######## display_arbiter ########
Figure 1. Cell classes on the final placement (display_arbiter).
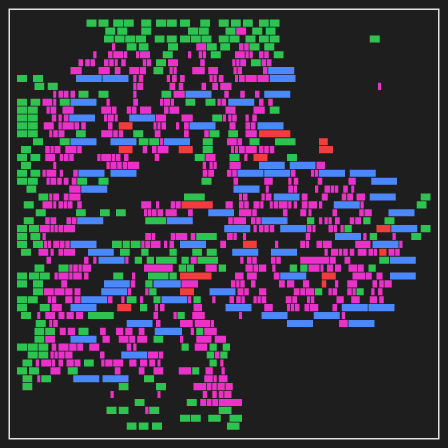

**src/rtl/display_pkg.sv**
```systemverilog
// Shared definitions for the display arbiter: FSM encoding, source count,
// default hold time and nibble-slicing helpers.
package display_pkg;

  typedef enum logic {
    ST_IDLE = 1'b0,
    ST_HOLD = 1'b1
  } state_t;

  localparam int N_SRC           = 4;
  localparam int HOLD_CYCLES_DEF = 100000000;
  localparam int CNT_W_DEF       = 27;
  localparam int NIB_W           = 4;
  localparam int N_NIB           = 8;
  localparam int WORD_W          = NIB_W * N_NIB;

  // Nibble idx of a display word; idx 7 is bits 31:28.
  function automatic logic [NIB_W-1:0] nib(input logic [WORD_W-1:0] word,
                                           input logic [2:0]        idx);
    return word[{idx, 2'b00} +: NIB_W];
  endfunction

  function automatic logic [N_SRC-1:0] onehot4(input logic [1:0] idx);
    return 4'b0001 << idx;
  endfunction

endpackage

```
**src/rtl/rr_pick4.sv**
```systemverilog
// Combinational round-robin picker over four requesters; the source after
// 'last' has highest priority and 'last' itself has the lowest.
module rr_pick4
  import display_pkg::*;
(
  input  logic [3:0] req,
  input  logic [1:0] last,
  output logic [1:0] pick,
  output logic       found
);

  logic [1:0] w_start;
  logic [3:0] w_rot;
  logic [1:0] w_ofs;

  assign w_start = last + 2'd1;

  // Rotate so that bit 0 is the first source to be scanned.
  always_comb begin
    w_rot = req;
    case (w_start)
      2'd0:    w_rot = req;
      2'd1:    w_rot = {req[0],   req[3:1]};
      2'd2:    w_rot = {req[1:0], req[3:2]};
      2'd3:    w_rot = {req[2:0], req[3]};
      default: w_rot = req;
    endcase
  end

  // Priority-encode the rotated request vector.
  always_comb begin
    w_ofs = 2'd0;
    found = 1'b1;
    casez (w_rot)
      4'b???1: w_ofs = 2'd0;
      4'b??10: w_ofs = 2'd1;
      4'b?100: w_ofs = 2'd2;
      4'b1000: w_ofs = 2'd3;
      default: found = 1'b0;
    endcase
  end

  assign pick = w_start + w_ofs;

endmodule

```
**src/rtl/display_arbiter.sv**
```systemverilog
// Round-robin arbiter sharing an 8-digit seven-segment display between four
// sources, with a minimum hold per grant and an optional owner lock.
module display_arbiter
  import display_pkg::*;
#(
  parameter int HOLD_CYCLES = HOLD_CYCLES_DEF,
  parameter int CNT_W       = CNT_W_DEF
) (
  input  logic              clk,
  input  logic              reset,
  input  logic [N_SRC-1:0]  req,
  input  logic [WORD_W-1:0] data0,
  input  logic [WORD_W-1:0] data1,
  input  logic [WORD_W-1:0] data2,
  input  logic [WORD_W-1:0] data3,
  input  logic              lock,
  output logic [NIB_W-1:0]  seg7,
  output logic [NIB_W-1:0]  seg6,
  output logic [NIB_W-1:0]  seg5,
  output logic [NIB_W-1:0]  seg4,
  output logic [NIB_W-1:0]  seg3,
  output logic [NIB_W-1:0]  seg2,
  output logic [NIB_W-1:0]  seg1,
  output logic [NIB_W-1:0]  seg0,
  output logic [N_SRC-1:0]  grant,
  output logic [1:0]        owner,
  output logic              owner_valid,
  output logic              hold_done
);

  localparam logic [CNT_W-1:0] LP_LAST = CNT_W'(HOLD_CYCLES - 1);
  localparam logic [CNT_W-1:0] LP_PRE  = CNT_W'(HOLD_CYCLES - 2);
  localparam logic [CNT_W-1:0] LP_ONE  = CNT_W'(1);

  state_t             r_state, w_state_nxt;
  logic [CNT_W-1:0]   r_cnt, w_cnt_nxt;
  logic [1:0]         r_owner, w_owner_nxt;
  logic [N_SRC-1:0]   r_grant, w_grant_nxt;
  logic               r_valid, w_valid_nxt;
  logic               r_hold_done, w_hold_done_nxt;
  logic [WORD_W-1:0]  r_seg, w_seg_nxt;
  logic [1:0]         w_pick;
  logic               w_found;
  logic [WORD_W-1:0]  w_data_pick, w_data_own, w_seg_live;
  logic               w_expiry;

  function automatic logic [WORD_W-1:0] sel_data(input logic [1:0] idx,
                                                 input logic [WORD_W-1:0] d0,
                                                 input logic [WORD_W-1:0] d1,
                                                 input logic [WORD_W-1:0] d2,
                                                 input logic [WORD_W-1:0] d3);
    case (idx)
      2'd0:    return d0;
      2'd1:    return d1;
      2'd2:    return d2;
      2'd3:    return d3;
      default: return d0;
    endcase
  endfunction

  rr_pick4 u_pick (
    .req   (req),
    .last  (r_owner),
    .pick  (w_pick),
    .found (w_found)
  );

  assign w_data_pick = sel_data(w_pick,  data0, data1, data2, data3);
  assign w_data_own  = sel_data(r_owner, data0, data1, data2, data3);
  assign w_seg_live  = req[r_owner] ? w_data_own : r_seg;
  assign w_expiry    = (r_cnt == LP_LAST);

  // Next-state, counter and output-register logic.
  always_comb begin
    w_state_nxt     = r_state;
    w_cnt_nxt       = r_cnt;
    w_owner_nxt     = r_owner;
    w_grant_nxt     = r_grant;
    w_valid_nxt     = r_valid;
    w_hold_done_nxt = 1'b0;
    w_seg_nxt       = r_seg;
    case (r_state)
      ST_IDLE: begin
        if (w_found) begin
          w_state_nxt = ST_HOLD;
          w_owner_nxt = w_pick;
          w_grant_nxt = onehot4(w_pick);
          w_valid_nxt = 1'b1;
          w_cnt_nxt   = '0;
          w_seg_nxt   = w_data_pick;
        end else begin
          w_state_nxt = ST_IDLE;
        end
      end
      ST_HOLD: begin
        w_seg_nxt = w_seg_live;
        if (!w_expiry) begin
          w_cnt_nxt       = r_cnt + LP_ONE;
          w_hold_done_nxt = (r_cnt == LP_PRE);
        end else if (lock) begin
          // Stall at expiry; hold_done already pulsed on the way in.
          w_cnt_nxt = LP_LAST;
        end else if (w_found) begin
          w_owner_nxt = w_pick;
          w_grant_nxt = onehot4(w_pick);
          w_cnt_nxt   = '0;
          w_seg_nxt   = w_data_pick;
        end else begin
          w_state_nxt = ST_IDLE;
          w_grant_nxt = '0;
          w_valid_nxt = 1'b0;
          w_cnt_nxt   = '0;
          w_seg_nxt   = r_seg;
        end
      end
      default: begin
        w_state_nxt = ST_IDLE;
        w_grant_nxt = '0;
        w_valid_nxt = 1'b0;
        w_cnt_nxt   = '0;
      end
    endcase
  end

  // State and output registers.
  always_ff @(posedge clk or posedge reset) begin
    if (reset) begin
      r_state     <= ST_IDLE;
      r_cnt       <= '0;
      r_owner     <= 2'd3;
      r_grant     <= 4'b0000;
      r_valid     <= 1'b0;
      r_hold_done <= 1'b0;
      r_seg       <= 32'h0000_0000;
    end else begin
      r_state     <= w_state_nxt;
      r_cnt       <= w_cnt_nxt;
      r_owner     <= w_owner_nxt;
      r_grant     <= w_grant_nxt;
      r_valid     <= w_valid_nxt;
      r_hold_done <= w_hold_done_nxt;
      r_seg       <= w_seg_nxt;
    end
  end

  assign seg7        = nib(r_seg, 3'd7);
  assign seg6        = nib(r_seg, 3'd6);
  assign seg5        = nib(r_seg, 3'd5);
  assign seg4        = nib(r_seg, 3'd4);
  assign seg3        = nib(r_seg, 3'd3);
  assign seg2        = nib(r_seg, 3'd2);
  assign seg1        = nib(r_seg, 3'd1);
  assign seg0        = nib(r_seg, 3'd0);
  assign grant       = r_grant;
  assign owner       = r_owner;
  assign owner_valid = r_valid;
  assign hold_done   = r_hold_done;

endmodule

```
**config.mk**
```make
export PLATFORM = sky130hd
export DESIGN_NAME = display_arbiter
export DESIGN_NICKNAME = d
export VERILOG_FILES = /design/src/rtl/display_pkg.sv /design/src/rtl/rr_pick4.sv /design/src/rtl/display_arbiter.sv
export SDC_FILE = /design/constraint.sdc
export NUM_CORES = 1
export LEC_CHECK = 0
export CAP_MARGIN = 20
export CORE_MARGIN = 2
export CORE_UTILIZATION = 25
export CTS_BUF_LIST = sky130_fd_sc_hd__clkbuf_8
export CTS_CLUSTER_DIAMETER = 200
export DETAILED_ROUTE_END_ITERATION = 6
export SLEW_MARGIN = 20
export SYNTH_ARGS = -nofsm -noshare
export SYNTH_HDL_FRONTEND = slang
export SYNTH_SLANG_ARGS = --single-unit
```
**constraint.sdc**
```tcl
create_clock -name clk -period 3.3 [get_ports clk]
set_input_delay 0.825 -clock clk [delete_from_list [all_inputs] [get_ports clk]]
set_output_delay 0.825 -clock clk [all_outputs]
set_load 0.01 [all_outputs]
```
######## hue_decay_engine ########
--- config.mk ---
export PLATFORM = sky130hd
export DESIGN_NAME = hue_decay_engine
export DESIGN_NICKNAME = d
export VERILOG_FILES = /design/src/rtl/hue_decay_pkg.sv /design/src/rtl/hue_sweep_gen.sv /design/src/rtl/hue_decay_engine.sv
export SDC_FILE = /design/constraint.sdc
export NUM_CORES = 1
export LEC_CHECK = 0
export CORE_ASPECT_RATIO = 1.4
export CORE_MARGIN = 2
export CORE_UTILIZATION = 45
export DETAILED_ROUTE_END_ITERATION = 8
export PLACE_DENSITY_LB_ADDON = 0.25
export SYNTH_ARGS = -nofsm -noshare
export SYNTH_HDL_FRONTEND = slang
export SYNTH_SLANG_ARGS = --single-unit
--- constraint.sdc ---
create_clock -name clk_100mhz -period 9.05 [get_ports clk_100mhz]
set_input_delay 0.905 -clock clk_100mhz [delete_from_list [all_inputs] [get_ports clk_100mhz]]
set_output_delay 0.905 -clock clk_100mhz [all_outputs]
set_load 0.01 [all_outputs]
--- src/rtl/hue_decay_pkg.sv ---
// Shared constants and types for the hue/decay LED engine.
package hue_decay_pkg;

   localparam logic [8:0] HUE_MAX = 9'd359;

   typedef enum logic {
      DECAY_LINEAR = 1'b0,
      DECAY_EXP    = 1'b1
   } decay_mode_e;

   typedef enum logic [1:0] {
      ST_IDLE  = 2'd0,
      ST_READ  = 2'd1,
      ST_WRITE = 2'd2,
      ST_EMIT  = 2'd3
   } decay_state_e;

endpackage

--- src/rtl/hue_sweep_gen.sv ---
// Hue accumulator: slow +1 sweep plus a BEAT_STEP jump on each beat rising edge.
module hue_sweep_gen
   import hue_decay_pkg::*;
#(
   parameter int HUE_TICK  = 10_000_000,
   parameter int BEAT_STEP = 60
) (
   input  logic       clk_100mhz,
   input  logic       rst,
   input  logic       beat_in,
   output logic [8:0] hue
);

   localparam int TW = (HUE_TICK > 1) ? $clog2(HUE_TICK) : 1;

   logic [TW-1:0] sweep_cnt;
   logic          sweep_tick;
   logic          beat_q;
   logic          beat_edge;
   logic [9:0]    hue_raw;
   logic [9:0]    hue_next;

   assign sweep_tick = (sweep_cnt == TW'(HUE_TICK - 1));
   assign beat_edge  = beat_in & ~beat_q;

   // Worst case 359 + 359 + 1 < 720, so one conditional subtract suffices.
   always_comb begin
      hue_raw  = {1'b0, hue} + (beat_edge ? 10'(BEAT_STEP) : 10'd0) + (sweep_tick ? 10'd1 : 10'd0);
      hue_next = (hue_raw > {1'b0, HUE_MAX}) ? hue_raw - 10'd360 : hue_raw;
   end

   always_ff @(posedge clk_100mhz or posedge rst) begin
      if (rst) begin
         sweep_cnt <= '0;
         beat_q    <= 1'b0;
         hue       <= '0;
      end else begin
         sweep_cnt <= sweep_tick ? '0 : sweep_cnt + TW'(1);
         beat_q    <= beat_in;
         hue       <= hue_next[8:0];
      end
   end

endmodule

--- src/rtl/hue_decay_engine.sv ---
// Per-LED brightness store fed by magnitude strobes, decayed and emitted one LED per decay tick.
module hue_decay_engine
   import hue_decay_pkg::*;
#(
   parameter int NUM_LEDS   = 72,
   parameter int VAL_W      = 8,
   parameter int HUE_TICK   = 10_000_000,
   parameter int DECAY_TICK = 2500,
   parameter int BEAT_STEP  = 60
) (
   input  logic                        clk_100mhz,
   input  logic                        rst,
   input  logic                        in_valid,
   input  logic [VAL_W-1:0]            in_mag,
   input  logic                        in_last,
   input  logic [VAL_W-1:0]            threshold,
   input  logic                        beat_in,
   input  logic                        decay_mode,
   input  logic                        peak_hold,
   input  logic                        out_ready,
   output logic                        out_valid,
   output logic [$clog2(NUM_LEDS)-1:0] out_index,
   output logic [8:0]                  out_hue,
   output logic [VAL_W-1:0]            out_val
);

   localparam int IDX_W = $clog2(NUM_LEDS);
   localparam int DW    = (DECAY_TICK > 1) ? $clog2(DECAY_TICK) : 1;
   localparam logic [IDX_W-1:0] LAST_IDX = IDX_W'(NUM_LEDS - 1);

   logic [VAL_W-1:0] mem [NUM_LEDS];

   decay_state_e     state;
   logic [IDX_W-1:0] in_idx, scan_idx, clr_idx;
   logic             clr_active;
   logic [DW-1:0]    decay_cnt;
   logic             decay_tick, decay_pending, consume;
   logic [VAL_W-1:0] rd_val, dec_step, dec_val, in_cur, in_wdata;
   logic             in_wr, collide, same_addr;
   logic [8:0]       hue;

   hue_sweep_gen #(
      .HUE_TICK  (HUE_TICK),
      .BEAT_STEP (BEAT_STEP)
   ) u_hue (
      .clk_100mhz (clk_100mhz),
      .rst        (rst),
      .beat_in    (beat_in),
      .hue        (hue)
   );

   function automatic logic [IDX_W-1:0] idx_inc(input logic [IDX_W-1:0] idx);
      return (idx == LAST_IDX) ? '0 : idx + IDX_W'(1);
   endfunction

   assign in_cur    = mem[in_idx];
   assign in_wdata  = (peak_hold && in_cur > in_mag) ? in_cur : in_mag;
   assign in_wr     = in_valid && !clr_active && (in_mag > threshold);
   assign same_addr = (in_idx == scan_idx);
   assign collide   = (state == ST_WRITE) && in_wr;
   assign decay_tick = (decay_cnt == DW'(DECAY_TICK - 1));
   assign consume   = (state == ST_IDLE) && decay_pending && !clr_active;

   always_comb begin
      dec_step = VAL_W'(1);
      if (decay_mode_e'(decay_mode) == DECAY_EXP && (rd_val >> 3) != '0)
         dec_step = rd_val >> 3;
      dec_val = (rd_val > dec_step) ? rd_val - dec_step : '0;
   end

   // Single write port: clear sweep, then input, then decay writeback.
   always_ff @(posedge clk_100mhz) begin
      if (clr_active)
         mem[clr_idx] <= '0;
      else if (in_wr)
         mem[in_idx] <= in_wdata;
      else if (state == ST_WRITE)
         mem[scan_idx] <= dec_val;
   end

   always_ff @(posedge clk_100mhz or posedge rst) begin
      if (rst) begin
         clr_active    <= 1'b1;
         clr_idx       <= '0;
         in_idx        <= '0;
         decay_cnt     <= '0;
         decay_pending <= 1'b0;
      end else begin
         if (clr_active) begin
            clr_idx <= idx_inc(clr_idx);
            if (clr_idx == LAST_IDX)
               clr_active <= 1'b0;
         end else if (in_valid) begin
            in_idx <= in_last ? '0 : idx_inc(in_idx);
         end
         decay_cnt     <= decay_tick ? '0 : decay_cnt + DW'(1);
         // Ticks arriving while already pending collapse into the one event.
         decay_pending <= decay_tick | (decay_pending & ~consume);
      end
   end

   always_ff @(posedge clk_100mhz or posedge rst) begin
      if (rst) begin
         state     <= ST_IDLE;
         scan_idx  <= '0;
         rd_val    <= '0;
         out_valid <= 1'b0;
         out_index <= '0;
         out_hue   <= '0;
         out_val   <= '0;
      end else begin
         unique case (state)
            ST_IDLE: if (consume) state <= ST_READ;
            ST_READ: begin
               rd_val <= (in_wr && same_addr) ? in_wdata : mem[scan_idx];
               state  <= ST_WRITE;
            end
            // A colliding input to another LED stalls the writeback one cycle;
            // to the same LED it replaces the decayed value outright.
            ST_WRITE: if (!collide || same_addr) begin
               out_valid <= 1'b1;
               out_index <= scan_idx;
               out_hue   <= hue;
               out_val   <= collide ? in_wdata : dec_val;
               state     <= ST_EMIT;
            end
            ST_EMIT: if (out_ready) begin
               out_valid <= 1'b0;
               scan_idx  <= idx_inc(scan_idx);
               state     <= ST_IDLE;
            end
            default: state <= ST_IDLE;
         endcase
      end
   end

endmodule

######## seq_divider ########
[src/rtl/seq_divider.sv]
// seq_divider: sequential unsigned restoring divider, one quotient bit per clock, MSB first
module seq_divider #(
    parameter int W = 4
) (
    input  logic         clk,
    input  logic         rst_n,
    input  logic         start,
    input  logic [W-1:0] x,
    input  logic [W-1:0] y,
    output logic         busy,
    output logic         done,
    output logic [W-1:0] q,
    output logic [W-1:0] r,
    output logic         div_zero
);
    localparam int CW = $clog2(W + 1);

    typedef enum logic [1:0] {IDLE, RUN, DONE} state_t;

    state_t        state;
    logic [W-1:0]  p;
    logic [W-1:0]  d;
    logic [W-1:0]  dv;
    logic [CW-1:0] cnt;
    logic [W:0]    shifted;
    logic [W-1:0]  diff;
    logic          ge;
    logic [W-1:0]  p_next;
    logic [W-1:0]  d_next;

    // one restoring step: shift the next dividend bit into the W+1-bit partial remainder and try the subtract
    always_comb begin
        shifted = {p, d[W-1]};
        ge      = shifted >= {1'b0, dv};
        diff    = shifted[W-1:0] - dv;
        p_next  = ge ? diff : shifted[W-1:0];
        d_next  = {d[W-2:0], ge};
    end

    // control FSM with registered outputs; DONE accepts a new start exactly like IDLE
    always_ff @(posedge clk) begin
        if (!rst_n) begin
            state    <= IDLE;
            p        <= '0;
            d        <= '0;
            dv       <= '0;
            cnt      <= '0;
            busy     <= 1'b0;
            done     <= 1'b0;
            q        <= '0;
            r        <= '0;
            div_zero <= 1'b0;
        end else begin
            case (state)
                RUN: begin
                    p   <= p_next;
                    d   <= d_next;
                    cnt <= cnt - CW'(1);
                    if (cnt == CW'(1)) begin
                        state <= DONE;
                        busy  <= 1'b0;
                        done  <= 1'b1;
                        q     <= d_next;
                        r     <= p_next;
                    end
                end
                default: begin
                    state <= IDLE;
                    done  <= 1'b0;
                    if (start && y == '0) begin
                        state    <= DONE;
                        done     <= 1'b1;
                        q        <= '1;
                        r        <= x;
                        div_zero <= 1'b1;
                    end else if (start) begin
                        state    <= RUN;
                        busy     <= 1'b1;
                        p        <= '0;
                        d        <= x;
                        dv       <= y;
                        cnt      <= CW'(W);
                        div_zero <= 1'b0;
                    end
                end
            endcase
        end
    end
endmodule
[config.mk]
export PLATFORM = sky130hd
export DESIGN_NAME = seq_divider
export DESIGN_NICKNAME = d
export VERILOG_FILES = /design/src/rtl/seq_divider.sv
export SDC_FILE = /design/constraint.sdc
export NUM_CORES = 1
export LEC_CHECK = 0
export ABC_AREA = 1
export CAP_MARGIN = 10
export CORE_ASPECT_RATIO = 0.9
export CORE_MARGIN = 2
export CORE_UTILIZATION = 35
export DETAILED_ROUTE_END_ITERATION = 10
export PLACE_DENSITY_LB_ADDON = 0.15
export SYNTH_ARGS = -nofsm -noshare
export SYNTH_HDL_FRONTEND = slang
export SYNTH_SLANG_ARGS = --single-unit
export TNS_END_PERCENT = 10
[constraint.sdc]
create_clock -name clk -period 2.15 [get_ports clk]
set_clock_uncertainty 0.05 [all_clocks]
set_input_delay 0.3225 -clock clk [delete_from_list [all_inputs] [get_ports clk]]
set_output_delay 0.3225 -clock clk [all_outputs]
set_load 0.01 [all_outputs]

## Gallery

Wiring by layer.
image #1
Scale bar: 50 um.
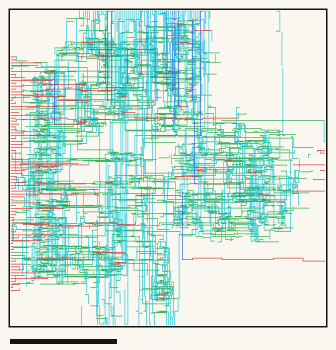
image #2
Scale bar: 50 um.
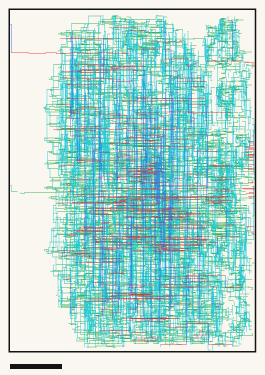
image #3
Scale bar: 20 um.
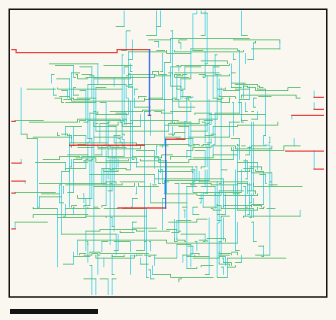
The one with the largest die is image #2.
The one with the least wire is image #3.
hue_decay_engine: image #2
seq_divider: image #3
display_arbiter: image #1

Figure 2. Cell classes on the final placement (hue_decay_engine).
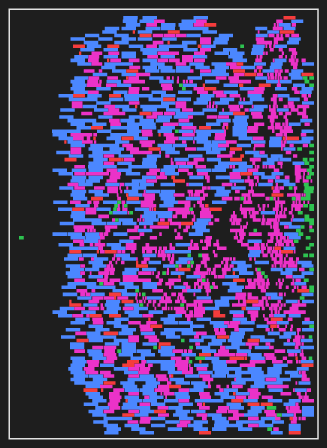
[all other logic] magenta | cells: 1248 | share of their area: 36%
[flip-flops] blue | cells: 689 | share of their area: 56%
[clock drivers and dummy loads] red | cells: 117 | share of their area: 5.7%
[other buffers and delay cells] green | cells: 91 | share of their area: 2.3%
Site Rows: 118
Core ar.: 74100 um^2
sequential share of cell area: 53.9%
post-layout util: 50.5%

==> Changelog: implementation, hue_decay_engine <==
## Flow update

* Mapped Nets at 2132
* P per Cell Area at 292 nW/um^2
* CP required at 9.29 ns
* Status: completed
* TritonRoute pass-1 iters at 5
* #FFs+latches synth at 689
* Multi-In Gates at 1202
* Max power group: registers
* Hold Path End: out_hue[8]
* Root buf cell: clkbuf_16
* CTS tree: yes
* XORs/XNORs by Area at 1.37%
* Post-synth seq share at 59.7%
* Area grow syn2layout at 10.7%
* Critical Path Fanout Max at 72
* Setup TNS Final at 0 ns
* Insertion Delay late pin at 0.64 ns
* EDFF count, synth at 584
* Clkbuf count at 91
* Seq group at 4.35 mW
* Met1 wire length at 35800 um
* CP top delay family: AND-OR/OR-AND gates
* Async S/R FF share, synth at 15.2%
* All-Layer GR Usage at 25.4%
* Fin Clk Skew at 0.0251 ns
* Top cell excl fill/tap: edfxtp_1
* Synth cell types at 79
* Largest net degree at the start of global routing at 123
* Crit start category: flop
* Minimum hold slack at 0.484 ns
* RD Place Congestion at 0.922
* Final setup margin at 1.49 ns
* Fraction of layout cells with a size suffix above 1 at 24.0%
* Worst Setup EP: mem[37][7]
* RSZ-0062 raised after global routing: false
* Met3 wire len at 6990 um
* Reg2reg path depth at 13
* Cell area after layout at 37400 um^2
* Slew HR at 8.16%
* Gr busiest metal: met2
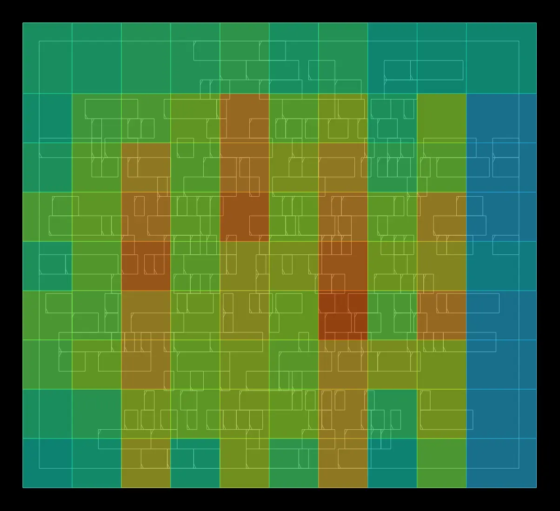
Figure 3: seq_divider, routing congestion map.
met2 GRT Util: 23.5%
gr busiest metal: met2
post-layout util: 43.8%
WL/cell: 11.8 um
met3 Use GR: 3.22%

==> Changelog: implementation, seq_divider <==
## Flow update

* Status: completed
* Simple Share, Synth at 27.2%
* Sw frac at 30.9%
* Met3 wire len at 94 um
* Dpl cells at 260
* Root buf cell: clkbuf_8
* Met1 wire length at 1640 um
* Chip Area at 4680 um^2
* Site Rows at 22
* Wire length on met2 at 1350 um
* Fraction of layout cells with a size suffix above 1 at 15.7%
* CP bufs+invs at 2
* # resized after CTS at 0
* Crit start category: flop
* Reg2reg path depth at 8
* Placed Area at 1710 um^2
* Area fraction in mux cells at 0%
Figure 4. Supply network (display_arbiter).
Scale bar: 50 um. Pins as bars on the die edge.
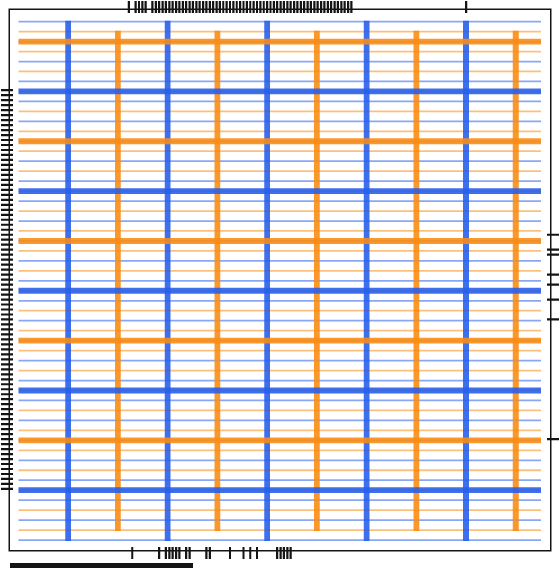
[VSS] blue
[VDD] orange
rows: 52
met5 straps: 10
signal pins: 175
met1 rails: 53
met4 straps: 10
Core ar.: 20200 um^2
Worst VDD drop: 248 uV
width of the die: 147 um

## Picture notes: Figure 1
[all other logic] magenta | cells: 530 | share of their area: 44%
[flip-flops] blue | cells: 68 | share of their area: 23%
[clock drivers and dummy loads] red | cells: 16 | share of their area: 3.4%
[other buffers and delay cells] green | cells: 215 | share of their area: 29%
cell area after layout: 7690 um^2
Site Rows: 52
sequential share of cell area: 22.2%
post-layout util: 38.1%

==> Changelog: implementation, display_arbiter <==
## Flow update

* Ys flop type: dfrtp_1
* Top logic cells by instance count in the layout: clkdlybuf4s50_1 (170), nand2_1 (124), dfrtp_1 (66)
* Critical Path Sink Type: flop
* Clk pwr at 0.881 mW
* Met3 wire len at 1470 um
* Async S/R FF share, synth at 100%
* Final Power at 4.26 mW
* Vias per cell at 5.41
* Post-Syn Area at 5140 um^2
* Synth cell types at 55
* Port bufs at 174
* Leak at 3.06 nW
* FMAX at 317 MHz
* Slew HR at 38.6%
* Met3 Use GR at 5.53%
* CP arrival at 3.42 ns
* Hold Crit Start: grant[1]
* Crit start category: flop
* DR DRC count at 18
* Vias in the first global route at 5777
* XORs/XNORs by Area at 0.682%
* Mapped Nets at 798
* Critical path depth in cells at 17
* Failing checks: DRC
* Actual slew at the worst max-slew pin at 0.921 ns
* Multi-In Gates at 511
* Min Tclk post-route at 3.16 ns
* Status: complete, but fails checks

######## reaction_timer_core ########
<file path="src/rtl/reaction_timer_core.sv">
// reaction_timer_core: randomised stimulus delay then ms reaction measurement with false-start/timeout handling.
// Define REACTION_TIMER_BEST_EN to keep a best-time register recalled by pressing in DONE.
module reaction_timer_core #(
    parameter int CLKS_PER_MS = 10000,
    parameter int MIN_WAIT_MS = 1000
) (
    input  logic        clk,
    input  logic        reset,
    input  logic        btn,
    input  logic        start,
    output logic        stim_led,
    output logic        busy,
    output logic [13:0] value,
    output logic        show_error
);
    localparam int PW = $clog2(CLKS_PER_MS);
    typedef enum logic [2:0] {IDLE, WAIT, MEASURE, DONE, ERROR} state_t;
    state_t state, state_d;
    logic [15:0] lfsr;
    logic [2:0] sync;
    logic [PW-1:0] pre;
    logic [14:0] wait_ms, wait_d;
    logic [13:0] elapsed, elapsed_d, last, last_d, value_d;
    logic press, tick, clr, launch;
`ifdef REACTION_TIMER_BEST_EN
    logic [13:0] best, best_d;
    logic show_best, show_d;
`endif
    assign press = sync[1] & ~sync[2];
    assign tick = pre == PW'(CLKS_PER_MS - 1);
    assign launch = start && (state == IDLE || state == DONE || state == ERROR);
    always_comb begin
        state_d = state;
        wait_d = wait_ms;
        elapsed_d = elapsed;
        last_d = last;
        clr = 1'b0;
`ifdef REACTION_TIMER_BEST_EN
        best_d = best;
        show_d = show_best;
`endif
        if (launch) begin
            state_d = WAIT;
            wait_d = 15'(MIN_WAIT_MS) + {4'd0, lfsr[10:0]};
            last_d = 14'd0;
            clr = 1'b1;
`ifdef REACTION_TIMER_BEST_EN
            show_d = 1'b0;
`endif
        end else begin
            case (state)
                WAIT: begin
                    if (press) begin
                        state_d = ERROR;
                    end else if (tick) begin
                        if (wait_ms == 15'd1) begin
                            state_d = MEASURE;
                            elapsed_d = 14'd0;
                            clr = 1'b1;
                        end else begin
                            wait_d = wait_ms - 15'd1;
                        end
                    end
                end
                MEASURE: begin
                    if (press) begin
                        state_d = DONE;
                        last_d = elapsed;
`ifdef REACTION_TIMER_BEST_EN
                        best_d = (elapsed < best) ? elapsed : best;
`endif
                    end else if (tick) begin
                        if (elapsed == 14'd9998) begin
                            state_d = DONE;
                            last_d = 14'd9999;
                        end else begin
                            elapsed_d = (elapsed == 14'd9999) ? elapsed : elapsed + 14'd1;
                        end
                    end
                end
`ifdef REACTION_TIMER_BEST_EN
                DONE: show_d = press ? !show_best : show_best;
`endif
                default: ;
            endcase
        end
`ifdef REACTION_TIMER_BEST_EN
        value_d = show_d ? best_d : last_d;
`else
        value_d = last_d;
`endif
    end
    always_ff @(posedge clk) begin
        if (reset) begin
            state <= IDLE;
            lfsr <= 16'hACE1;
            sync <= 3'd0;
            pre <= '0;
            wait_ms <= 15'd0;
            elapsed <= 14'd0;
            last <= 14'd0;
            value <= 14'd0;
            stim_led <= 1'b0;
            busy <= 1'b0;
            show_error <= 1'b0;
`ifdef REACTION_TIMER_BEST_EN
            best <= 14'd9999;
            show_best <= 1'b0;
`endif
        end else begin
            state <= state_d;
            lfsr <= {1'b0, lfsr[15:1]} ^ (lfsr[0] ? 16'hB400 : 16'h0000);
            sync <= {sync[1:0], btn};
            // restart on WAIT/MEASURE entry so the first ms is always full length
            pre <= (clr || tick) ? '0 : pre + PW'(1);
            wait_ms <= wait_d;
            elapsed <= elapsed_d;
            last <= last_d;
            value <= value_d;
            stim_led <= state_d == MEASURE;
            busy <= state_d == WAIT || state_d == MEASURE;
            show_error <= state_d == ERROR;
`ifdef REACTION_TIMER_BEST_EN
            best <= best_d;
            show_best <= show_d;
`endif
        end
    end
endmodule

</file>
<file path="config.mk">
export PLATFORM = sky130hd
export DESIGN_NAME = reaction_timer_core
export DESIGN_NICKNAME = d
export VERILOG_FILES = /design/src/rtl/reaction_timer_core.sv
export SDC_FILE = /design/constraint.sdc
export NUM_CORES = 1
export LEC_CHECK = 0
export ABC_CLOCK_PERIOD_IN_PS = 5250
export CAP_MARGIN = 20
export CORE_MARGIN = 2
export CORE_UTILIZATION = 66
export CTS_BUF_LIST = sky130_fd_sc_hd__clkbuf_4
export DETAILED_ROUTE_END_ITERATION = 8
export PLACE_DENSITY = 0.87
export SLEW_MARGIN = 20
export SYNTH_ARGS = -nofsm -noshare
export SYNTH_HDL_FRONTEND = slang
export SYNTH_SLANG_ARGS = --single-unit
</file>
<file path="constraint.sdc">
create_clock -name clk -period 5.25 [get_ports clk]
set_input_delay 0.7875 -clock clk [delete_from_list [all_inputs] [get_ports clk]]
set_output_delay 0.7875 -clock clk [all_outputs]
set_load 0.02 [all_outputs]
</file>
######## atm_session_ctrl_flat ########
`src/rtl/atm_session_if.sv`:
```
// Request/response handshake bundle between the ATM front end and atm_session_ctrl.
// The front end is the master; the session controller is the slave.
interface atm_session_if;
    logic        req_valid;
    logic        req_ready;
    logic [1:0]  req_op;
    logic [9:0]  req_card;
    logic [10:0] req_pin;
    logic [10:0] req_amount;
    logic        resp_valid;
    logic        resp_ready;
    logic [2:0]  resp_status;
    logic [10:0] resp_bal;

    modport master (
        output req_valid, req_op, req_card, req_pin, req_amount, resp_ready,
        input  req_ready, resp_valid, resp_status, resp_bal
    );

    modport slave (
        input  req_valid, req_op, req_card, req_pin, req_amount, resp_ready,
        output req_ready, resp_valid, resp_status, resp_bal
    );
endinterface

```
`src/rtl/atm_session_ctrl.sv`:
```
// ATM session sequencer: accept, linear account scan, auth, single balance write-back.
// Define PIN_LOCKOUT_EN to add a saturating per-account PIN failure lockout.
module atm_session_ctrl #(
    parameter  int N  = 4,
    localparam int AW = $clog2(N + 1)
) (
    input  logic          clk,
    input  logic          rst_n,
    atm_session_if.slave  bus,
    output logic          mem_rd_en,
    output logic [AW-1:0] mem_addr,
    input  logic [9:0]    mem_card,
    input  logic [10:0]   mem_pin,
    input  logic [10:0]   mem_bal,
    output logic          bal_wr_en,
    output logic [10:0]   bal_wr_data,
    output logic          busy
);

    typedef enum logic [2:0] {
        IDLE,
        SCAN_RD,
        SCAN_CMP,
        EXEC,
        RESP
    } state_t;

    localparam logic [2:0] ST_OK       = 3'd0;
    localparam logic [2:0] ST_BAD_AUTH = 3'd1;
    localparam logic [2:0] ST_NO_FUNDS = 3'd2;
    localparam logic [2:0] ST_OVERFLOW = 3'd3;
    localparam logic [2:0] ST_BAD_OP   = 3'd4;
    localparam logic [2:0] ST_LOCKED   = 3'd5;

    localparam logic [1:0] OP_WD  = 2'b01;
    localparam logic [1:0] OP_DEP = 2'b10;
    localparam logic [1:0] OP_BAD = 2'b11;

    state_t      state;
    logic [1:0]  op_q;
    logic [9:0]  card_q;
    logic [10:0] pin_q;
    logic [10:0] amt_q;

    logic [11:0] sum;
    logic        x_wr;
    logic [10:0] x_data;
    logic [2:0]  x_status;
    logic [10:0] x_bal;
    logic        locked;

`ifdef PIN_LOCKOUT_EN
    logic [1:0] fail_cnt [0:N];
    assign locked = (fail_cnt[mem_addr] == 2'd3);
`else
    assign locked = 1'b0;
`endif

    // Operation result is resolved from the live read data so EXEC only has to strobe it out.
    always_comb begin
        sum      = {1'b0, mem_bal} + {1'b0, amt_q};
        x_wr     = 1'b0;
        x_data   = mem_bal;
        x_status = ST_OK;
        x_bal    = mem_bal;
        unique case (1'b1)
            op_q == OP_WD: begin
                if (mem_bal >= amt_q) begin
                    x_wr   = 1'b1;
                    x_data = mem_bal - amt_q;
                    x_bal  = mem_bal - amt_q;
                end else begin
                    x_status = ST_NO_FUNDS;
                end
            end
            op_q == OP_DEP: begin
                if (sum[11]) begin
                    x_status = ST_OVERFLOW;
                end else begin
                    x_wr   = 1'b1;
                    x_data = sum[10:0];
                    x_bal  = sum[10:0];
                end
            end
            default: ;
        endcase
    end

    always_ff @(posedge clk or negedge rst_n) begin
        if (!rst_n) begin
            state           <= IDLE;
            bus.req_ready   <= 1'b1;
            busy            <= 1'b0;
            mem_rd_en       <= 1'b0;
            mem_addr        <= '0;
            bal_wr_en       <= 1'b0;
            bal_wr_data     <= '0;
            bus.resp_valid  <= 1'b0;
            bus.resp_status <= ST_OK;
            bus.resp_bal    <= '0;
            op_q            <= '0;
            card_q          <= '0;
            pin_q           <= '0;
            amt_q           <= '0;
`ifdef PIN_LOCKOUT_EN
            for (int i = 0; i <= N; i++) fail_cnt[i] <= 2'd0;
`endif
        end else begin
            mem_rd_en <= 1'b0;
            bal_wr_en <= 1'b0;
            unique case (state)
                IDLE: begin
                    if (bus.req_valid) begin
                        op_q          <= bus.req_op;
                        card_q        <= bus.req_card;
                        pin_q         <= bus.req_pin;
                        amt_q         <= bus.req_amount;
                        bus.req_ready <= 1'b0;
                        busy          <= 1'b1;
                        if (bus.req_op == OP_BAD) begin
                            bus.resp_status <= ST_BAD_OP;
                            bus.resp_bal    <= '0;
                            bus.resp_valid  <= 1'b1;
                            state           <= RESP;
                        end else begin
                            mem_addr  <= '0;
                            mem_rd_en <= 1'b1;
                            state     <= SCAN_RD;
                        end
                    end
                end
                SCAN_RD: state <= SCAN_CMP;
                SCAN_CMP: begin
                    if (mem_card != card_q) begin
                        if (mem_addr == AW'(N)) begin
                            bus.resp_status <= ST_BAD_AUTH;
                            bus.resp_bal    <= '0;
                            bus.resp_valid  <= 1'b1;
                            state           <= RESP;
                        end else begin
                            mem_addr  <= mem_addr + AW'(1);
                            mem_rd_en <= 1'b1;
                            state     <= SCAN_RD;
                        end
                    end else if (locked) begin
                        bus.resp_status <= ST_LOCKED;
                        bus.resp_bal    <= mem_bal;
                        bus.resp_valid  <= 1'b1;
                        state           <= RESP;
                    end else if (mem_pin != pin_q) begin
`ifdef PIN_LOCKOUT_EN
                        fail_cnt[mem_addr] <= fail_cnt[mem_addr] + 2'd1;
`endif
                        bus.resp_status <= ST_BAD_AUTH;
                        bus.resp_bal    <= mem_bal;
                        bus.resp_valid  <= 1'b1;
                        state           <= RESP;
                    end else begin
`ifdef PIN_LOCKOUT_EN
                        fail_cnt[mem_addr] <= 2'd0;
`endif
                        bal_wr_en       <= x_wr;
                        bal_wr_data     <= x_wr ? x_data : bal_wr_data;
                        bus.resp_status <= x_status;
                        bus.resp_bal    <= x_bal;
                        state           <= EXEC;
                    end
                end
                EXEC: begin
                    bus.resp_valid <= 1'b1;
                    state          <= RESP;
                end
                RESP: begin
                    if (bus.resp_ready) begin
                        bus.resp_valid <= 1'b0;
                        bus.req_ready  <= 1'b1;
                        busy           <= 1'b0;
                        state          <= IDLE;
                    end
                end
                default: state <= IDLE;
            endcase
        end
    end

endmodule
```
`src/flat_wrapper.sv`:
```
// flat-port wrapper written by rule: the top's interface ports become plain ports
module atm_session_ctrl_flat 
#(
    parameter  int N  = 4,
    localparam int AW = $clog2(N + 1)
)
  (clk, rst_n, mem_rd_en, mem_addr, mem_card, mem_pin, mem_bal, bal_wr_en, bal_wr_data, busy, bus_req_valid, bus_req_op, bus_req_card, bus_req_pin, bus_req_amount, bus_resp_ready, bus_req_ready, bus_resp_valid, bus_resp_status, bus_resp_bal);
  atm_session_if bus_i ();
  input  logic clk;
  input  logic rst_n;
  output logic mem_rd_en;
  output logic [AW-1:0] mem_addr;
  input  logic [9:0] mem_card;
  input  logic [10:0] mem_pin;
  input  logic [10:0] mem_bal;
  output logic bal_wr_en;
  output logic [10:0] bal_wr_data;
  output logic busy;
  input wire logic [$bits(bus_i.req_valid)-1:0] bus_req_valid;
  input wire logic [$bits(bus_i.req_op)-1:0] bus_req_op;
  input wire logic [$bits(bus_i.req_card)-1:0] bus_req_card;
  input wire logic [$bits(bus_i.req_pin)-1:0] bus_req_pin;
  input wire logic [$bits(bus_i.req_amount)-1:0] bus_req_amount;
  input wire logic [$bits(bus_i.resp_ready)-1:0] bus_resp_ready;
  output wire logic [$bits(bus_i.req_ready)-1:0] bus_req_ready;
  output wire logic [$bits(bus_i.resp_valid)-1:0] bus_resp_valid;
  output wire logic [$bits(bus_i.resp_status)-1:0] bus_resp_status;
  output wire logic [$bits(bus_i.resp_bal)-1:0] bus_resp_bal;
  assign bus_i.req_valid = bus_req_valid;
  assign bus_i.req_op = bus_req_op;
  assign bus_i.req_card = bus_req_card;
  assign bus_i.req_pin = bus_req_pin;
  assign bus_i.req_amount = bus_req_amount;
  assign bus_i.resp_ready = bus_resp_ready;
  assign bus_req_ready = bus_i.req_ready;
  assign bus_resp_valid = bus_i.resp_valid;
  assign bus_resp_status = bus_i.resp_status;
  assign bus_resp_bal = bus_i.resp_bal;
  atm_session_ctrl #(.N(N)) u_core (.clk(clk), .rst_n(rst_n), .bus(bus_i), .mem_rd_en(mem_rd_en), .mem_addr(mem_addr), .mem_card(mem_card), .mem_pin(mem_pin), .mem_bal(mem_bal), .bal_wr_en(bal_wr_en), .bal_wr_data(bal_wr_data), .busy(busy));
endmodule
```
`config.mk`:
```
export PLATFORM = sky130hd
export DESIGN_NAME = atm_session_ctrl_flat
export DESIGN_NICKNAME = d
export VERILOG_FILES = /design/src/rtl/atm_session_if.sv /design/src/rtl/atm_session_ctrl.sv /design/src/flat_wrapper.sv
export SDC_FILE = /design/constraint.sdc
export NUM_CORES = 1
export LEC_CHECK = 0
export CORE_ASPECT_RATIO = 1.2
export CORE_MARGIN = 5
export CORE_UTILIZATION = 30
export DETAILED_ROUTE_END_ITERATION = 8
export PLACE_DENSITY = 0.56
export SLEW_MARGIN = 25
export SYNTH_ARGS = -nofsm -noshare
export SYNTH_HDL_FRONTEND = slang
export SYNTH_SLANG_ARGS = --single-unit
```
`constraint.sdc`:
```
create_clock -name clk -period 3.4 [get_ports clk]
set_input_delay 0.85 -clock clk [delete_from_list [all_inputs] [get_ports clk]]
set_output_delay 0.85 -clock clk [all_outputs]
set_load 0.1 [all_outputs]
```
Figure 5. Supply network (reaction_timer_core).
Scale bar: 20 um. Pins as bars on the die edge.
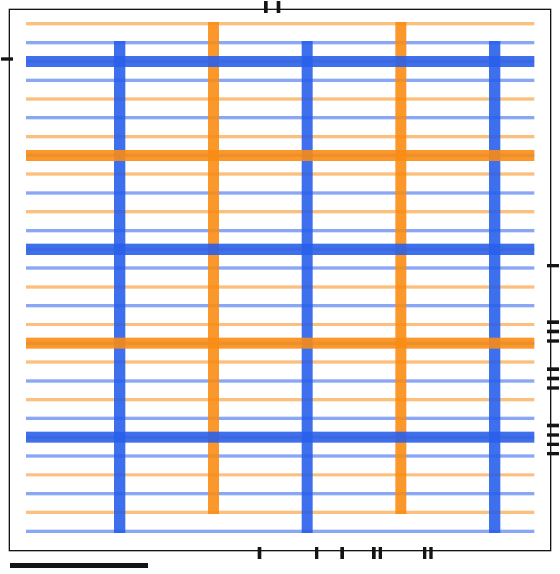
[VDD] orange
[VSS] blue
rows: 27
met1 rails: 28
signal pins: 21
met4 straps: 5
met5 straps: 5
Vert. Die Dim: 78.2 um
Core ar.: 5410 um^2
width of the die: 78.2 um
Worst VDD drop: 171 uV

Figure 6. Routing congestion map (reaction_timer_core).
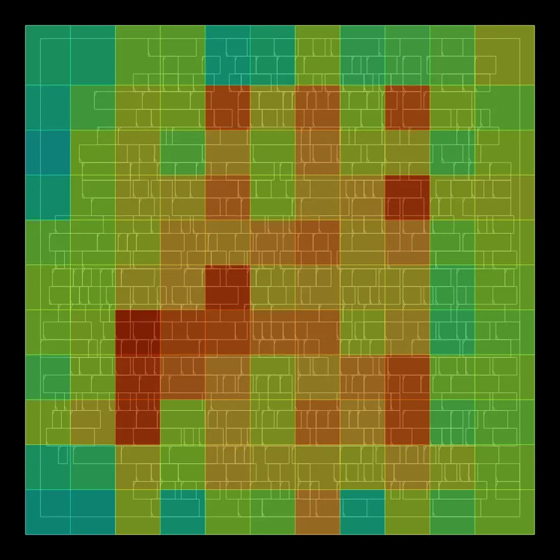
met1 layer usage reported by global route: 34.2%
All-Layer GR Usage: 24.8%

==> Changelog: implementation, reaction_timer_core <==
## Flow update

* XORs/XNORs by Area at 7.72%
* Antenna viol nets, final at 0
* Top logic cells by instance count in the layout: dfxtp_1 (82), nor2_1 (56), nor3_1 (29)
* Switching component of the power at 0.247 mW
* R2R Setup Slk at 2.31 ns
* Mean area per synthesized cell at 9.03 um^2
* Status: completed
* Placed Area at 3840 um^2
* Worst-path clk slew at 0.12 ns
* Slew HR at 39.4%
* Clk cell area share at 2.29%
* Placement Setup Slack at 2.00 ns
* DR DRC count at 0
* Non-clock buffers at 22
* Seq pwr share at 64.5%
* Worst Setup EP: elapsed[9]
* Synth cell count leaders: dfxtp_1 (82), nor2_1 (56), nor3_1 (29)
* Gr busiest metal: met2
* CP arrival at 3.26 ns
* Met1 wire length at 3410 um
* FP Util at 67.2%
* Critical path depth in cells at 6
* Ao+oa area frac at 12.2%
* Crit start category: flop
* Post-layout util at 72.8%
* CP top delay family: simple AND/OR/NAND/NOR gates
* Master of the slowest instance on the critical path: nor2_1
* Setup CP Type: reg2reg
* RR Endpoint: elapsed[9]
* Max Used Layer: met4
* Layout Cells excl Fill at 488
* Overflow after GRT at 0
* Total wire length at 7050 um
* Cell chain of the critical path: or4b_4 -> nor4_1 -> o211ai_1 -> nor2_1 -> a41oi_1 -> a311oi_1
* Multi-In Gates at 292
Figure 7. Supply network (atm_session_ctrl_flat).
Scale bar: 20 um. Pins as bars on the die edge.
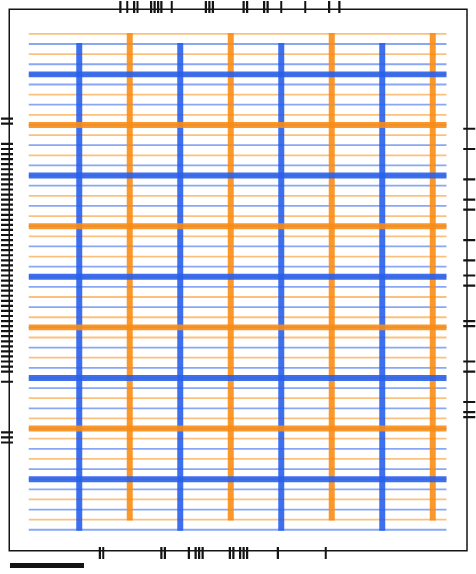
[VSS] blue
[VDD] orange
met5 straps: 9
rows: 49
met4 straps: 8
signal pins: 103
met1 rails: 50
width of the die: 123 um
Core ar.: 15000 um^2
Worst VDD drop: 553 uV

Figure 8. Wiring by layer (atm_session_ctrl_flat).
Scale bar: 20 um.
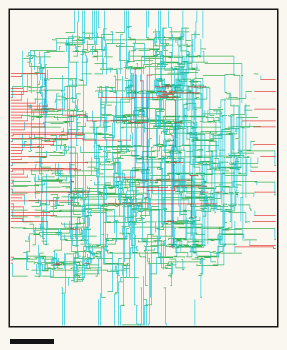
[met3] red | wire length: 1060 um
[met4] blue | wire length: 333 um
[met2] cyan | wire length: 6810 um
[met1] green | wire length: 5510 um
via count: 4111
total wire length: 13700 um
WL/cell: 16.1 um

==> Changelog: implementation, atm_session_ctrl_flat <==
## Flow update

* Inverters at 34
* Fin Clk Skew at 0.00672 ns
* Type of the worst min-delay path: reg2reg
* Sequential cells at 70
* Async S/R FF share, synth at 100%
* Worst Setup EP: u_core.bus.resp_bal[5]
* Hold-fix buffers, CTS at 0
* DP Wirelength at 11000 um
* Master of the slowest instance on the critical path: or4_4
* Synth warn at 0
* Post-layout util at 44.0%
* Num tapcells at 204
* Status: completed
* Max power group: combinational cells
* Placement Setup Slack at -0.240 ns
* Layout Cells excl Fill at 849
* Final Power at 5.56 mW
* #FFs+latches synth at 70
* Switching component of the power at 2.39 mW
* Clk cell area share at 4.99%
* CTS buffer count at 9
* Comb power at 3.21 mW
* Cell area after layout at 6590 um^2
* Clkbuf count at 9

######## ramp_tick_gen ########
Figure 9. Cell classes on the final placement (ramp_tick_gen).
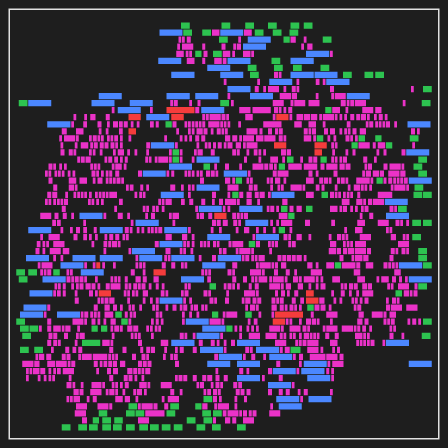

`config.mk`:
```
export PLATFORM = sky130hd
export DESIGN_NAME = ramp_tick_gen
export DESIGN_NICKNAME = d
export VERILOG_FILES = /design/src/rtl/shiftreg_pkg.sv /design/src/rtl/ramp_tick_gen_rise_detect.sv /design/src/rtl/ramp_tick_gen.sv
export SDC_FILE = /design/constraint.sdc
export NUM_CORES = 1
export LEC_CHECK = 0
export ABC_AREA = 1
export CAP_MARGIN = 20
export CORE_MARGIN = 2
export CORE_UTILIZATION = 35
export CTS_BUF_LIST = sky130_fd_sc_hd__clkbuf_8
export DETAILED_ROUTE_END_ITERATION = 8
export PLACE_DENSITY = 0.63
export SYNTH_ARGS = -nofsm -noshare
export SYNTH_HDL_FRONTEND = slang
export SYNTH_HIERARCHICAL = 1
export SYNTH_SLANG_ARGS = --single-unit
```
`constraint.sdc`:
```
create_clock -name clk -period 4.4 [get_ports clk]
set_input_delay 0.88 -clock clk [delete_from_list [all_inputs] [get_ports clk]]
set_output_delay 0.88 -clock clk [all_outputs]
set_load 0.01 [all_outputs]
```
`src/rtl/shiftreg_pkg.sv`:
```
// Shared definitions for the bouncing shift register and its ramp prescaler:
// FSM state encodings and the default interval width.
package shiftreg_pkg;

  localparam int DIV_WIDTH_DEF = 16;

  localparam logic [1:0] ST_IDLE  = 2'd0;
  localparam logic [1:0] ST_ACCEL = 2'd1;
  localparam logic [1:0] ST_DECEL = 2'd2;

  typedef enum logic [1:0] {
    S_IDLE  = ST_IDLE,
    S_ACCEL = ST_ACCEL,
    S_DECEL = ST_DECEL
  } state_t;

endpackage

```
`src/rtl/ramp_tick_gen_rise_detect.sv`:
```
// Registered 1-bit rising-edge detector; o_rise is a one-cycle pulse the
// cycle after d is first seen high.
module rise_detect (
  input  logic clk,
  input  logic rsta,
  input  logic i_d,
  output logic o_rise
);

  logic r_prev;
  logic r_rise;

  always_ff @(posedge clk or posedge rsta) begin
    if (rsta) begin
      r_prev <= 1'b0;
      r_rise <= 1'b0;
    end else begin
      r_prev <= i_d;
      r_rise <= i_d & ~r_prev;
    end
  end

  assign o_rise = r_rise;

endmodule

```
`src/rtl/ramp_tick_gen.sv`:
```
// Ramp prescaler: issues a one-cycle ena strobe every cur_div cycles and walks
// cur_div down to a floor and back up, one step per sweep-complete edge.
module ramp_tick_gen
  import shiftreg_pkg::*;
#(
  parameter int DIV_WIDTH = shiftreg_pkg::DIV_WIDTH_DEF,
  parameter int CNT_WIDTH = 8
) (
  input  logic                 clk,
  input  logic                 rsta,
  input  logic                 start,
  input  logic                 stop,
  input  logic                 tc_in,
  input  logic [DIV_WIDTH-1:0] div_init,
  input  logic [DIV_WIDTH-1:0] div_min,
  input  logic [DIV_WIDTH-1:0] div_step,
  output logic                 ena,
  output logic                 busy,
  output logic                 decel,
  output logic [DIV_WIDTH-1:0] cur_div,
  output logic [CNT_WIDTH-1:0] ramp_count
);

  state_t               r_state,      w_state_next;
  logic [DIV_WIDTH-1:0] r_cnt,        w_cnt_next;
  logic [DIV_WIDTH-1:0] r_cur_div,    w_cur_div_next;
  logic [DIV_WIDTH-1:0] r_min_eff,    w_min_eff_next;
  logic [DIV_WIDTH-1:0] r_init_eff,   w_init_eff_next;
  logic [DIV_WIDTH-1:0] r_step,       w_step_next;
  logic [CNT_WIDTH-1:0] r_ramp_count, w_ramp_count_next;
  logic                 r_ena,        w_ena_next;

  logic                 w_tc_rise;
  logic [DIV_WIDTH-1:0] w_init_s;
  logic [DIV_WIDTH-1:0] w_min_s;
  logic [DIV_WIDTH:0]   w_diff;
  logic [DIV_WIDTH:0]   w_sum;

  rise_detect u_tc_rise (
    .clk    (clk),
    .rsta   (rsta),
    .i_d    (tc_in),
    .o_rise (w_tc_rise)
  );

  // A zero interval would never fire, so it is read as the fastest rate.
  assign w_init_s = (div_init == '0) ? DIV_WIDTH'(1) : div_init;
  assign w_min_s  = (div_min  == '0) ? DIV_WIDTH'(1) : div_min;

  assign w_diff = {1'b0, r_cur_div} - {1'b0, r_step};
  assign w_sum  = {1'b0, r_cur_div} + {1'b0, r_step};

  always_ff @(posedge clk or posedge rsta) begin
    if (rsta) begin
      r_state      <= S_IDLE;
      r_cnt        <= '0;
      r_cur_div    <= '0;
      r_min_eff    <= '0;
      r_init_eff   <= '0;
      r_step       <= '0;
      r_ramp_count <= '0;
      r_ena        <= 1'b0;
    end else begin
      r_state      <= w_state_next;
      r_cnt        <= w_cnt_next;
      r_cur_div    <= w_cur_div_next;
      r_min_eff    <= w_min_eff_next;
      r_init_eff   <= w_init_eff_next;
      r_step       <= w_step_next;
      r_ramp_count <= w_ramp_count_next;
      r_ena        <= w_ena_next;
    end
  end

  always_comb begin
    w_state_next      = r_state;
    w_cnt_next        = r_cnt;
    w_cur_div_next    = r_cur_div;
    w_min_eff_next    = r_min_eff;
    w_init_eff_next   = r_init_eff;
    w_step_next       = r_step;
    w_ramp_count_next = r_ramp_count;
    w_ena_next        = 1'b0;

    if (stop) begin
      w_state_next = S_IDLE;
      w_cnt_next   = '0;
    end else if (r_state == S_IDLE) begin
      if (start) begin
        w_min_eff_next  = (w_min_s <= w_init_s) ? w_min_s : w_init_s;
        w_init_eff_next = (w_min_s <= w_init_s) ? w_init_s : w_min_s;
        w_step_next     = div_step;
        w_cur_div_next  = w_init_eff_next;
        w_cnt_next      = w_init_eff_next - DIV_WIDTH'(1);
        w_state_next    = S_ACCEL;
      end
    end else if (r_state == S_ACCEL || r_state == S_DECEL) begin
      // Reload from the interval currently in force; a pending update to
      // cur_div only takes effect at the following reload.
      if (r_cnt == '0) begin
        w_ena_next = 1'b1;
        w_cnt_next = r_cur_div - DIV_WIDTH'(1);
      end else begin
        w_cnt_next = r_cnt - DIV_WIDTH'(1);
      end

      if (w_tc_rise && (r_step != '0)) begin
        if (r_state == S_ACCEL) begin
          if (w_diff[DIV_WIDTH] || (w_diff <= {1'b0, r_min_eff})) begin
            w_cur_div_next = r_min_eff;
            w_state_next   = S_DECEL;
          end else begin
            w_cur_div_next = w_diff[DIV_WIDTH-1:0];
          end
        end else begin
          if (w_sum >= {1'b0, r_init_eff}) begin
            w_cur_div_next    = r_init_eff;
            w_state_next      = S_ACCEL;
            w_ramp_count_next = r_ramp_count + CNT_WIDTH'(1);
          end else begin
            w_cur_div_next = w_sum[DIV_WIDTH-1:0];
          end
        end
      end
    end else begin
      w_state_next = S_IDLE;
      w_cnt_next   = '0;
    end
  end

  assign ena        = r_ena;
  assign busy       = (r_state != S_IDLE);
  assign decel      = (r_state == S_DECEL);
  assign cur_div    = r_cur_div;
  assign ramp_count = r_ramp_count;

endmodule

```
######## mdu_iter ########
### config.mk
export PLATFORM = sky130hd
export DESIGN_NAME = mdu_iter
export DESIGN_NICKNAME = d
export VERILOG_FILES = /design/src/rtl/mdu_pkg.sv /design/src/rtl/mdu_div_radix2.sv /design/src/rtl/mdu_iter.sv
export SDC_FILE = /design/constraint.sdc
export NUM_CORES = 2
export LEC_CHECK = 0
export CAP_MARGIN = 20
export CORE_ASPECT_RATIO = 1.5
export CORE_UTILIZATION = 36
export DETAILED_ROUTE_END_ITERATION = 12
export DONT_BUFFER_PORTS = 1
export GPL_TIMING_DRIVEN = 0
export PLACE_DENSITY = 0.52
export SYNTH_ARGS = -nofsm -noshare
export SYNTH_HDL_FRONTEND = slang
export SYNTH_HIERARCHICAL = 1
export SYNTH_SLANG_ARGS = --single-unit
### constraint.sdc
create_clock -name clk -period 14.1 [get_ports clk]
set_input_delay 1.41 -clock clk [delete_from_list [all_inputs] [get_ports clk]]
set_output_delay 1.41 -clock clk [all_outputs]
set_load 0.03 [all_outputs]
### src/rtl/mdu_pkg.sv
// Opcodes, FSM encoding and op classification for the HI/LO multiply-divide unit.
// MDU_MADD_EN enables the MADD/MADDU/MSUB/MSUBU accumulate opcodes.
package mdu_pkg;

  localparam logic [3:0] MDU_NOP   = 4'd0;
  localparam logic [3:0] MDU_MULT  = 4'd1;
  localparam logic [3:0] MDU_MULTU = 4'd2;
  localparam logic [3:0] MDU_DIV   = 4'd3;
  localparam logic [3:0] MDU_DIVU  = 4'd4;
  localparam logic [3:0] MDU_MTHI  = 4'd5;
  localparam logic [3:0] MDU_MTLO  = 4'd6;
  localparam logic [3:0] MDU_MADD  = 4'd7;
  localparam logic [3:0] MDU_MADDU = 4'd8;
  localparam logic [3:0] MDU_MSUB  = 4'd9;
  localparam logic [3:0] MDU_MSUBU = 4'd10;

  localparam logic [1:0] ST_IDLE    = 2'd0;
  localparam logic [1:0] ST_MUL     = 2'd1;
  localparam logic [1:0] ST_DIV     = 2'd2;
  localparam logic [1:0] ST_DIV_FIX = 2'd3;

  // How the latched product is combined with {hi,lo} at completion.
  typedef enum logic [1:0] {ACC_SET, ACC_ADD, ACC_SUB} acc_mode_e;

  function automatic logic is_mul_op(input logic [3:0] op);
    case (op)
      MDU_MULT, MDU_MULTU: return 1'b1;
`ifdef MDU_MADD_EN
      MDU_MADD, MDU_MADDU, MDU_MSUB, MDU_MSUBU: return 1'b1;
`endif
      default: return 1'b0;
    endcase
  endfunction

  function automatic logic is_div_op(input logic [3:0] op);
    return (op == MDU_DIV) || (op == MDU_DIVU);
  endfunction

  function automatic logic is_long_op(input logic [3:0] op);
    return is_mul_op(op) || is_div_op(op);
  endfunction

endpackage

### src/rtl/mdu_div_radix2.sv
// Unsigned radix-2 restoring divider datapath: one compare-subtract step per enable.
// After WIDTH steps quo holds the quotient and rem the remainder.
module mdu_div_radix2 #(
  parameter int WIDTH = 32
) (
  input  logic             clk,
  input  logic             reset,
  input  logic             load,
  input  logic             en,
  input  logic [WIDTH-1:0] dividend,
  input  logic [WIDTH-1:0] divisor,
  output logic [WIDTH-1:0] quo,
  output logic [WIDTH-1:0] rem
);

  logic [WIDTH-1:0] dsr;
  logic [WIDTH:0]   shifted;
  logic [WIDTH:0]   diff;

  // The extra top bit of diff is the borrow: set means the trial subtract failed.
  assign shifted = {rem, quo[WIDTH-1]};
  assign diff    = shifted - {1'b0, dsr};

  // NOTE: sequential state uses non-blocking assignments so every register
  // samples pre-edge values regardless of statement order.
  always_ff @(posedge clk) begin
    if (reset) begin
      quo <= '0;
      rem <= '0;
      dsr <= '0;
    end else if (load) begin
      quo <= dividend;
      rem <= '0;
      dsr <= divisor;
    end else if (en) begin
      if (!diff[WIDTH]) begin
        rem <= diff[WIDTH-1:0];
        quo <= {quo[WIDTH-2:0], 1'b1};
      end else begin
        rem <= shifted[WIDTH-1:0];
        quo <= {quo[WIDTH-2:0], 1'b0};
      end
    end
  end

endmodule

### src/rtl/mdu_iter.sv
// HI/LO multiply-divide unit: held single-cycle multiply, iterative restoring divide.
// Define MDU_MADD_EN to accept MADD/MADDU/MSUB/MSUBU (accumulate into {hi,lo}).
module mdu_iter
  import mdu_pkg::*;
#(
  parameter int WIDTH       = 32,
  parameter int MULT_CYCLES = 5,
  parameter int CNT_W       = 8
) (
  input  logic             clk,
  input  logic             reset,
  input  logic             op_valid,
  input  logic [3:0]       op,
  input  logic [WIDTH-1:0] src_a,
  input  logic [WIDTH-1:0] src_b,
  input  logic             cancel,
  output logic             start,
  output logic             busy,
  output logic             done,
  output logic [WIDTH-1:0] hi,
  output logic [WIDTH-1:0] lo
);

  localparam logic [CNT_W-1:0] MUL_CNT0 = CNT_W'(MULT_CYCLES - 1);
  localparam logic [CNT_W-1:0] DIV_CNT0 = CNT_W'(WIDTH - 1);

  logic [1:0]         state;
  logic [CNT_W-1:0]   cnt;
  logic [2*WIDTH-1:0] prod;
  logic               sign_q, sign_r, b_zero;

  logic               accept;
  logic               mul_signed, div_signed, neg_a, neg_b;
  logic [2*WIDTH-1:0] ext_a, ext_b, mul_full, mul_result;
  logic [WIDTH-1:0]   mag_a, mag_b, quo, rem, q_fix, r_fix;

  assign accept = op_valid & ~cancel & (state == ST_IDLE);
  assign start  = accept & is_long_op(op);
  assign busy   = (state != ST_IDLE);

  assign mul_signed = (op == MDU_MULT) || (op == MDU_MADD) || (op == MDU_MSUB);
  assign ext_a      = mul_signed ? {{WIDTH{src_a[WIDTH-1]}}, src_a} : {{WIDTH{1'b0}}, src_a};
  assign ext_b      = mul_signed ? {{WIDTH{src_b[WIDTH-1]}}, src_b} : {{WIDTH{1'b0}}, src_b};
  assign mul_full   = ext_a * ext_b;

  assign div_signed = (op == MDU_DIV);
  assign neg_a      = div_signed & src_a[WIDTH-1];
  assign neg_b      = div_signed & src_b[WIDTH-1];
  assign mag_a      = neg_a ? -src_a : src_a;
  assign mag_b      = neg_b ? -src_b : src_b;

  mdu_div_radix2 #(.WIDTH(WIDTH)) u_div (
    .clk      (clk),
    .reset    (reset),
    .load     (start & is_div_op(op)),
    .en       (state == ST_DIV),
    .dividend (mag_a),
    .divisor  (mag_b),
    .quo      (quo),
    .rem      (rem)
  );

  // Divide by zero leaves rem = |a|, so the remainder fix-up alone restores hi = src_a.
  assign q_fix = sign_q ? -quo : quo;
  assign r_fix = sign_r ? -rem : rem;

`ifdef MDU_MADD_EN
  acc_mode_e acc_mode, acc_sel;

  always_comb begin
    // NOTE: every combinational output gets a default first so no path infers a latch.
    acc_sel = ACC_SET;
    if (op == MDU_MADD || op == MDU_MADDU)      acc_sel = ACC_ADD;
    else if (op == MDU_MSUB || op == MDU_MSUBU) acc_sel = ACC_SUB;
  end

  // The accumulator is read at completion, so an MTHI/MTLO cannot slip in mid-op anyway.
  always_comb begin
    mul_result = prod;
    case (acc_mode)
      ACC_ADD: mul_result = {hi, lo} + prod;
      ACC_SUB: mul_result = {hi, lo} - prod;
      default: mul_result = prod;
    endcase
  end
`else
  assign mul_result = prod;
`endif

  always_ff @(posedge clk) begin
    if (reset) begin
      state  <= ST_IDLE;
      cnt    <= '0;
      prod   <= '0;
      sign_q <= 1'b0;
      sign_r <= 1'b0;
      b_zero <= 1'b0;
      hi     <= '0;
      lo     <= '0;
      done   <= 1'b0;
`ifdef MDU_MADD_EN
      acc_mode <= ACC_SET;
`endif
    end else begin
      done <= 1'b0;
      case (state)
        ST_IDLE: begin
          if (accept) begin
            if (is_mul_op(op)) begin
              state <= ST_MUL;
              cnt   <= MUL_CNT0;
              prod  <= mul_full;
`ifdef MDU_MADD_EN
              acc_mode <= acc_sel;
`endif
            end else if (is_div_op(op)) begin
              state  <= ST_DIV;
              cnt    <= DIV_CNT0;
              sign_q <= neg_a ^ neg_b;
              sign_r <= neg_a;
              b_zero <= (src_b == '0);
            end else if (op == MDU_MTHI) begin
              hi <= src_a;
            end else if (op == MDU_MTLO) begin
              lo <= src_a;
            end
          end
        end
        ST_MUL: begin
          if (cancel) begin
            state <= ST_IDLE;
          end else if (cnt == '0) begin
            {hi, lo} <= mul_result;
            done     <= 1'b1;
            state    <= ST_IDLE;
          end else begin
            cnt <= cnt - 1'b1;
          end
        end
        ST_DIV: begin
          if (cancel)           state <= ST_IDLE;
          else if (cnt == '0)   state <= ST_DIV_FIX;
          else                  cnt   <= cnt - 1'b1;
        end
        ST_DIV_FIX: begin
          if (!cancel) begin
            hi   <= r_fix;
            lo   <= b_zero ? '1 : q_fix;
            done <= 1'b1;
          end
          state <= ST_IDLE;
        end
        default: state <= ST_IDLE;
      endcase
    end
  end

endmodule
######## router_pkt_src_flat ########
[src/rtl/router_pkt_src_if.sv]
// Request and router-side signals of the packet source.
// master = the packet source, slave = the requester plus router.
interface router_pkt_src_if;
  logic        start;
  logic [1:0]  dest_addr;
  logic [5:0]  payload_len;
  logic [7:0]  seed;
  logic        corrupt;
  logic        busy;
  logic        pkt_valid;
  logic [7:0]  pkt_data;
  logic        ready;
  logic        done;
  logic        reject;
  logic [15:0] pkt_count;

  modport master (
    input  start, dest_addr, payload_len, seed, corrupt, busy,
    output pkt_valid, pkt_data, ready, done, reject, pkt_count
  );

  modport slave (
    output start, dest_addr, payload_len, seed, corrupt, busy,
    input  pkt_valid, pkt_data, ready, done, reject, pkt_count
  );
endinterface

[src/rtl/router_pkt_src.sv]
// Router packet generator: header, LFSR payload, then parity byte, under busy flow control.
// Every output comes straight from a flop.
module router_pkt_src #(
  parameter int GAP_CYCLES = 2
) (
  input  logic              clock,
  input  logic              reset,
  router_pkt_src_if.master  bus
);

  typedef enum logic [2:0] {
    S_IDLE, S_HEADER, S_PAYLOAD, S_PARITY, S_GAP
  } state_t;

  localparam logic [3:0] GAP_LAST = (GAP_CYCLES > 0) ? 4'(GAP_CYCLES - 1) : 4'd0;

  function automatic logic [7:0] lfsr_step(input logic [7:0] v);
    lfsr_step = {1'b0, v[7:1]} ^ (v[0] ? 8'hB8 : 8'h00);
  endfunction

  state_t      state_q, state_d;
  logic        pkt_valid_q, pkt_valid_d;
  logic [7:0]  pkt_data_q, pkt_data_d;
  logic        ready_q, ready_d;
  logic        done_q, done_d;
  logic        reject_q, reject_d;
  logic [15:0] pkt_count_q, pkt_count_d;
  logic [7:0]  lfsr_q, lfsr_d;
  logic [5:0]  len_q, len_d;
  logic        corrupt_q, corrupt_d;
  logic [7:0]  par_q, par_d;
  logic [5:0]  cnt_q, cnt_d;
  logic [3:0]  gap_q, gap_d;

  always_comb begin
    state_d     = state_q;
    pkt_valid_d = pkt_valid_q;
    pkt_data_d  = pkt_data_q;
    ready_d     = ready_q;
    done_d      = 1'b0;
    reject_d    = 1'b0;
    pkt_count_d = pkt_count_q;
    lfsr_d      = lfsr_q;
    len_d       = len_q;
    corrupt_d   = corrupt_q;
    par_d       = par_q;
    cnt_d       = cnt_q;
    gap_d       = gap_q;
    case (state_q)
      S_IDLE: begin
        if (bus.start) begin
          if (bus.dest_addr == 2'd3 || bus.payload_len == 6'd0) begin
            reject_d = 1'b1;
          end else begin
            state_d     = S_HEADER;
            ready_d     = 1'b0;
            pkt_valid_d = 1'b1;
            pkt_data_d  = {bus.payload_len, bus.dest_addr};
            len_d       = bus.payload_len;
            corrupt_d   = bus.corrupt;
            lfsr_d      = (bus.seed == 8'h00) ? 8'h01 : bus.seed;
            par_d       = 8'h00;
            cnt_d       = 6'd0;
          end
        end
      end
      S_HEADER: begin
        if (!bus.busy) begin
          state_d    = S_PAYLOAD;
          par_d      = par_q ^ pkt_data_q;
          pkt_data_d = lfsr_q;
        end
      end
      S_PAYLOAD: begin
        if (!bus.busy) begin
          par_d = par_q ^ pkt_data_q;
          cnt_d = cnt_q + 6'd1;
          if (cnt_q + 6'd1 == len_q) begin
            // Parity goes out with pkt_valid low, so the router sees it as the trailing byte.
            state_d     = S_PARITY;
            pkt_valid_d = 1'b0;
            pkt_data_d  = par_q ^ pkt_data_q ^ {7'd0, corrupt_q};
          end else begin
            lfsr_d     = lfsr_step(lfsr_q);
            pkt_data_d = lfsr_step(lfsr_q);
          end
        end
      end
      S_PARITY: begin
        if (!bus.busy) begin
          done_d      = 1'b1;
          pkt_count_d = pkt_count_q + 16'd1;
          gap_d       = 4'd0;
          if (GAP_CYCLES == 0) begin
            state_d = S_IDLE;
            ready_d = 1'b1;
          end else begin
            state_d = S_GAP;
          end
        end
      end
      S_GAP: begin
        gap_d = gap_q + 4'd1;
        if (gap_q == GAP_LAST) begin
          state_d = S_IDLE;
          ready_d = 1'b1;
        end
      end
      default: begin
        state_d = S_IDLE;
        ready_d = 1'b1;
      end
    endcase
  end

  always_ff @(posedge clock) begin
    if (reset) begin
      state_q     <= S_IDLE;
      pkt_valid_q <= 1'b0;
      pkt_data_q  <= 8'h00;
      ready_q     <= 1'b1;
      done_q      <= 1'b0;
      reject_q    <= 1'b0;
      pkt_count_q <= 16'd0;
      lfsr_q      <= 8'h01;
      len_q       <= 6'd0;
      corrupt_q   <= 1'b0;
      par_q       <= 8'h00;
      cnt_q       <= 6'd0;
      gap_q       <= 4'd0;
    end else begin
      state_q     <= state_d;
      pkt_valid_q <= pkt_valid_d;
      pkt_data_q  <= pkt_data_d;
      ready_q     <= ready_d;
      done_q      <= done_d;
      reject_q    <= reject_d;
      pkt_count_q <= pkt_count_d;
      lfsr_q      <= lfsr_d;
      len_q       <= len_d;
      corrupt_q   <= corrupt_d;
      par_q       <= par_d;
      cnt_q       <= cnt_d;
      gap_q       <= gap_d;
    end
  end

  assign bus.pkt_valid = pkt_valid_q;
  assign bus.pkt_data  = pkt_data_q;
  assign bus.ready     = ready_q;
  assign bus.done      = done_q;
  assign bus.reject    = reject_q;
  assign bus.pkt_count = pkt_count_q;

endmodule

[src/flat_wrapper.sv]
// flat-port wrapper written by rule: the top's interface ports become plain ports
module router_pkt_src_flat 
#(
  parameter int GAP_CYCLES = 2
)
  (clock, reset, bus_start, bus_dest_addr, bus_payload_len, bus_seed, bus_corrupt, bus_busy, bus_pkt_valid, bus_pkt_data, bus_ready, bus_done, bus_reject, bus_pkt_count);
  router_pkt_src_if bus_i ();
  input  logic clock;
  input  logic reset;
  input wire logic [$bits(bus_i.start)-1:0] bus_start;
  input wire logic [$bits(bus_i.dest_addr)-1:0] bus_dest_addr;
  input wire logic [$bits(bus_i.payload_len)-1:0] bus_payload_len;
  input wire logic [$bits(bus_i.seed)-1:0] bus_seed;
  input wire logic [$bits(bus_i.corrupt)-1:0] bus_corrupt;
  input wire logic [$bits(bus_i.busy)-1:0] bus_busy;
  output wire logic [$bits(bus_i.pkt_valid)-1:0] bus_pkt_valid;
  output wire logic [$bits(bus_i.pkt_data)-1:0] bus_pkt_data;
  output wire logic [$bits(bus_i.ready)-1:0] bus_ready;
  output wire logic [$bits(bus_i.done)-1:0] bus_done;
  output wire logic [$bits(bus_i.reject)-1:0] bus_reject;
  output wire logic [$bits(bus_i.pkt_count)-1:0] bus_pkt_count;
  assign bus_i.start = bus_start;
  assign bus_i.dest_addr = bus_dest_addr;
  assign bus_i.payload_len = bus_payload_len;
  assign bus_i.seed = bus_seed;
  assign bus_i.corrupt = bus_corrupt;
  assign bus_i.busy = bus_busy;
  assign bus_pkt_valid = bus_i.pkt_valid;
  assign bus_pkt_data = bus_i.pkt_data;
  assign bus_ready = bus_i.ready;
  assign bus_done = bus_i.done;
  assign bus_reject = bus_i.reject;
  assign bus_pkt_count = bus_i.pkt_count;
  router_pkt_src #(.GAP_CYCLES(GAP_CYCLES)) u_core (.clock(clock), .reset(reset), .bus(bus_i));
endmodule
[config.mk]
export PLATFORM = sky130hd
export DESIGN_NAME = router_pkt_src_flat
export DESIGN_NICKNAME = d
export VERILOG_FILES = /design/src/rtl/router_pkt_src_if.sv /design/src/rtl/router_pkt_src.sv /design/src/flat_wrapper.sv
export SDC_FILE = /design/constraint.sdc
export NUM_CORES = 1
export LEC_CHECK = 0
export ABC_AREA = 1
export CAP_MARGIN = 40
export CORE_MARGIN = 4
export CORE_UTILIZATION = 55
export DETAILED_ROUTE_END_ITERATION = 12
export GPL_ROUTABILITY_DRIVEN = 0
export PLACE_DENSITY = 0.8
export SLEW_MARGIN = 20
export SYNTH_ARGS = -nofsm -noshare
export SYNTH_HDL_FRONTEND = slang
export SYNTH_SLANG_ARGS = --single-unit
[constraint.sdc]
create_clock -name clock -period 2.9 [get_ports clock]
set_clock_uncertainty 0.05 [all_clocks]
set_input_delay 0.725 -clock clock [delete_from_list [all_inputs] [get_ports clock]]
set_output_delay 0.725 -clock clock [all_outputs]
set_load 0.1 [all_outputs]

==> gallery <==
Clock distribution.
shot_01.png
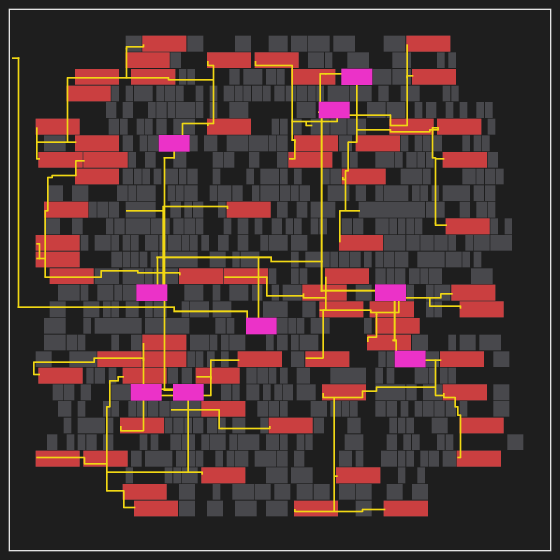
shot_02.png
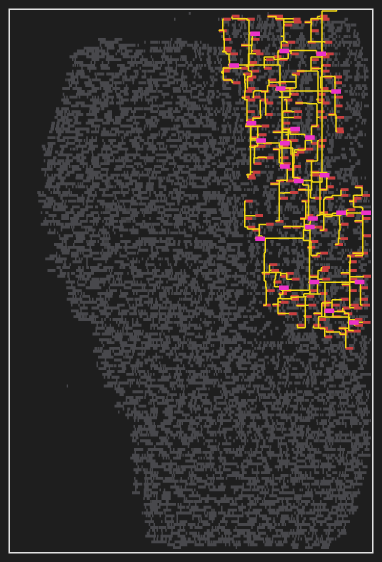
shot_03.png
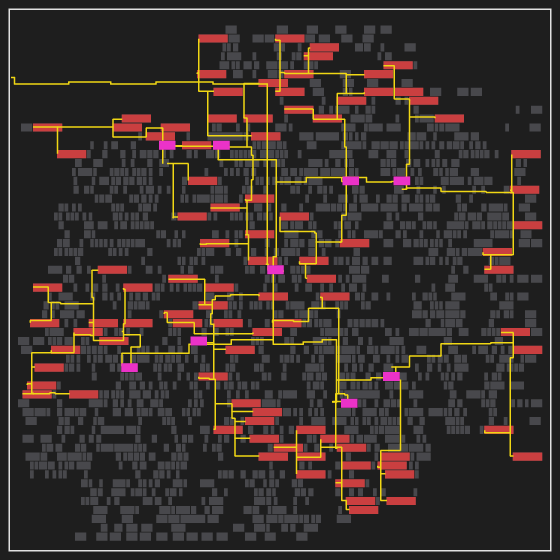
| picture | from |
|---|---|
| shot_01.png | router_pkt_src_flat |
| shot_03.png | ramp_tick_gen |
| shot_02.png | mdu_iter |

Figure 10. Supply network (router_pkt_src_flat).
Scale bar: 20 um. Pins as bars on the die edge.
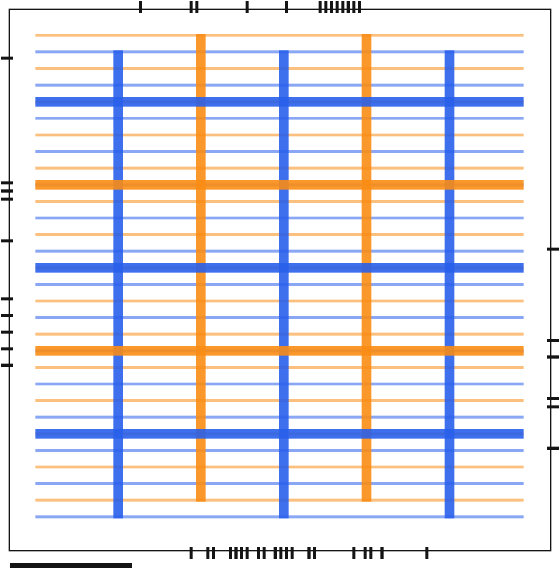
[VSS] blue
[VDD] orange
signal pins: 49
met4 straps: 5
met1 rails: 30
met5 straps: 5
width of the die: 88.5 um

==> Changelog: implementation, router_pkt_src_flat <==
## Flow update

* Final #Nets at 563
* Status: completed
* DP Wirelength at 6230 um
* Logic area at 1920 um^2
* XORs/XNORs by Area at 3.69%
* TritonRoute pass-1 iters at 4
* DR DRC count at 0
* # resized after CTS at 0
* Adder-Cell Fraction of Synth Area at 1.40%
* Dpl cells at 604
* Root buf cell: clkbuf_8
* Port bufs at 48
* Worst-path clk slew at 0.07 ns
* Hold-fix buffers, CTS at 0
* Type of the worst min-delay path: reg2reg
* Fraction of layout cells with a size suffix above 1 at 18.3%
* Hold Path End: u_core.len_q[0]
* Clk cell area share at 4.90%
* Cell area leaders: dfxtp_1 (36%), nand2_1 (10%), inv_1 (6.0%)
* Tool warning count at 27
* Sequential share of cell area at 30.6%
* Max Slew Vio Count at 0
* Tcrit/Tclk final at 79.6%
* Wire length on met2 at 4080 um
* Met1 layer usage reported by global route at 30.8%
* Vias in the first global route at 3049
* CP arrival at 2.49 ns
* Worst Hold Depth at 2
* Post-CTS setup buffers at 0
* Non-clock buffers at 50
* #FFs+latches synth at 64
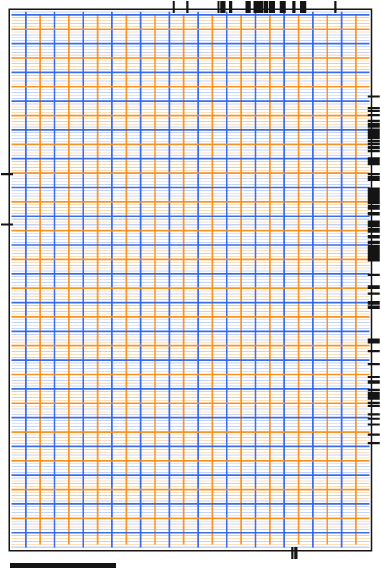
Figure 11: mdu_iter, supply network.
Scale bar: 100 um. Pins as bars on the die edge.
[VSS] blue
[VDD] orange
rows: 186
met4 straps: 24
met5 straps: 37
met1 rails: 187
signal pins: 139
width of the die: 341 um
Core ar.: 171000 um^2
Vert. Die Dim: 511 um

==> Changelog: implementation, mdu_iter <==
## Flow update

* Status: completed
* Final #Nets at 9024
* Root buf cell: clkbuf_16
* Yosys cell count at 7097
* Ao+oa area frac at 8.41%
* Cell area leaders: fa_1 (46%), inv_1 (10%), dfxtp_1 (7.7%)
* CP required at 14.58 ns
* Area fraction in mux cells at 1.16%
* WL/cell at 28.7 um
* Largest area contributor in the synthesized netlist: fa_1
* Hold Violations, Final at 0
* Adder-Cell Fraction of Synth Area at 53.0%
* Layout Cells excl Fill at 9465
* Sequential share of cell area at 7.14%
* Max Used Layer: met5
* Starting DRT DRC Count at 3740
* Post-layout util at 39.0%
* Data buffer area share at 3.72%
* Min Tclk post-route at 13.38 ns
* Bufs on Longest Clock Path at 3
* Most used cell, CP: fa_1
* Worst Setup EP: mul_result[55]
* Max-cap viol count at 0
* Tool warning count at 32
* Met1 layer usage reported by global route at 32.2%
* Synth cell types at 81
* Placed Area at 65700 um^2
* Logic gate fraction of the total cell area at 74.2%
* Minimum hold slack at 0.454 ns
* Sequential cells at 238
* Clkbuf count at 33
* DP Wirelength at 235000 um
* Fill cells at 17893
* Global-route wire length before repair at 387000 um
* Hold-fix buffers, CTS at 0
Figure 12. Wiring by layer (ramp_tick_gen).
Scale bar: 50 um.
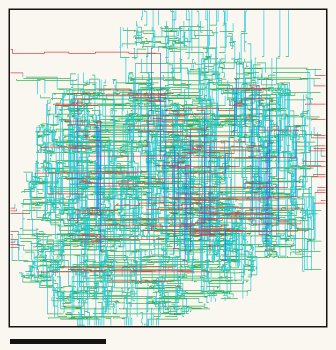
[met1] green | wire length: 14600 um
[met2] cyan | wire length: 14800 um
[met3] red | wire length: 2660 um
[met4] blue | wire length: 1250 um
total wire length: 33400 um
via count: 9483
All-Layer GR Usage: 24.6%

## Picture notes: Figure 9
[clock drivers and dummy loads] red | cells: 16 | share of their area: 2.2%
[flip-flops] blue | cells: 93 | share of their area: 23%
[other buffers and delay cells] green | cells: 119 | share of their area: 11%
[all other logic] magenta | cells: 1253 | share of their area: 64%
post-layout util: 41.9%
cell area after layout: 10600 um^2
Core ar.: 25300 um^2

==> Changelog: implementation, ramp_tick_gen <==
## Flow update

* Tool warning count at 46
* Largest area contributor in the synthesized netlist: dfrtp_1
* Global-route wire length before repair at 50400 um
* Width of the die at 165 um
* WL/cell at 18.4 um
* Data buffer area share at 10.4%
* CTS H-tree lvls at 3
* #FFs+latches synth at 93
* Count leader, synth: nand2_1
* CP top delay family: simple AND/OR/NAND/NOR gates
* Hold Crit Start: u_tc_rise/r_prev
* Top cell category: combinational gates
* Ao+oa area frac at 13.1%
* Gr busiest metal: met2
* Simple Share, Synth at 32.8%
* Master of the slowest instance on the critical path: dfrtp_1
* Antenna cell count at 0
* Status: completed
* Vias in the first global route at 8934
* Setup violations, final at 0
* Ys flop type: dfrtp_1
* Met1 wire length at 14600 um
* Dpl cells at 1791
* Chip Area at 27300 um^2
* Worst Setup EP: cur_div[2]
* Max-cap viol count at 0
* Hold-fix buffers, CTS at 0
* I/O Pins at 80
* Post-CTS setup buffers at 0

######## rom_uart_streamer ########
Figure 13. Cell classes on the final placement (rom_uart_streamer).
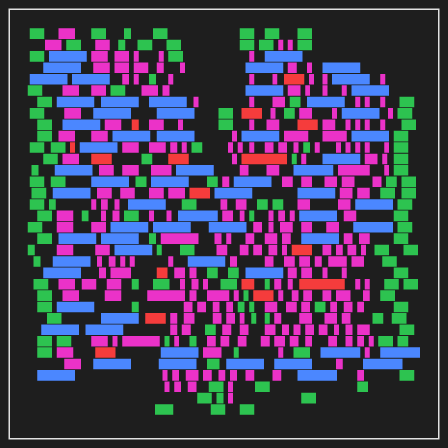

`src/rtl/streamer_pkg.sv`:
```
// Shared types for the ROM-to-UART byte streamer: FSM states, byte index
// and the default program-memory address width.
package streamer_pkg;

  localparam int unsigned ADDR_W_DEFAULT = 13;
  localparam int unsigned IDX_W          = 2;

  typedef logic [IDX_W-1:0] idx_t;

  localparam idx_t IDX_LAST = '1;

  typedef enum logic [2:0] {
    ST_IDLE,
    ST_FETCH,
    ST_MEMWAIT,
    ST_LOAD,
    ST_SEND,
    ST_GUARD,
    ST_GAP
  } state_e;

  // Little-endian byte lane select: index 0 is the least significant byte.
  function automatic logic [7:0] byte_sel(input logic [31:0] word, input idx_t idx);
    logic [7:0] b;
    case (idx)
      2'd0:    b = word[7:0];
      2'd1:    b = word[15:8];
      2'd2:    b = word[23:16];
      default: b = word[31:24];
    endcase
    return b;
  endfunction

endpackage

```
`src/rtl/rom_uart_streamer.sv`:
```
// Streams an inclusive range of 32-bit ROM words to a byte-wide UART
// transmitter, least significant byte first, with optional inter-byte gap.
module rom_uart_streamer
  import streamer_pkg::*;
#(
  parameter int unsigned ADDR_W = ADDR_W_DEFAULT,
  parameter int unsigned TX_GAP = 0
) (
  input  logic              clk,
  input  logic              rst,
  input  logic              start,
  input  logic              abort,
  input  logic [ADDR_W-1:0] first_addr,
  input  logic [ADDR_W-1:0] last_addr,
  output logic [ADDR_W-1:0] mem_addr,
  input  logic [31:0]       mem_data,
  output logic [7:0]        tx_byte,
  output logic              tx_send,
  input  logic              tx_ready,
  output logic              busy,
  output logic              done
);

  // A zero gap still spends one clock in GAP, so the counter spans max(TX_GAP,1).
  localparam int unsigned     GAP_CYCLES = (TX_GAP > 0) ? TX_GAP : 1;
  localparam int unsigned     GAP_W      = (GAP_CYCLES > 1) ? $clog2(GAP_CYCLES) : 1;
  localparam logic [GAP_W-1:0] GAP_LAST  = GAP_W'(GAP_CYCLES - 1);

  state_e            state_q, state_d;
  logic [ADDR_W-1:0] addr_q,  addr_d;
  logic [ADDR_W-1:0] last_q,  last_d;
  logic [31:0]       word_q,  word_d;
  idx_t              idx_q,   idx_d;
  logic [GAP_W-1:0]  gap_q,   gap_d;

  always_ff @(posedge clk or negedge rst) begin
    if (!rst) begin
      state_q <= ST_IDLE;
      addr_q  <= '0;
      last_q  <= '0;
      word_q  <= '0;
      idx_q   <= '0;
      gap_q   <= '0;
    end else begin
      state_q <= state_d;
      addr_q  <= addr_d;
      last_q  <= last_d;
      word_q  <= word_d;
      idx_q   <= idx_d;
      gap_q   <= gap_d;
    end
  end

  always_comb begin
    state_d = state_q;
    addr_d  = addr_q;
    last_d  = last_q;
    word_d  = word_q;
    idx_d   = idx_q;
    gap_d   = gap_q;
    tx_send = 1'b0;
    done    = 1'b0;

    if (abort && (state_q != ST_IDLE)) begin
      state_d = ST_IDLE;
    end else begin
      case (state_q)
        ST_IDLE: begin
          if (start && !abort) begin
            addr_d  = first_addr;
            last_d  = last_addr;
            state_d = ST_FETCH;
          end
        end
        ST_FETCH:   state_d = ST_MEMWAIT;
        ST_MEMWAIT: state_d = ST_LOAD;
        ST_LOAD: begin
          word_d  = mem_data;
          idx_d   = '0;
          state_d = ST_SEND;
        end
        ST_SEND: begin
          if (tx_ready) begin
            tx_send = 1'b1;
            state_d = ST_GUARD;
          end
        end
        ST_GUARD: begin
          gap_d   = '0;
          state_d = ST_GAP;
        end
        ST_GAP: begin
          if (gap_q == GAP_LAST) begin
            if (idx_q != IDX_LAST) begin
              idx_d   = idx_q + idx_t'(1);
              state_d = ST_SEND;
            end else if (addr_q != last_q) begin
              // Natural ADDR_W-bit wrap lets a range cross the top of memory.
              addr_d  = addr_q + ADDR_W'(1);
              state_d = ST_FETCH;
            end else begin
              done    = 1'b1;
              state_d = ST_IDLE;
            end
          end else begin
            gap_d = gap_q + GAP_W'(1);
          end
        end
        default: state_d = ST_IDLE;
      endcase
    end
  end

  assign mem_addr = addr_q;
  assign tx_byte  = byte_sel(word_q, idx_q);
  assign busy     = (state_q != ST_IDLE);

endmodule

```
`config.mk`:
```
export PLATFORM = sky130hd
export DESIGN_NAME = rom_uart_streamer
export DESIGN_NICKNAME = d
export VERILOG_FILES = /design/src/rtl/streamer_pkg.sv /design/src/rtl/rom_uart_streamer.sv
export SDC_FILE = /design/constraint.sdc
export NUM_CORES = 1
export LEC_CHECK = 0
export CAP_MARGIN = 20
export CELL_PAD_IN_SITES_DETAIL_PLACEMENT = 1
export CELL_PAD_IN_SITES_GLOBAL_PLACEMENT = 1
export CORE_MARGIN = 4
export CORE_UTILIZATION = 37
export CTS_CLUSTER_SIZE = 10
export DETAILED_ROUTE_END_ITERATION = 16
export GPL_TIMING_DRIVEN = 0
export PLACE_DENSITY = 0.88
export SYNTH_ARGS = -nofsm -noshare
export SYNTH_HDL_FRONTEND = slang
export SYNTH_SLANG_ARGS = --single-unit
```
`constraint.sdc`:
```
create_clock -name clk -period 2.5 [get_ports clk]
set_input_delay 0.625 -clock clk [delete_from_list [all_inputs] [get_ports clk]]
set_output_delay 0.625 -clock clk [all_outputs]
set_load 0.01 [all_outputs]
```
######## up_counter_5bit_ctl ########
## config.mk

```make
export PLATFORM = sky130hd
export DESIGN_NAME = up_counter_5bit_ctl
export DESIGN_NICKNAME = d
export VERILOG_FILES = /design/src/rtl/up_counter_5bit_ctl.sv
export SDC_FILE = /design/constraint.sdc
export NUM_CORES = 1
export LEC_CHECK = 0
export CAP_MARGIN = 10
export CORE_MARGIN = 2
export CORE_UTILIZATION = 35
export CTS_CLUSTER_SIZE = 20
export DETAILED_ROUTE_END_ITERATION = 10
export PLACE_DENSITY = 0.68
export SETUP_SLACK_MARGIN = 0.1
export SYNTH_ARGS = -nofsm -noshare
export SYNTH_HDL_FRONTEND = slang
export SYNTH_SLANG_ARGS = --single-unit
export TNS_END_PERCENT = 50
```

## constraint.sdc

```tcl
create_clock -name clk -period 3.6 [get_ports clk]
set_input_delay 0.36 -clock clk [delete_from_list [all_inputs] [get_ports clk]]
set_output_delay 0.36 -clock clk [all_outputs]
set_load 0.03 [all_outputs]
```

## src/rtl/up_counter_5bit_ctl.sv

```systemverilog
// 5-bit up counter with start/run/done control, programmable terminal value,
// parallel load, terminal-count flag and sticky free-run overflow flag.
module up_counter_5bit_ctl #(
  parameter int WIDTH    = 5,
  parameter int TERMINAL = 31
) (
  input  logic             clk,
  input  logic             rst,
  input  logic             clr,
  input  logic             load,
  input  logic [WIDTH-1:0] d,
  input  logic             start,
  input  logic             en,
  input  logic             oneshot,
  output logic [WIDTH-1:0] o,
  output logic             busy,
  output logic             done,
  output logic             tc,
  output logic             ovf
);

  typedef enum logic [1:0] {
    ST_IDLE = 2'd0,
    ST_RUN  = 2'd1,
    ST_DONE = 2'd2
  } state_t;

  localparam logic [WIDTH-1:0] TERM_C = WIDTH'(TERMINAL);
  localparam logic [WIDTH-1:0] ONE_C  = WIDTH'(1);
  localparam logic [WIDTH-1:0] ZERO_C = WIDTH'(0);

  state_t           state_r, state_s;
  logic [WIDTH-1:0] cnt_r, cnt_s;
  logic             ovf_r, ovf_s;
  logic             busy_r, done_r, tc_r;

  // next-state and next-count decode: clr beats load beats the FSM
  always_comb begin
    state_s = state_r;
    cnt_s   = cnt_r;
    ovf_s   = ovf_r;
    if (clr) begin
      state_s = ST_IDLE;
      cnt_s   = ZERO_C;
      ovf_s   = 1'b0;
    end else if (load) begin
      cnt_s = d;
    end else begin
      case (state_r)
        ST_IDLE: begin
          if (start) begin
            state_s = ST_RUN;
          end else begin
            state_s = ST_IDLE;
          end
        end
        ST_RUN: begin
          if (en) begin
            if (cnt_r == TERM_C) begin
              if (oneshot) begin
                state_s = ST_DONE;
              end else begin
                cnt_s = ZERO_C;
                ovf_s = 1'b1;
              end
            end else begin
              cnt_s = cnt_r + ONE_C;
            end
          end else begin
            cnt_s = cnt_r;
          end
        end
        ST_DONE: begin
          if (start) begin
            state_s = ST_RUN;
            cnt_s   = ZERO_C;
          end else begin
            state_s = ST_DONE;
          end
        end
        default: begin
          state_s = ST_IDLE;
          cnt_s   = ZERO_C;
        end
      endcase
    end
  end

  // state, count and status flags; flags are registered from the next-state
  // decode so they line up with the state register on the same edge
  always_ff @(posedge clk or posedge rst) begin
    if (rst) begin
      state_r <= ST_IDLE;
      cnt_r   <= ZERO_C;
      ovf_r   <= 1'b0;
      busy_r  <= 1'b0;
      done_r  <= 1'b0;
      tc_r    <= 1'b0;
    end else begin
      state_r <= state_s;
      cnt_r   <= cnt_s;
      ovf_r   <= ovf_s;
      busy_r  <= (state_s == ST_RUN);
      done_r  <= (state_s == ST_DONE);
      tc_r    <= (state_s == ST_RUN) && (cnt_s == TERM_C);
    end
  end

  assign o    = cnt_r;
  assign busy = busy_r;
  assign done = done_r;
  assign tc   = tc_r;
  assign ovf  = ovf_r;

endmodule

```

######## seq_shift_add_mult ########
==> src/rtl/seq_shift_add_mult.sv <==
// rtl/seq_shift_add_mult.sv - multi-cycle shift-and-add multiplier, one multiplier bit per clock
module seq_shift_add_mult #(
  parameter int A_W    = 8,
  parameter int B_W    = 8,
  parameter int SGN_EN = 1
) (
  input  logic               clk,
  input  logic               rst,
  input  logic               in_valid,
  output logic               in_ready,
  input  logic [A_W-1:0]     a,
  input  logic [B_W-1:0]     b,
  input  logic               signed_mode,
  output logic               out_valid,
  input  logic               out_ready,
  output logic [A_W+B_W-1:0] product,
  output logic               busy
);

  localparam int P  = A_W + B_W;
  localparam int CW = $clog2(B_W);

  typedef enum logic [1:0] {S_IDLE, S_RUN, S_DONE} state_t;

  state_t         state_q, state_d;
  logic [P-1:0]   mcand_q, mcand_d;
  logic [B_W-1:0] mplier_q, mplier_d;
  logic           neg_q, neg_d;
  logic [P-1:0]   acc_q, acc_d;
  logic [CW-1:0]  cnt_q, cnt_d;
  logic [P-1:0]   product_q, product_d;
  logic           out_valid_q, out_valid_d;

  logic           sgn;
  logic           accept;
  logic           last_iter;
  logic [A_W-1:0] mag_a;
  logic [B_W-1:0] mag_b;
  logic [P-1:0]   acc_sum;

  // Negating the most negative value wraps back to 2^(W-1), which is exactly its magnitude.
  assign sgn       = signed_mode && (SGN_EN != 0);
  assign mag_a     = (sgn && a[A_W-1]) ? -a : a;
  assign mag_b     = (sgn && b[B_W-1]) ? -b : b;
  assign in_ready  = (state_q == S_IDLE) && !rst;
  assign accept    = in_valid && in_ready;
  assign last_iter = (cnt_q == CW'(B_W - 1));
  assign acc_sum   = acc_q + (mplier_q[0] ? mcand_q : '0);

  always_comb begin
    state_d     = state_q;
    mcand_d     = mcand_q;
    mplier_d    = mplier_q;
    neg_d       = neg_q;
    acc_d       = acc_q;
    cnt_d       = cnt_q;
    product_d   = product_q;
    out_valid_d = out_valid_q;
    case (state_q)
      S_IDLE: begin
        if (accept) begin
          mcand_d  = {{B_W{1'b0}}, mag_a};
          mplier_d = mag_b;
          neg_d    = sgn && (a[A_W-1] ^ b[B_W-1]);
          acc_d    = '0;
          cnt_d    = '0;
          state_d  = S_RUN;
        end
      end
      S_RUN: begin
        // The multiplicand shifts up while the multiplier shifts down, so bit i is always at [0].
        acc_d    = acc_sum;
        mcand_d  = mcand_q << 1;
        mplier_d = mplier_q >> 1;
        cnt_d    = cnt_q + CW'(1);
        if (last_iter) begin
          product_d   = neg_q ? -acc_sum : acc_sum;
          out_valid_d = 1'b1;
          state_d     = S_DONE;
        end
      end
      S_DONE: begin
        if (out_ready) begin
          out_valid_d = 1'b0;
          state_d     = S_IDLE;
        end
      end
      default: state_d = S_IDLE;
    endcase
  end

  always_ff @(posedge clk or posedge rst) begin
    if (rst) begin
      state_q     <= S_IDLE;
      mcand_q     <= '0;
      mplier_q    <= '0;
      neg_q       <= 1'b0;
      acc_q       <= '0;
      cnt_q       <= '0;
      product_q   <= '0;
      out_valid_q <= 1'b0;
    end else begin
      state_q     <= state_d;
      mcand_q     <= mcand_d;
      mplier_q    <= mplier_d;
      neg_q       <= neg_d;
      acc_q       <= acc_d;
      cnt_q       <= cnt_d;
      product_q   <= product_d;
      out_valid_q <= out_valid_d;
    end
  end

  assign product   = product_q;
  assign out_valid = out_valid_q;
  assign busy      = (state_q != S_IDLE);

endmodule
==> config.mk <==
export PLATFORM = sky130hd
export DESIGN_NAME = seq_shift_add_mult
export DESIGN_NICKNAME = d
export VERILOG_FILES = /design/src/rtl/seq_shift_add_mult.sv
export SDC_FILE = /design/constraint.sdc
export NUM_CORES = 1
export LEC_CHECK = 0
export ABC_AREA = 0
export CELL_PAD_IN_SITES_DETAIL_PLACEMENT = 0
export CELL_PAD_IN_SITES_GLOBAL_PLACEMENT = 2
export CORE_UTILIZATION = 32
export CTS_CLUSTER_DIAMETER = 120
export CTS_CLUSTER_SIZE = 10
export DETAILED_ROUTE_END_ITERATION = 10
export HOLD_SLACK_MARGIN = 0.15
export PLACE_DENSITY = 0.82
export SYNTH_ARGS = -nofsm -noshare
export SYNTH_HDL_FRONTEND = slang
export SYNTH_SLANG_ARGS = --single-unit
==> constraint.sdc <==
create_clock -name clk -period 3.6 [get_ports clk]
set_clock_uncertainty 0.05 [all_clocks]
set_input_delay 0.54 -clock clk [delete_from_list [all_inputs] [get_ports clk]]
set_output_delay 0.54 -clock clk [all_outputs]
set_load 0.05 [all_outputs]
######## counter_up_mod ########
### config.mk
export PLATFORM = sky130hd
export DESIGN_NAME = counter_up_mod
export DESIGN_NICKNAME = d
export VERILOG_FILES = /design/src/rtl/counter_up_mod.sv
export SDC_FILE = /design/constraint.sdc
export NUM_CORES = 1
export LEC_CHECK = 0
export CAP_MARGIN = 20
export CORE_AREA = 2 2 39 41
export CTS_CLUSTER_SIZE = 12
export DETAILED_ROUTE_END_ITERATION = 8
export DIE_AREA = 0 0 41 43
export PLACE_DENSITY = 0.68
export SYNTH_ARGS = -nofsm -noshare
export SYNTH_HDL_FRONTEND = slang
export SYNTH_SLANG_ARGS = --single-unit
### constraint.sdc
create_clock -name clk -period 2.2 [get_ports clk]
set_clock_uncertainty 0.15 [all_clocks]
set_input_delay 0.44 -clock clk [delete_from_list [all_inputs] [get_ports clk]]
set_output_delay 0.44 -clock clk [all_outputs]
set_load 0.005 [all_outputs]
### src/rtl/counter_up_mod.sv
// Modulo-MODULUS up counter with enable, sync clear, parallel load (clamped),
// cascade carry, a registered wrap pulse and a registered Gray-coded copy of q.
module counter_up_mod #(
  parameter int WIDTH   = 4,
  parameter int MODULUS = 10
) (
  input  logic             clk,
  input  logic             rstn,
  input  logic             en,
  input  logic             clr,
  input  logic             load,
  input  logic [WIDTH-1:0] load_val,
  output logic [WIDTH-1:0] q,
  output logic [WIDTH-1:0] q_gray,
  output logic             carry_out,
  output logic             wrap,
  output logic             load_err
);

  // Terminal count, and the modulus widened by one bit so MODULUS==2**WIDTH
  // still compares correctly against load_val.
  localparam logic [WIDTH-1:0] LAST    = WIDTH'(MODULUS - 1);
  localparam logic [WIDTH:0]   MOD_EXT = (WIDTH + 1)'(MODULUS);

  logic [WIDTH-1:0] r_q;
  logic [WIDTH-1:0] r_q_gray;
  logic             r_wrap;
  logic             r_load_err;

  logic [WIDTH-1:0] w_next_q;
  logic             w_next_wrap;
  logic             w_next_err;
  logic             w_at_last;
  logic             w_load_ok;

  function automatic logic [WIDTH-1:0] to_gray(input logic [WIDTH-1:0] b);
    return b ^ (b >> 1);
  endfunction

  assign w_at_last = (r_q == LAST);
  assign w_load_ok = ({1'b0, load_val} < MOD_EXT);

  // Next-state selection: clear beats load beats count beats hold.
  always_comb begin
    w_next_q    = r_q;
    w_next_wrap = 1'b0;
    w_next_err  = 1'b0;
    if (clr) begin
      w_next_q = '0;
    end else if (load) begin
      if (w_load_ok) begin
        w_next_q = load_val;
      end else begin
        w_next_q   = LAST;
        w_next_err = 1'b1;
      end
    end else if (en) begin
      if (w_at_last) begin
        w_next_q    = '0;
        w_next_wrap = 1'b1;
      end else begin
        w_next_q = r_q + 1'b1;
      end
    end
  end

  // State registers; Gray copy is derived from the same next value so it
  // never lags the binary count.
  always_ff @(posedge clk or negedge rstn) begin
    if (!rstn) begin
      r_q        <= '0;
      r_q_gray   <= '0;
      r_wrap     <= 1'b0;
      r_load_err <= 1'b0;
    end else begin
      r_q        <= w_next_q;
      r_q_gray   <= to_gray(w_next_q);
      r_wrap     <= w_next_wrap;
      r_load_err <= w_next_err;
    end
  end

  // Carry is combinational so a chained stage advances on the same edge.
  assign carry_out = en & ~clr & ~load & w_at_last;

  assign q        = r_q;
  assign q_gray   = r_q_gray;
  assign wrap     = r_wrap;
  assign load_err = r_load_err;

endmodule

Figure 14. Supply network (counter_up_mod).
Scale bar: 10 um. Pins as bars on the die edge.
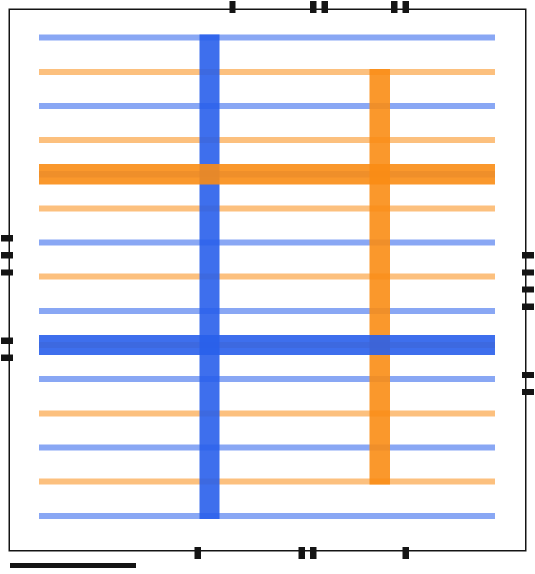
[VDD] orange
[VSS] blue
signal pins: 20
met4 straps: 2
Worst VDD drop: 260 uV
Vert. Die Dim: 43 um

==> Changelog: implementation, counter_up_mod <==
## Flow update

* Comb power at 0.106 mW
* Master of the slowest instance on the critical path: dfrtp_1
* EDFF count, synth at 0
* Setup TNS Final at 0 ns
* Port bufs at 19
* Post-CTS setup buffers at 6
* Global-route wire length before repair at 1800 um
* Sw frac at 26.5%
* Sequential share of cell area at 27.0%
* CP arrival at 1.53 ns
* Seq pwr share at 43.3%
* Switching component of the power at 0.111 mW
* Reg area at 225 um^2
* P per Cell Area at 501 nW/um^2
* DR DRC count at 0
* Top cell category: buffers
* Cell chain of the critical path: inv_1 -> ha_2 -> nand4b_1 -> buf_4 -> nor3_2 -> clkdlybuf4s15_1
* Ys flop type: dfrtp_1
* TritonRoute pass-1 iters at 4
* CP required at 1.61 ns
* Met2 GRT Util at 21.9%
* Setup CP Type: reg2out
* RR Endpoint: q_gray[0]
* Width of the die at 41 um
* Reg2reg path depth at 11
* Placed Area at 736 um^2
* Setup violations, final at 0
* Final #Nets at 97
* Slew HR at 72.8%
* Vias per cell at 5.19
* CTS tree: yes
* Data buffer area share at 33.4%
* Top logic cells by instance count in the layout: clkdlybuf4s50_1 (17), buf_4 (12), dfrtp_1 (9)
* Clkbuf count at 4
* Status: completed
* Post-synth seq share at 45.5%
* Cell area leaders: dfrtp_1 (45%), xor2_1 (5.3%), ha_1 (5.1%)
* Wire length on met2 at 576 um
* Type of the worst min-delay path: in2async
* Max Used Layer: met4
* Yosys cell count at 51
* Max reg flops at 4
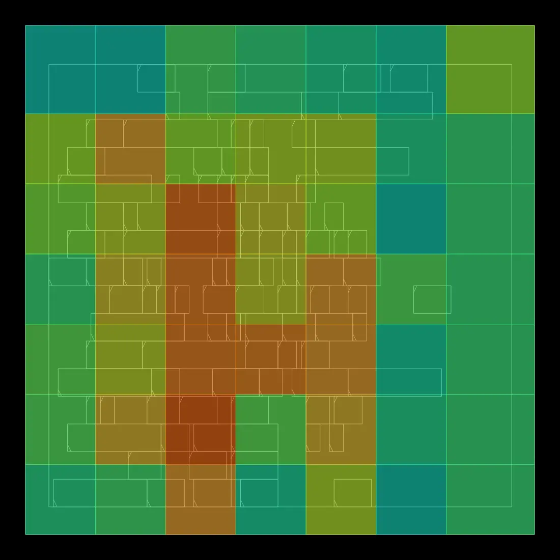
Figure 15: up_counter_5bit_ctl, routing congestion map.
All-Layer GR Usage: 15.9%
gr busiest metal: met1

==> Changelog: implementation, up_counter_5bit_ctl <==
## Flow update

* CTS sink count at 11
* Seq pwr share at 46.4%
* Clk cell area share at 2.68%
* Simple Share, Synth at 20.7%
* Comb pwr share at 23.9%
* Yosys cell count at 79
* DR DRC count at 0
* Dpl cells at 124
* Max reg flops at 5
* Pint at 0.203 mW
* Minimum hold slack at 0.377 ns
* Wire length on met2 at 870 um
* Fraction of layout cells with a size suffix above 1 at 9.90%
* Top logic cells by instance count in the layout: clkdlybuf4s50_1 (20), dfrtp_1 (11), inv_1 (8)
* Top comb family, area: AND-OR/OR-AND gates
* Master of the slowest instance on the critical path: dfrtp_1
* Cell chain of the critical path: ha_1 -> and3_1 -> ha_1 -> a21bo_2 -> o21ai_0 -> nor3_1 -> a221oi_1 -> nor4b_2
* Setup CP Type: reg2reg
* Type of the worst min-delay path: in2async
* Placed Area at 956 um^2
* Status: completed
* RSZ-0062 raised after global routing: false
* Num tapcells at 27
* Mapped Nets at 94
* # resized after CTS at 0
* Actual slew at the worst max-slew pin at 0.506 ns
* R2R Setup Slk at 1.23 ns
* Synth Instances at 79
* Fin Clk Skew at 0.000943 ns
* Placement Setup Slack at 1.23 ns
* Worst Setup EP: tc
* Met2 GRT Util at 22.8%
* Min Tclk post-route at 2.37 ns
Figure 16. Clock distribution (seq_shift_add_mult).
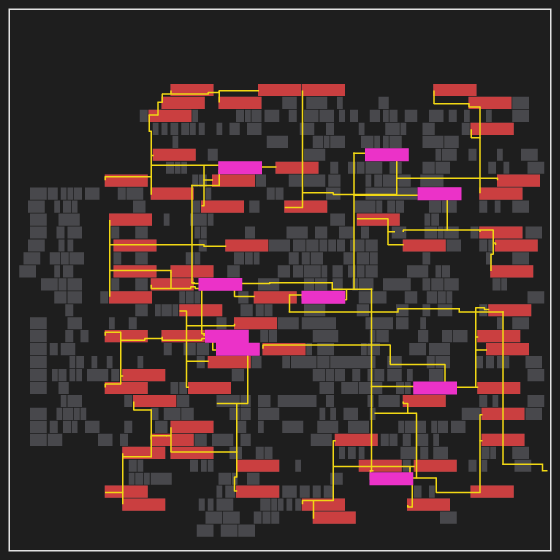
[clock wires] yellow | length: 980 um
[cells driving clock nets] magenta | count: 9
[flip-flops] red | count: 63
flops lie: widely spread
clock power share: 19.1%
clk pwr: 0.874 mW

Figure 17. Routing congestion map (seq_shift_add_mult).
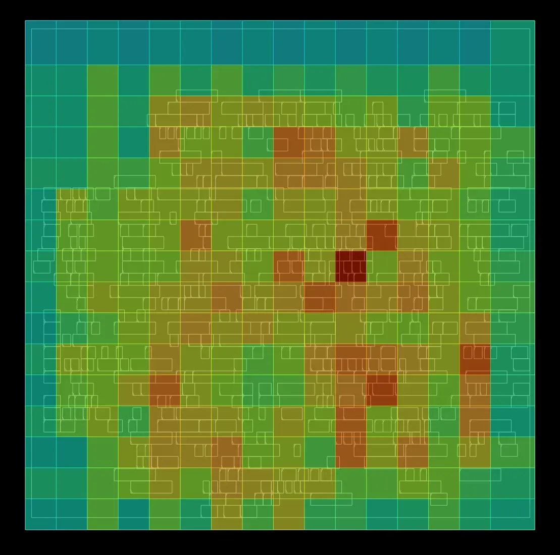
gr busiest metal: met2
WL/cell: 13.4 um

==> Changelog: implementation, seq_shift_add_mult <==
## Flow update

* Max stage delay on crit path at 0.54 ns
* Width of the die at 113 um
* Met1 layer usage reported by global route at 21.5%
* Fraction of layout cells with a size suffix above 1 at 11.3%
* FMAX at 296 MHz
* I/O Pins at 40
* Placement Setup Slack at 0.112 ns
* Worst VDD drop at 334 uV
* Tcrit/Tclk final at 94.0%
* Max Slew Vio Count at 0
* Setup CP Type: reg2reg
* Status: completed
* Hold Path End: product[11]
* Tool warning count at 26
* CP required at 3.73 ns
* CTS buffer count at 9
* Clk cell area share at 6.05%
* Max-cap viol count at 0
* Top logic cells by instance count in the layout: nand2_1 (73), dfrtp_1 (63), o21ai_0 (57)
* Vias in the first global route at 3127
* Post-Syn Area at 3970 um^2
* Slew HR at 41.7%
* Comb pwr share at 54.4%
* Vias per cell at 4.86
* TritonRoute pass-1 iters at 4
* Via count at 3259
* Cell area after layout at 4960 um^2
* CTS H-tree lvls at 3
* All-Layer GR Usage at 15.3%
* Global-route wire length before repair at 15500 um
* Placed Area at 4600 um^2
* FP Util at 32.9%
* Worst Hold Depth at 2
* Synth cell types at 56
* Top comb family, area: simple AND/OR/NAND/NOR gates
* Worst Setup EP: product[15]
Figure 18. Clock distribution (rom_uart_streamer).
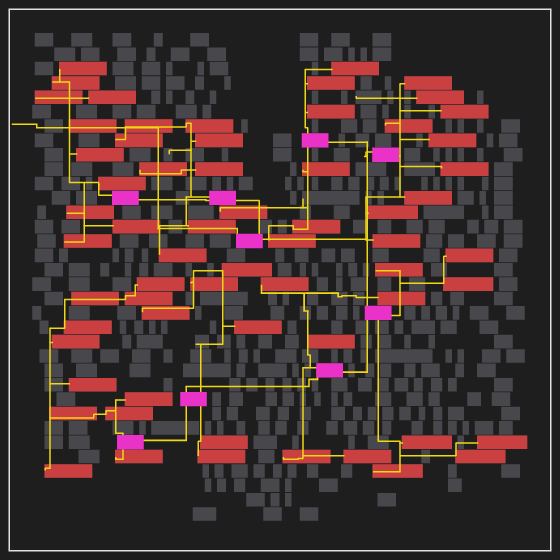
[cells driving clock nets] magenta | count: 9
[flip-flops] red | count: 63
[clock wires] yellow | length: 862 um
flops lie: widely spread
routed clock nets: 10
Insertion Delay late pin: 0.34 ns
clk pwr: 0.999 mW
clock power share: 27.8%
Fin Clk Skew: 0.00555 ns

Figure 19. Routing congestion map (rom_uart_streamer).
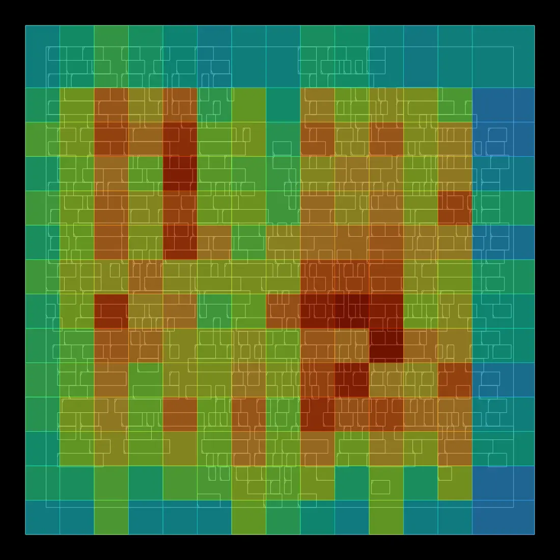
met3 Use GR: 6.28%
post-layout util: 53.7%
met1 layer usage reported by global route: 24.2%

## Picture notes: Figure 13
[clock drivers and dummy loads] red | cells: 16 | share of their area: 4.9%
[flip-flops] blue | cells: 63 | share of their area: 35%
[all other logic] magenta | cells: 251 | share of their area: 37%
[other buffers and delay cells] green | cells: 120 | share of their area: 23%
Site Rows: 34
sequential share of cell area: 34.0%
cell area after layout: 4660 um^2
Core ar.: 8680 um^2

==> Changelog: implementation, rom_uart_streamer <==
## Flow update

* Via count at 3051
* Multi-In Gates at 238
* RSZ-0062 raised after global routing: true
* Pint at 2.47 mW
* DP Wirelength at 7470 um
* I/O Pins at 87
* Chip Area at 10400 um^2
* Critical Path Source: mem_addr[8]
* Hold Violations, Final at 0
* Minimum hold slack at 0.339 ns
* Final setup margin at 0.0306 ns
* Wire length on met2 at 5520 um
* Slew HR at 45.2%
* Max stage delay on crit path at 0.48 ns
* Inverters at 13
* Comb pwr share at 28.7%
* Async S/R FF share, synth at 100%
* Root buf cell: clkbuf_8
* Tcrit/Tclk final at 98.8%
* Synth cell count leaders: dfrtp_1 (63), nand2_1 (62), mux2_2 (24)
* Cell chain of the critical path: xnor2_1 -> nand4_1 -> nor3_4 -> nand2_2 -> nor2_2 -> buf_2
* EDFF count, synth at 0
* Max reg flops at 32
* Area grow syn2layout at 42.1%
* Status: completed
* CP bufs+invs at 1
* Gr busiest metal: met2
* Bufs on Longest Clock Path at 2
* DR DRC count at 0
* Critical Path Fanout Max at 6
* Cell area leaders: dfrtp_1 (48%), mux2_2 (8.2%), nand2_1 (7.1%)
* Sw frac at 31.2%
* Top logic cells by instance count in the layout: clkdlybuf4s50_1 (74), nand2_1 (61), dfrtp_1 (56)
* Switching component of the power at 1.12 mW
* Synth cell types at 42


==> gallery <==
Cell classes on the final placement.
Plate I
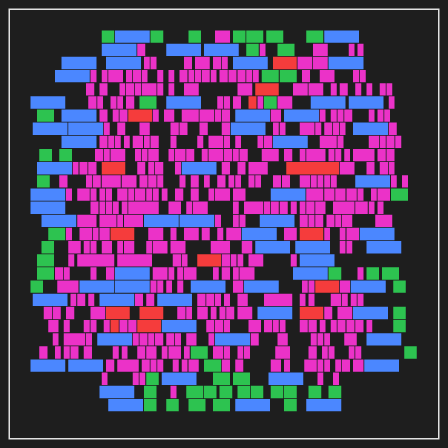
Plate II
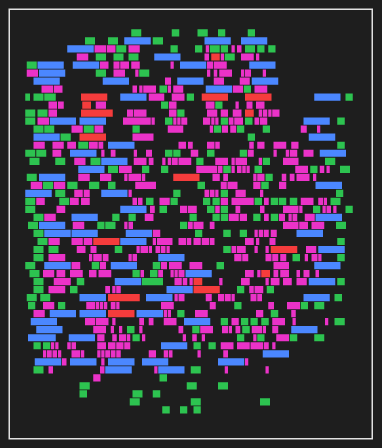
Plate III
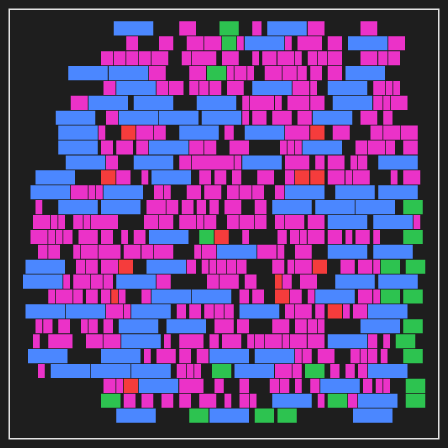
Plate IV
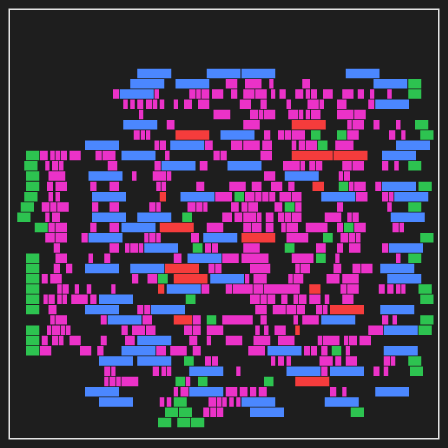
Plate V
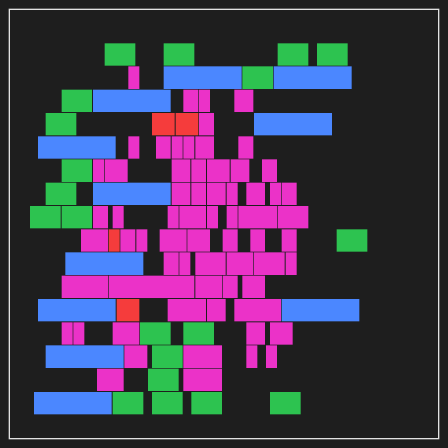
Plate VI
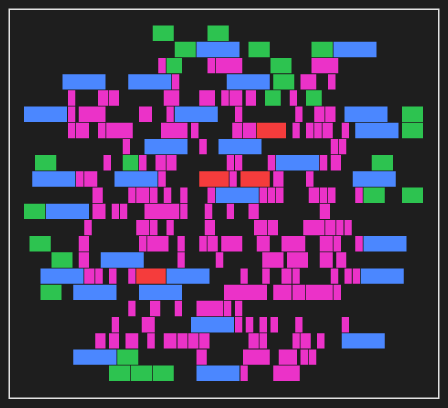
- Plate III = reaction_timer_core
- Plate V = up_counter_5bit_ctl
- Plate I = router_pkt_src_flat
- Plate IV = seq_shift_add_mult
- Plate II = atm_session_ctrl_flat
- Plate VI = seq_divider
Of these, most cells: Plate II
Of these, fewest cells: Plate V


==> layout pictures side by side <==
Routing congestion map.
panel A
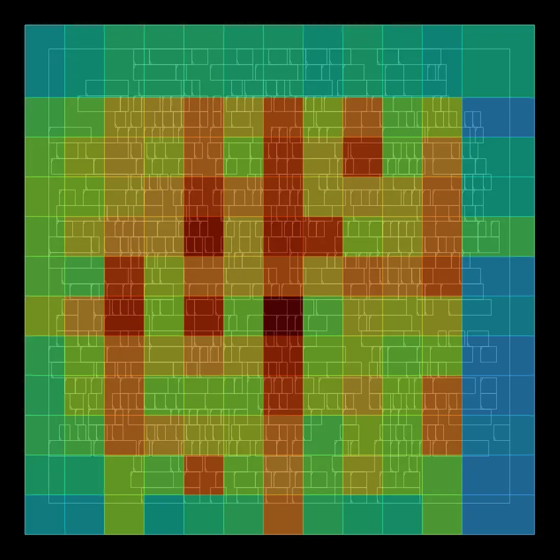
panel B
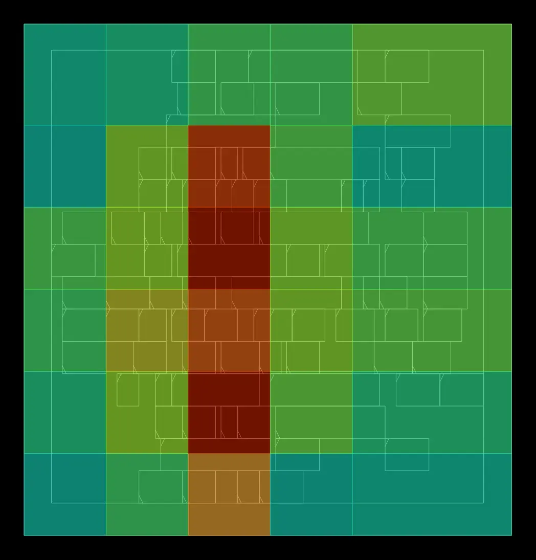
panel C
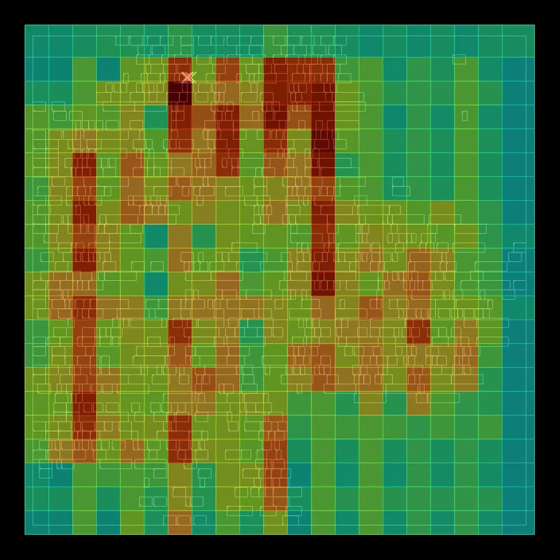
panel D
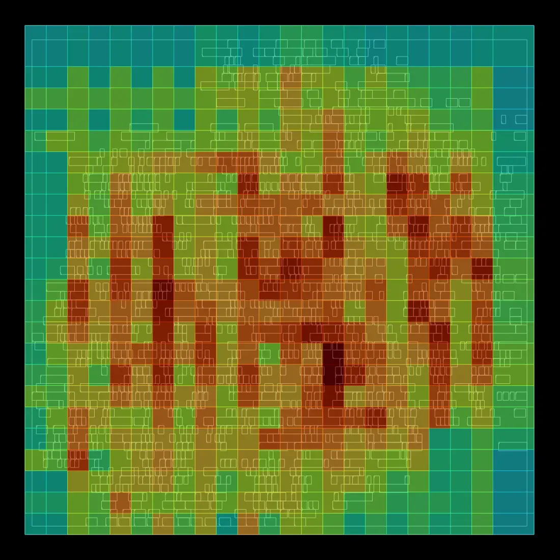
panel E
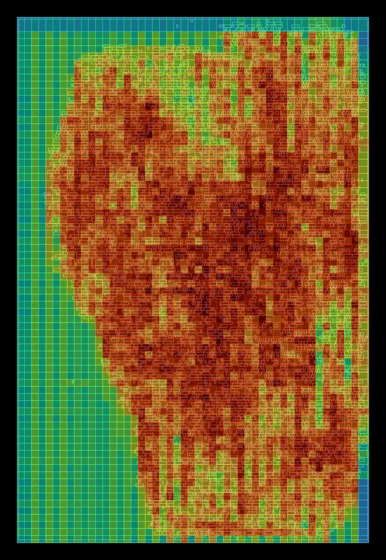
panel F
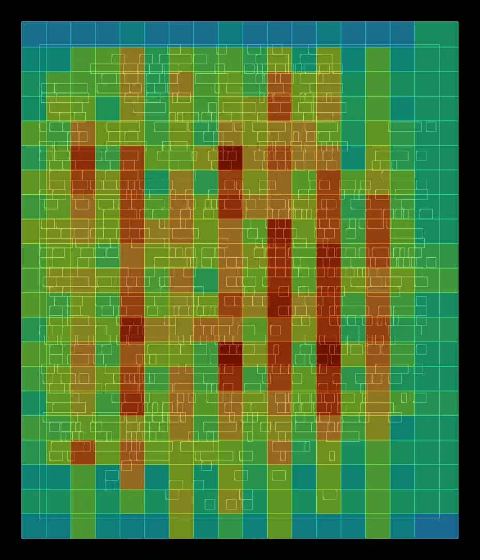
mdu_iter is panel E.
counter_up_mod is panel B.
atm_session_ctrl_flat is panel F.
ramp_tick_gen is panel D.
router_pkt_src_flat is panel A.
display_arbiter is panel C.
Of these, highest track usage: panel E
Of these, least wire per cell: panel B

Power figures rest on the tool's default switching activity, not on a simulated workload.
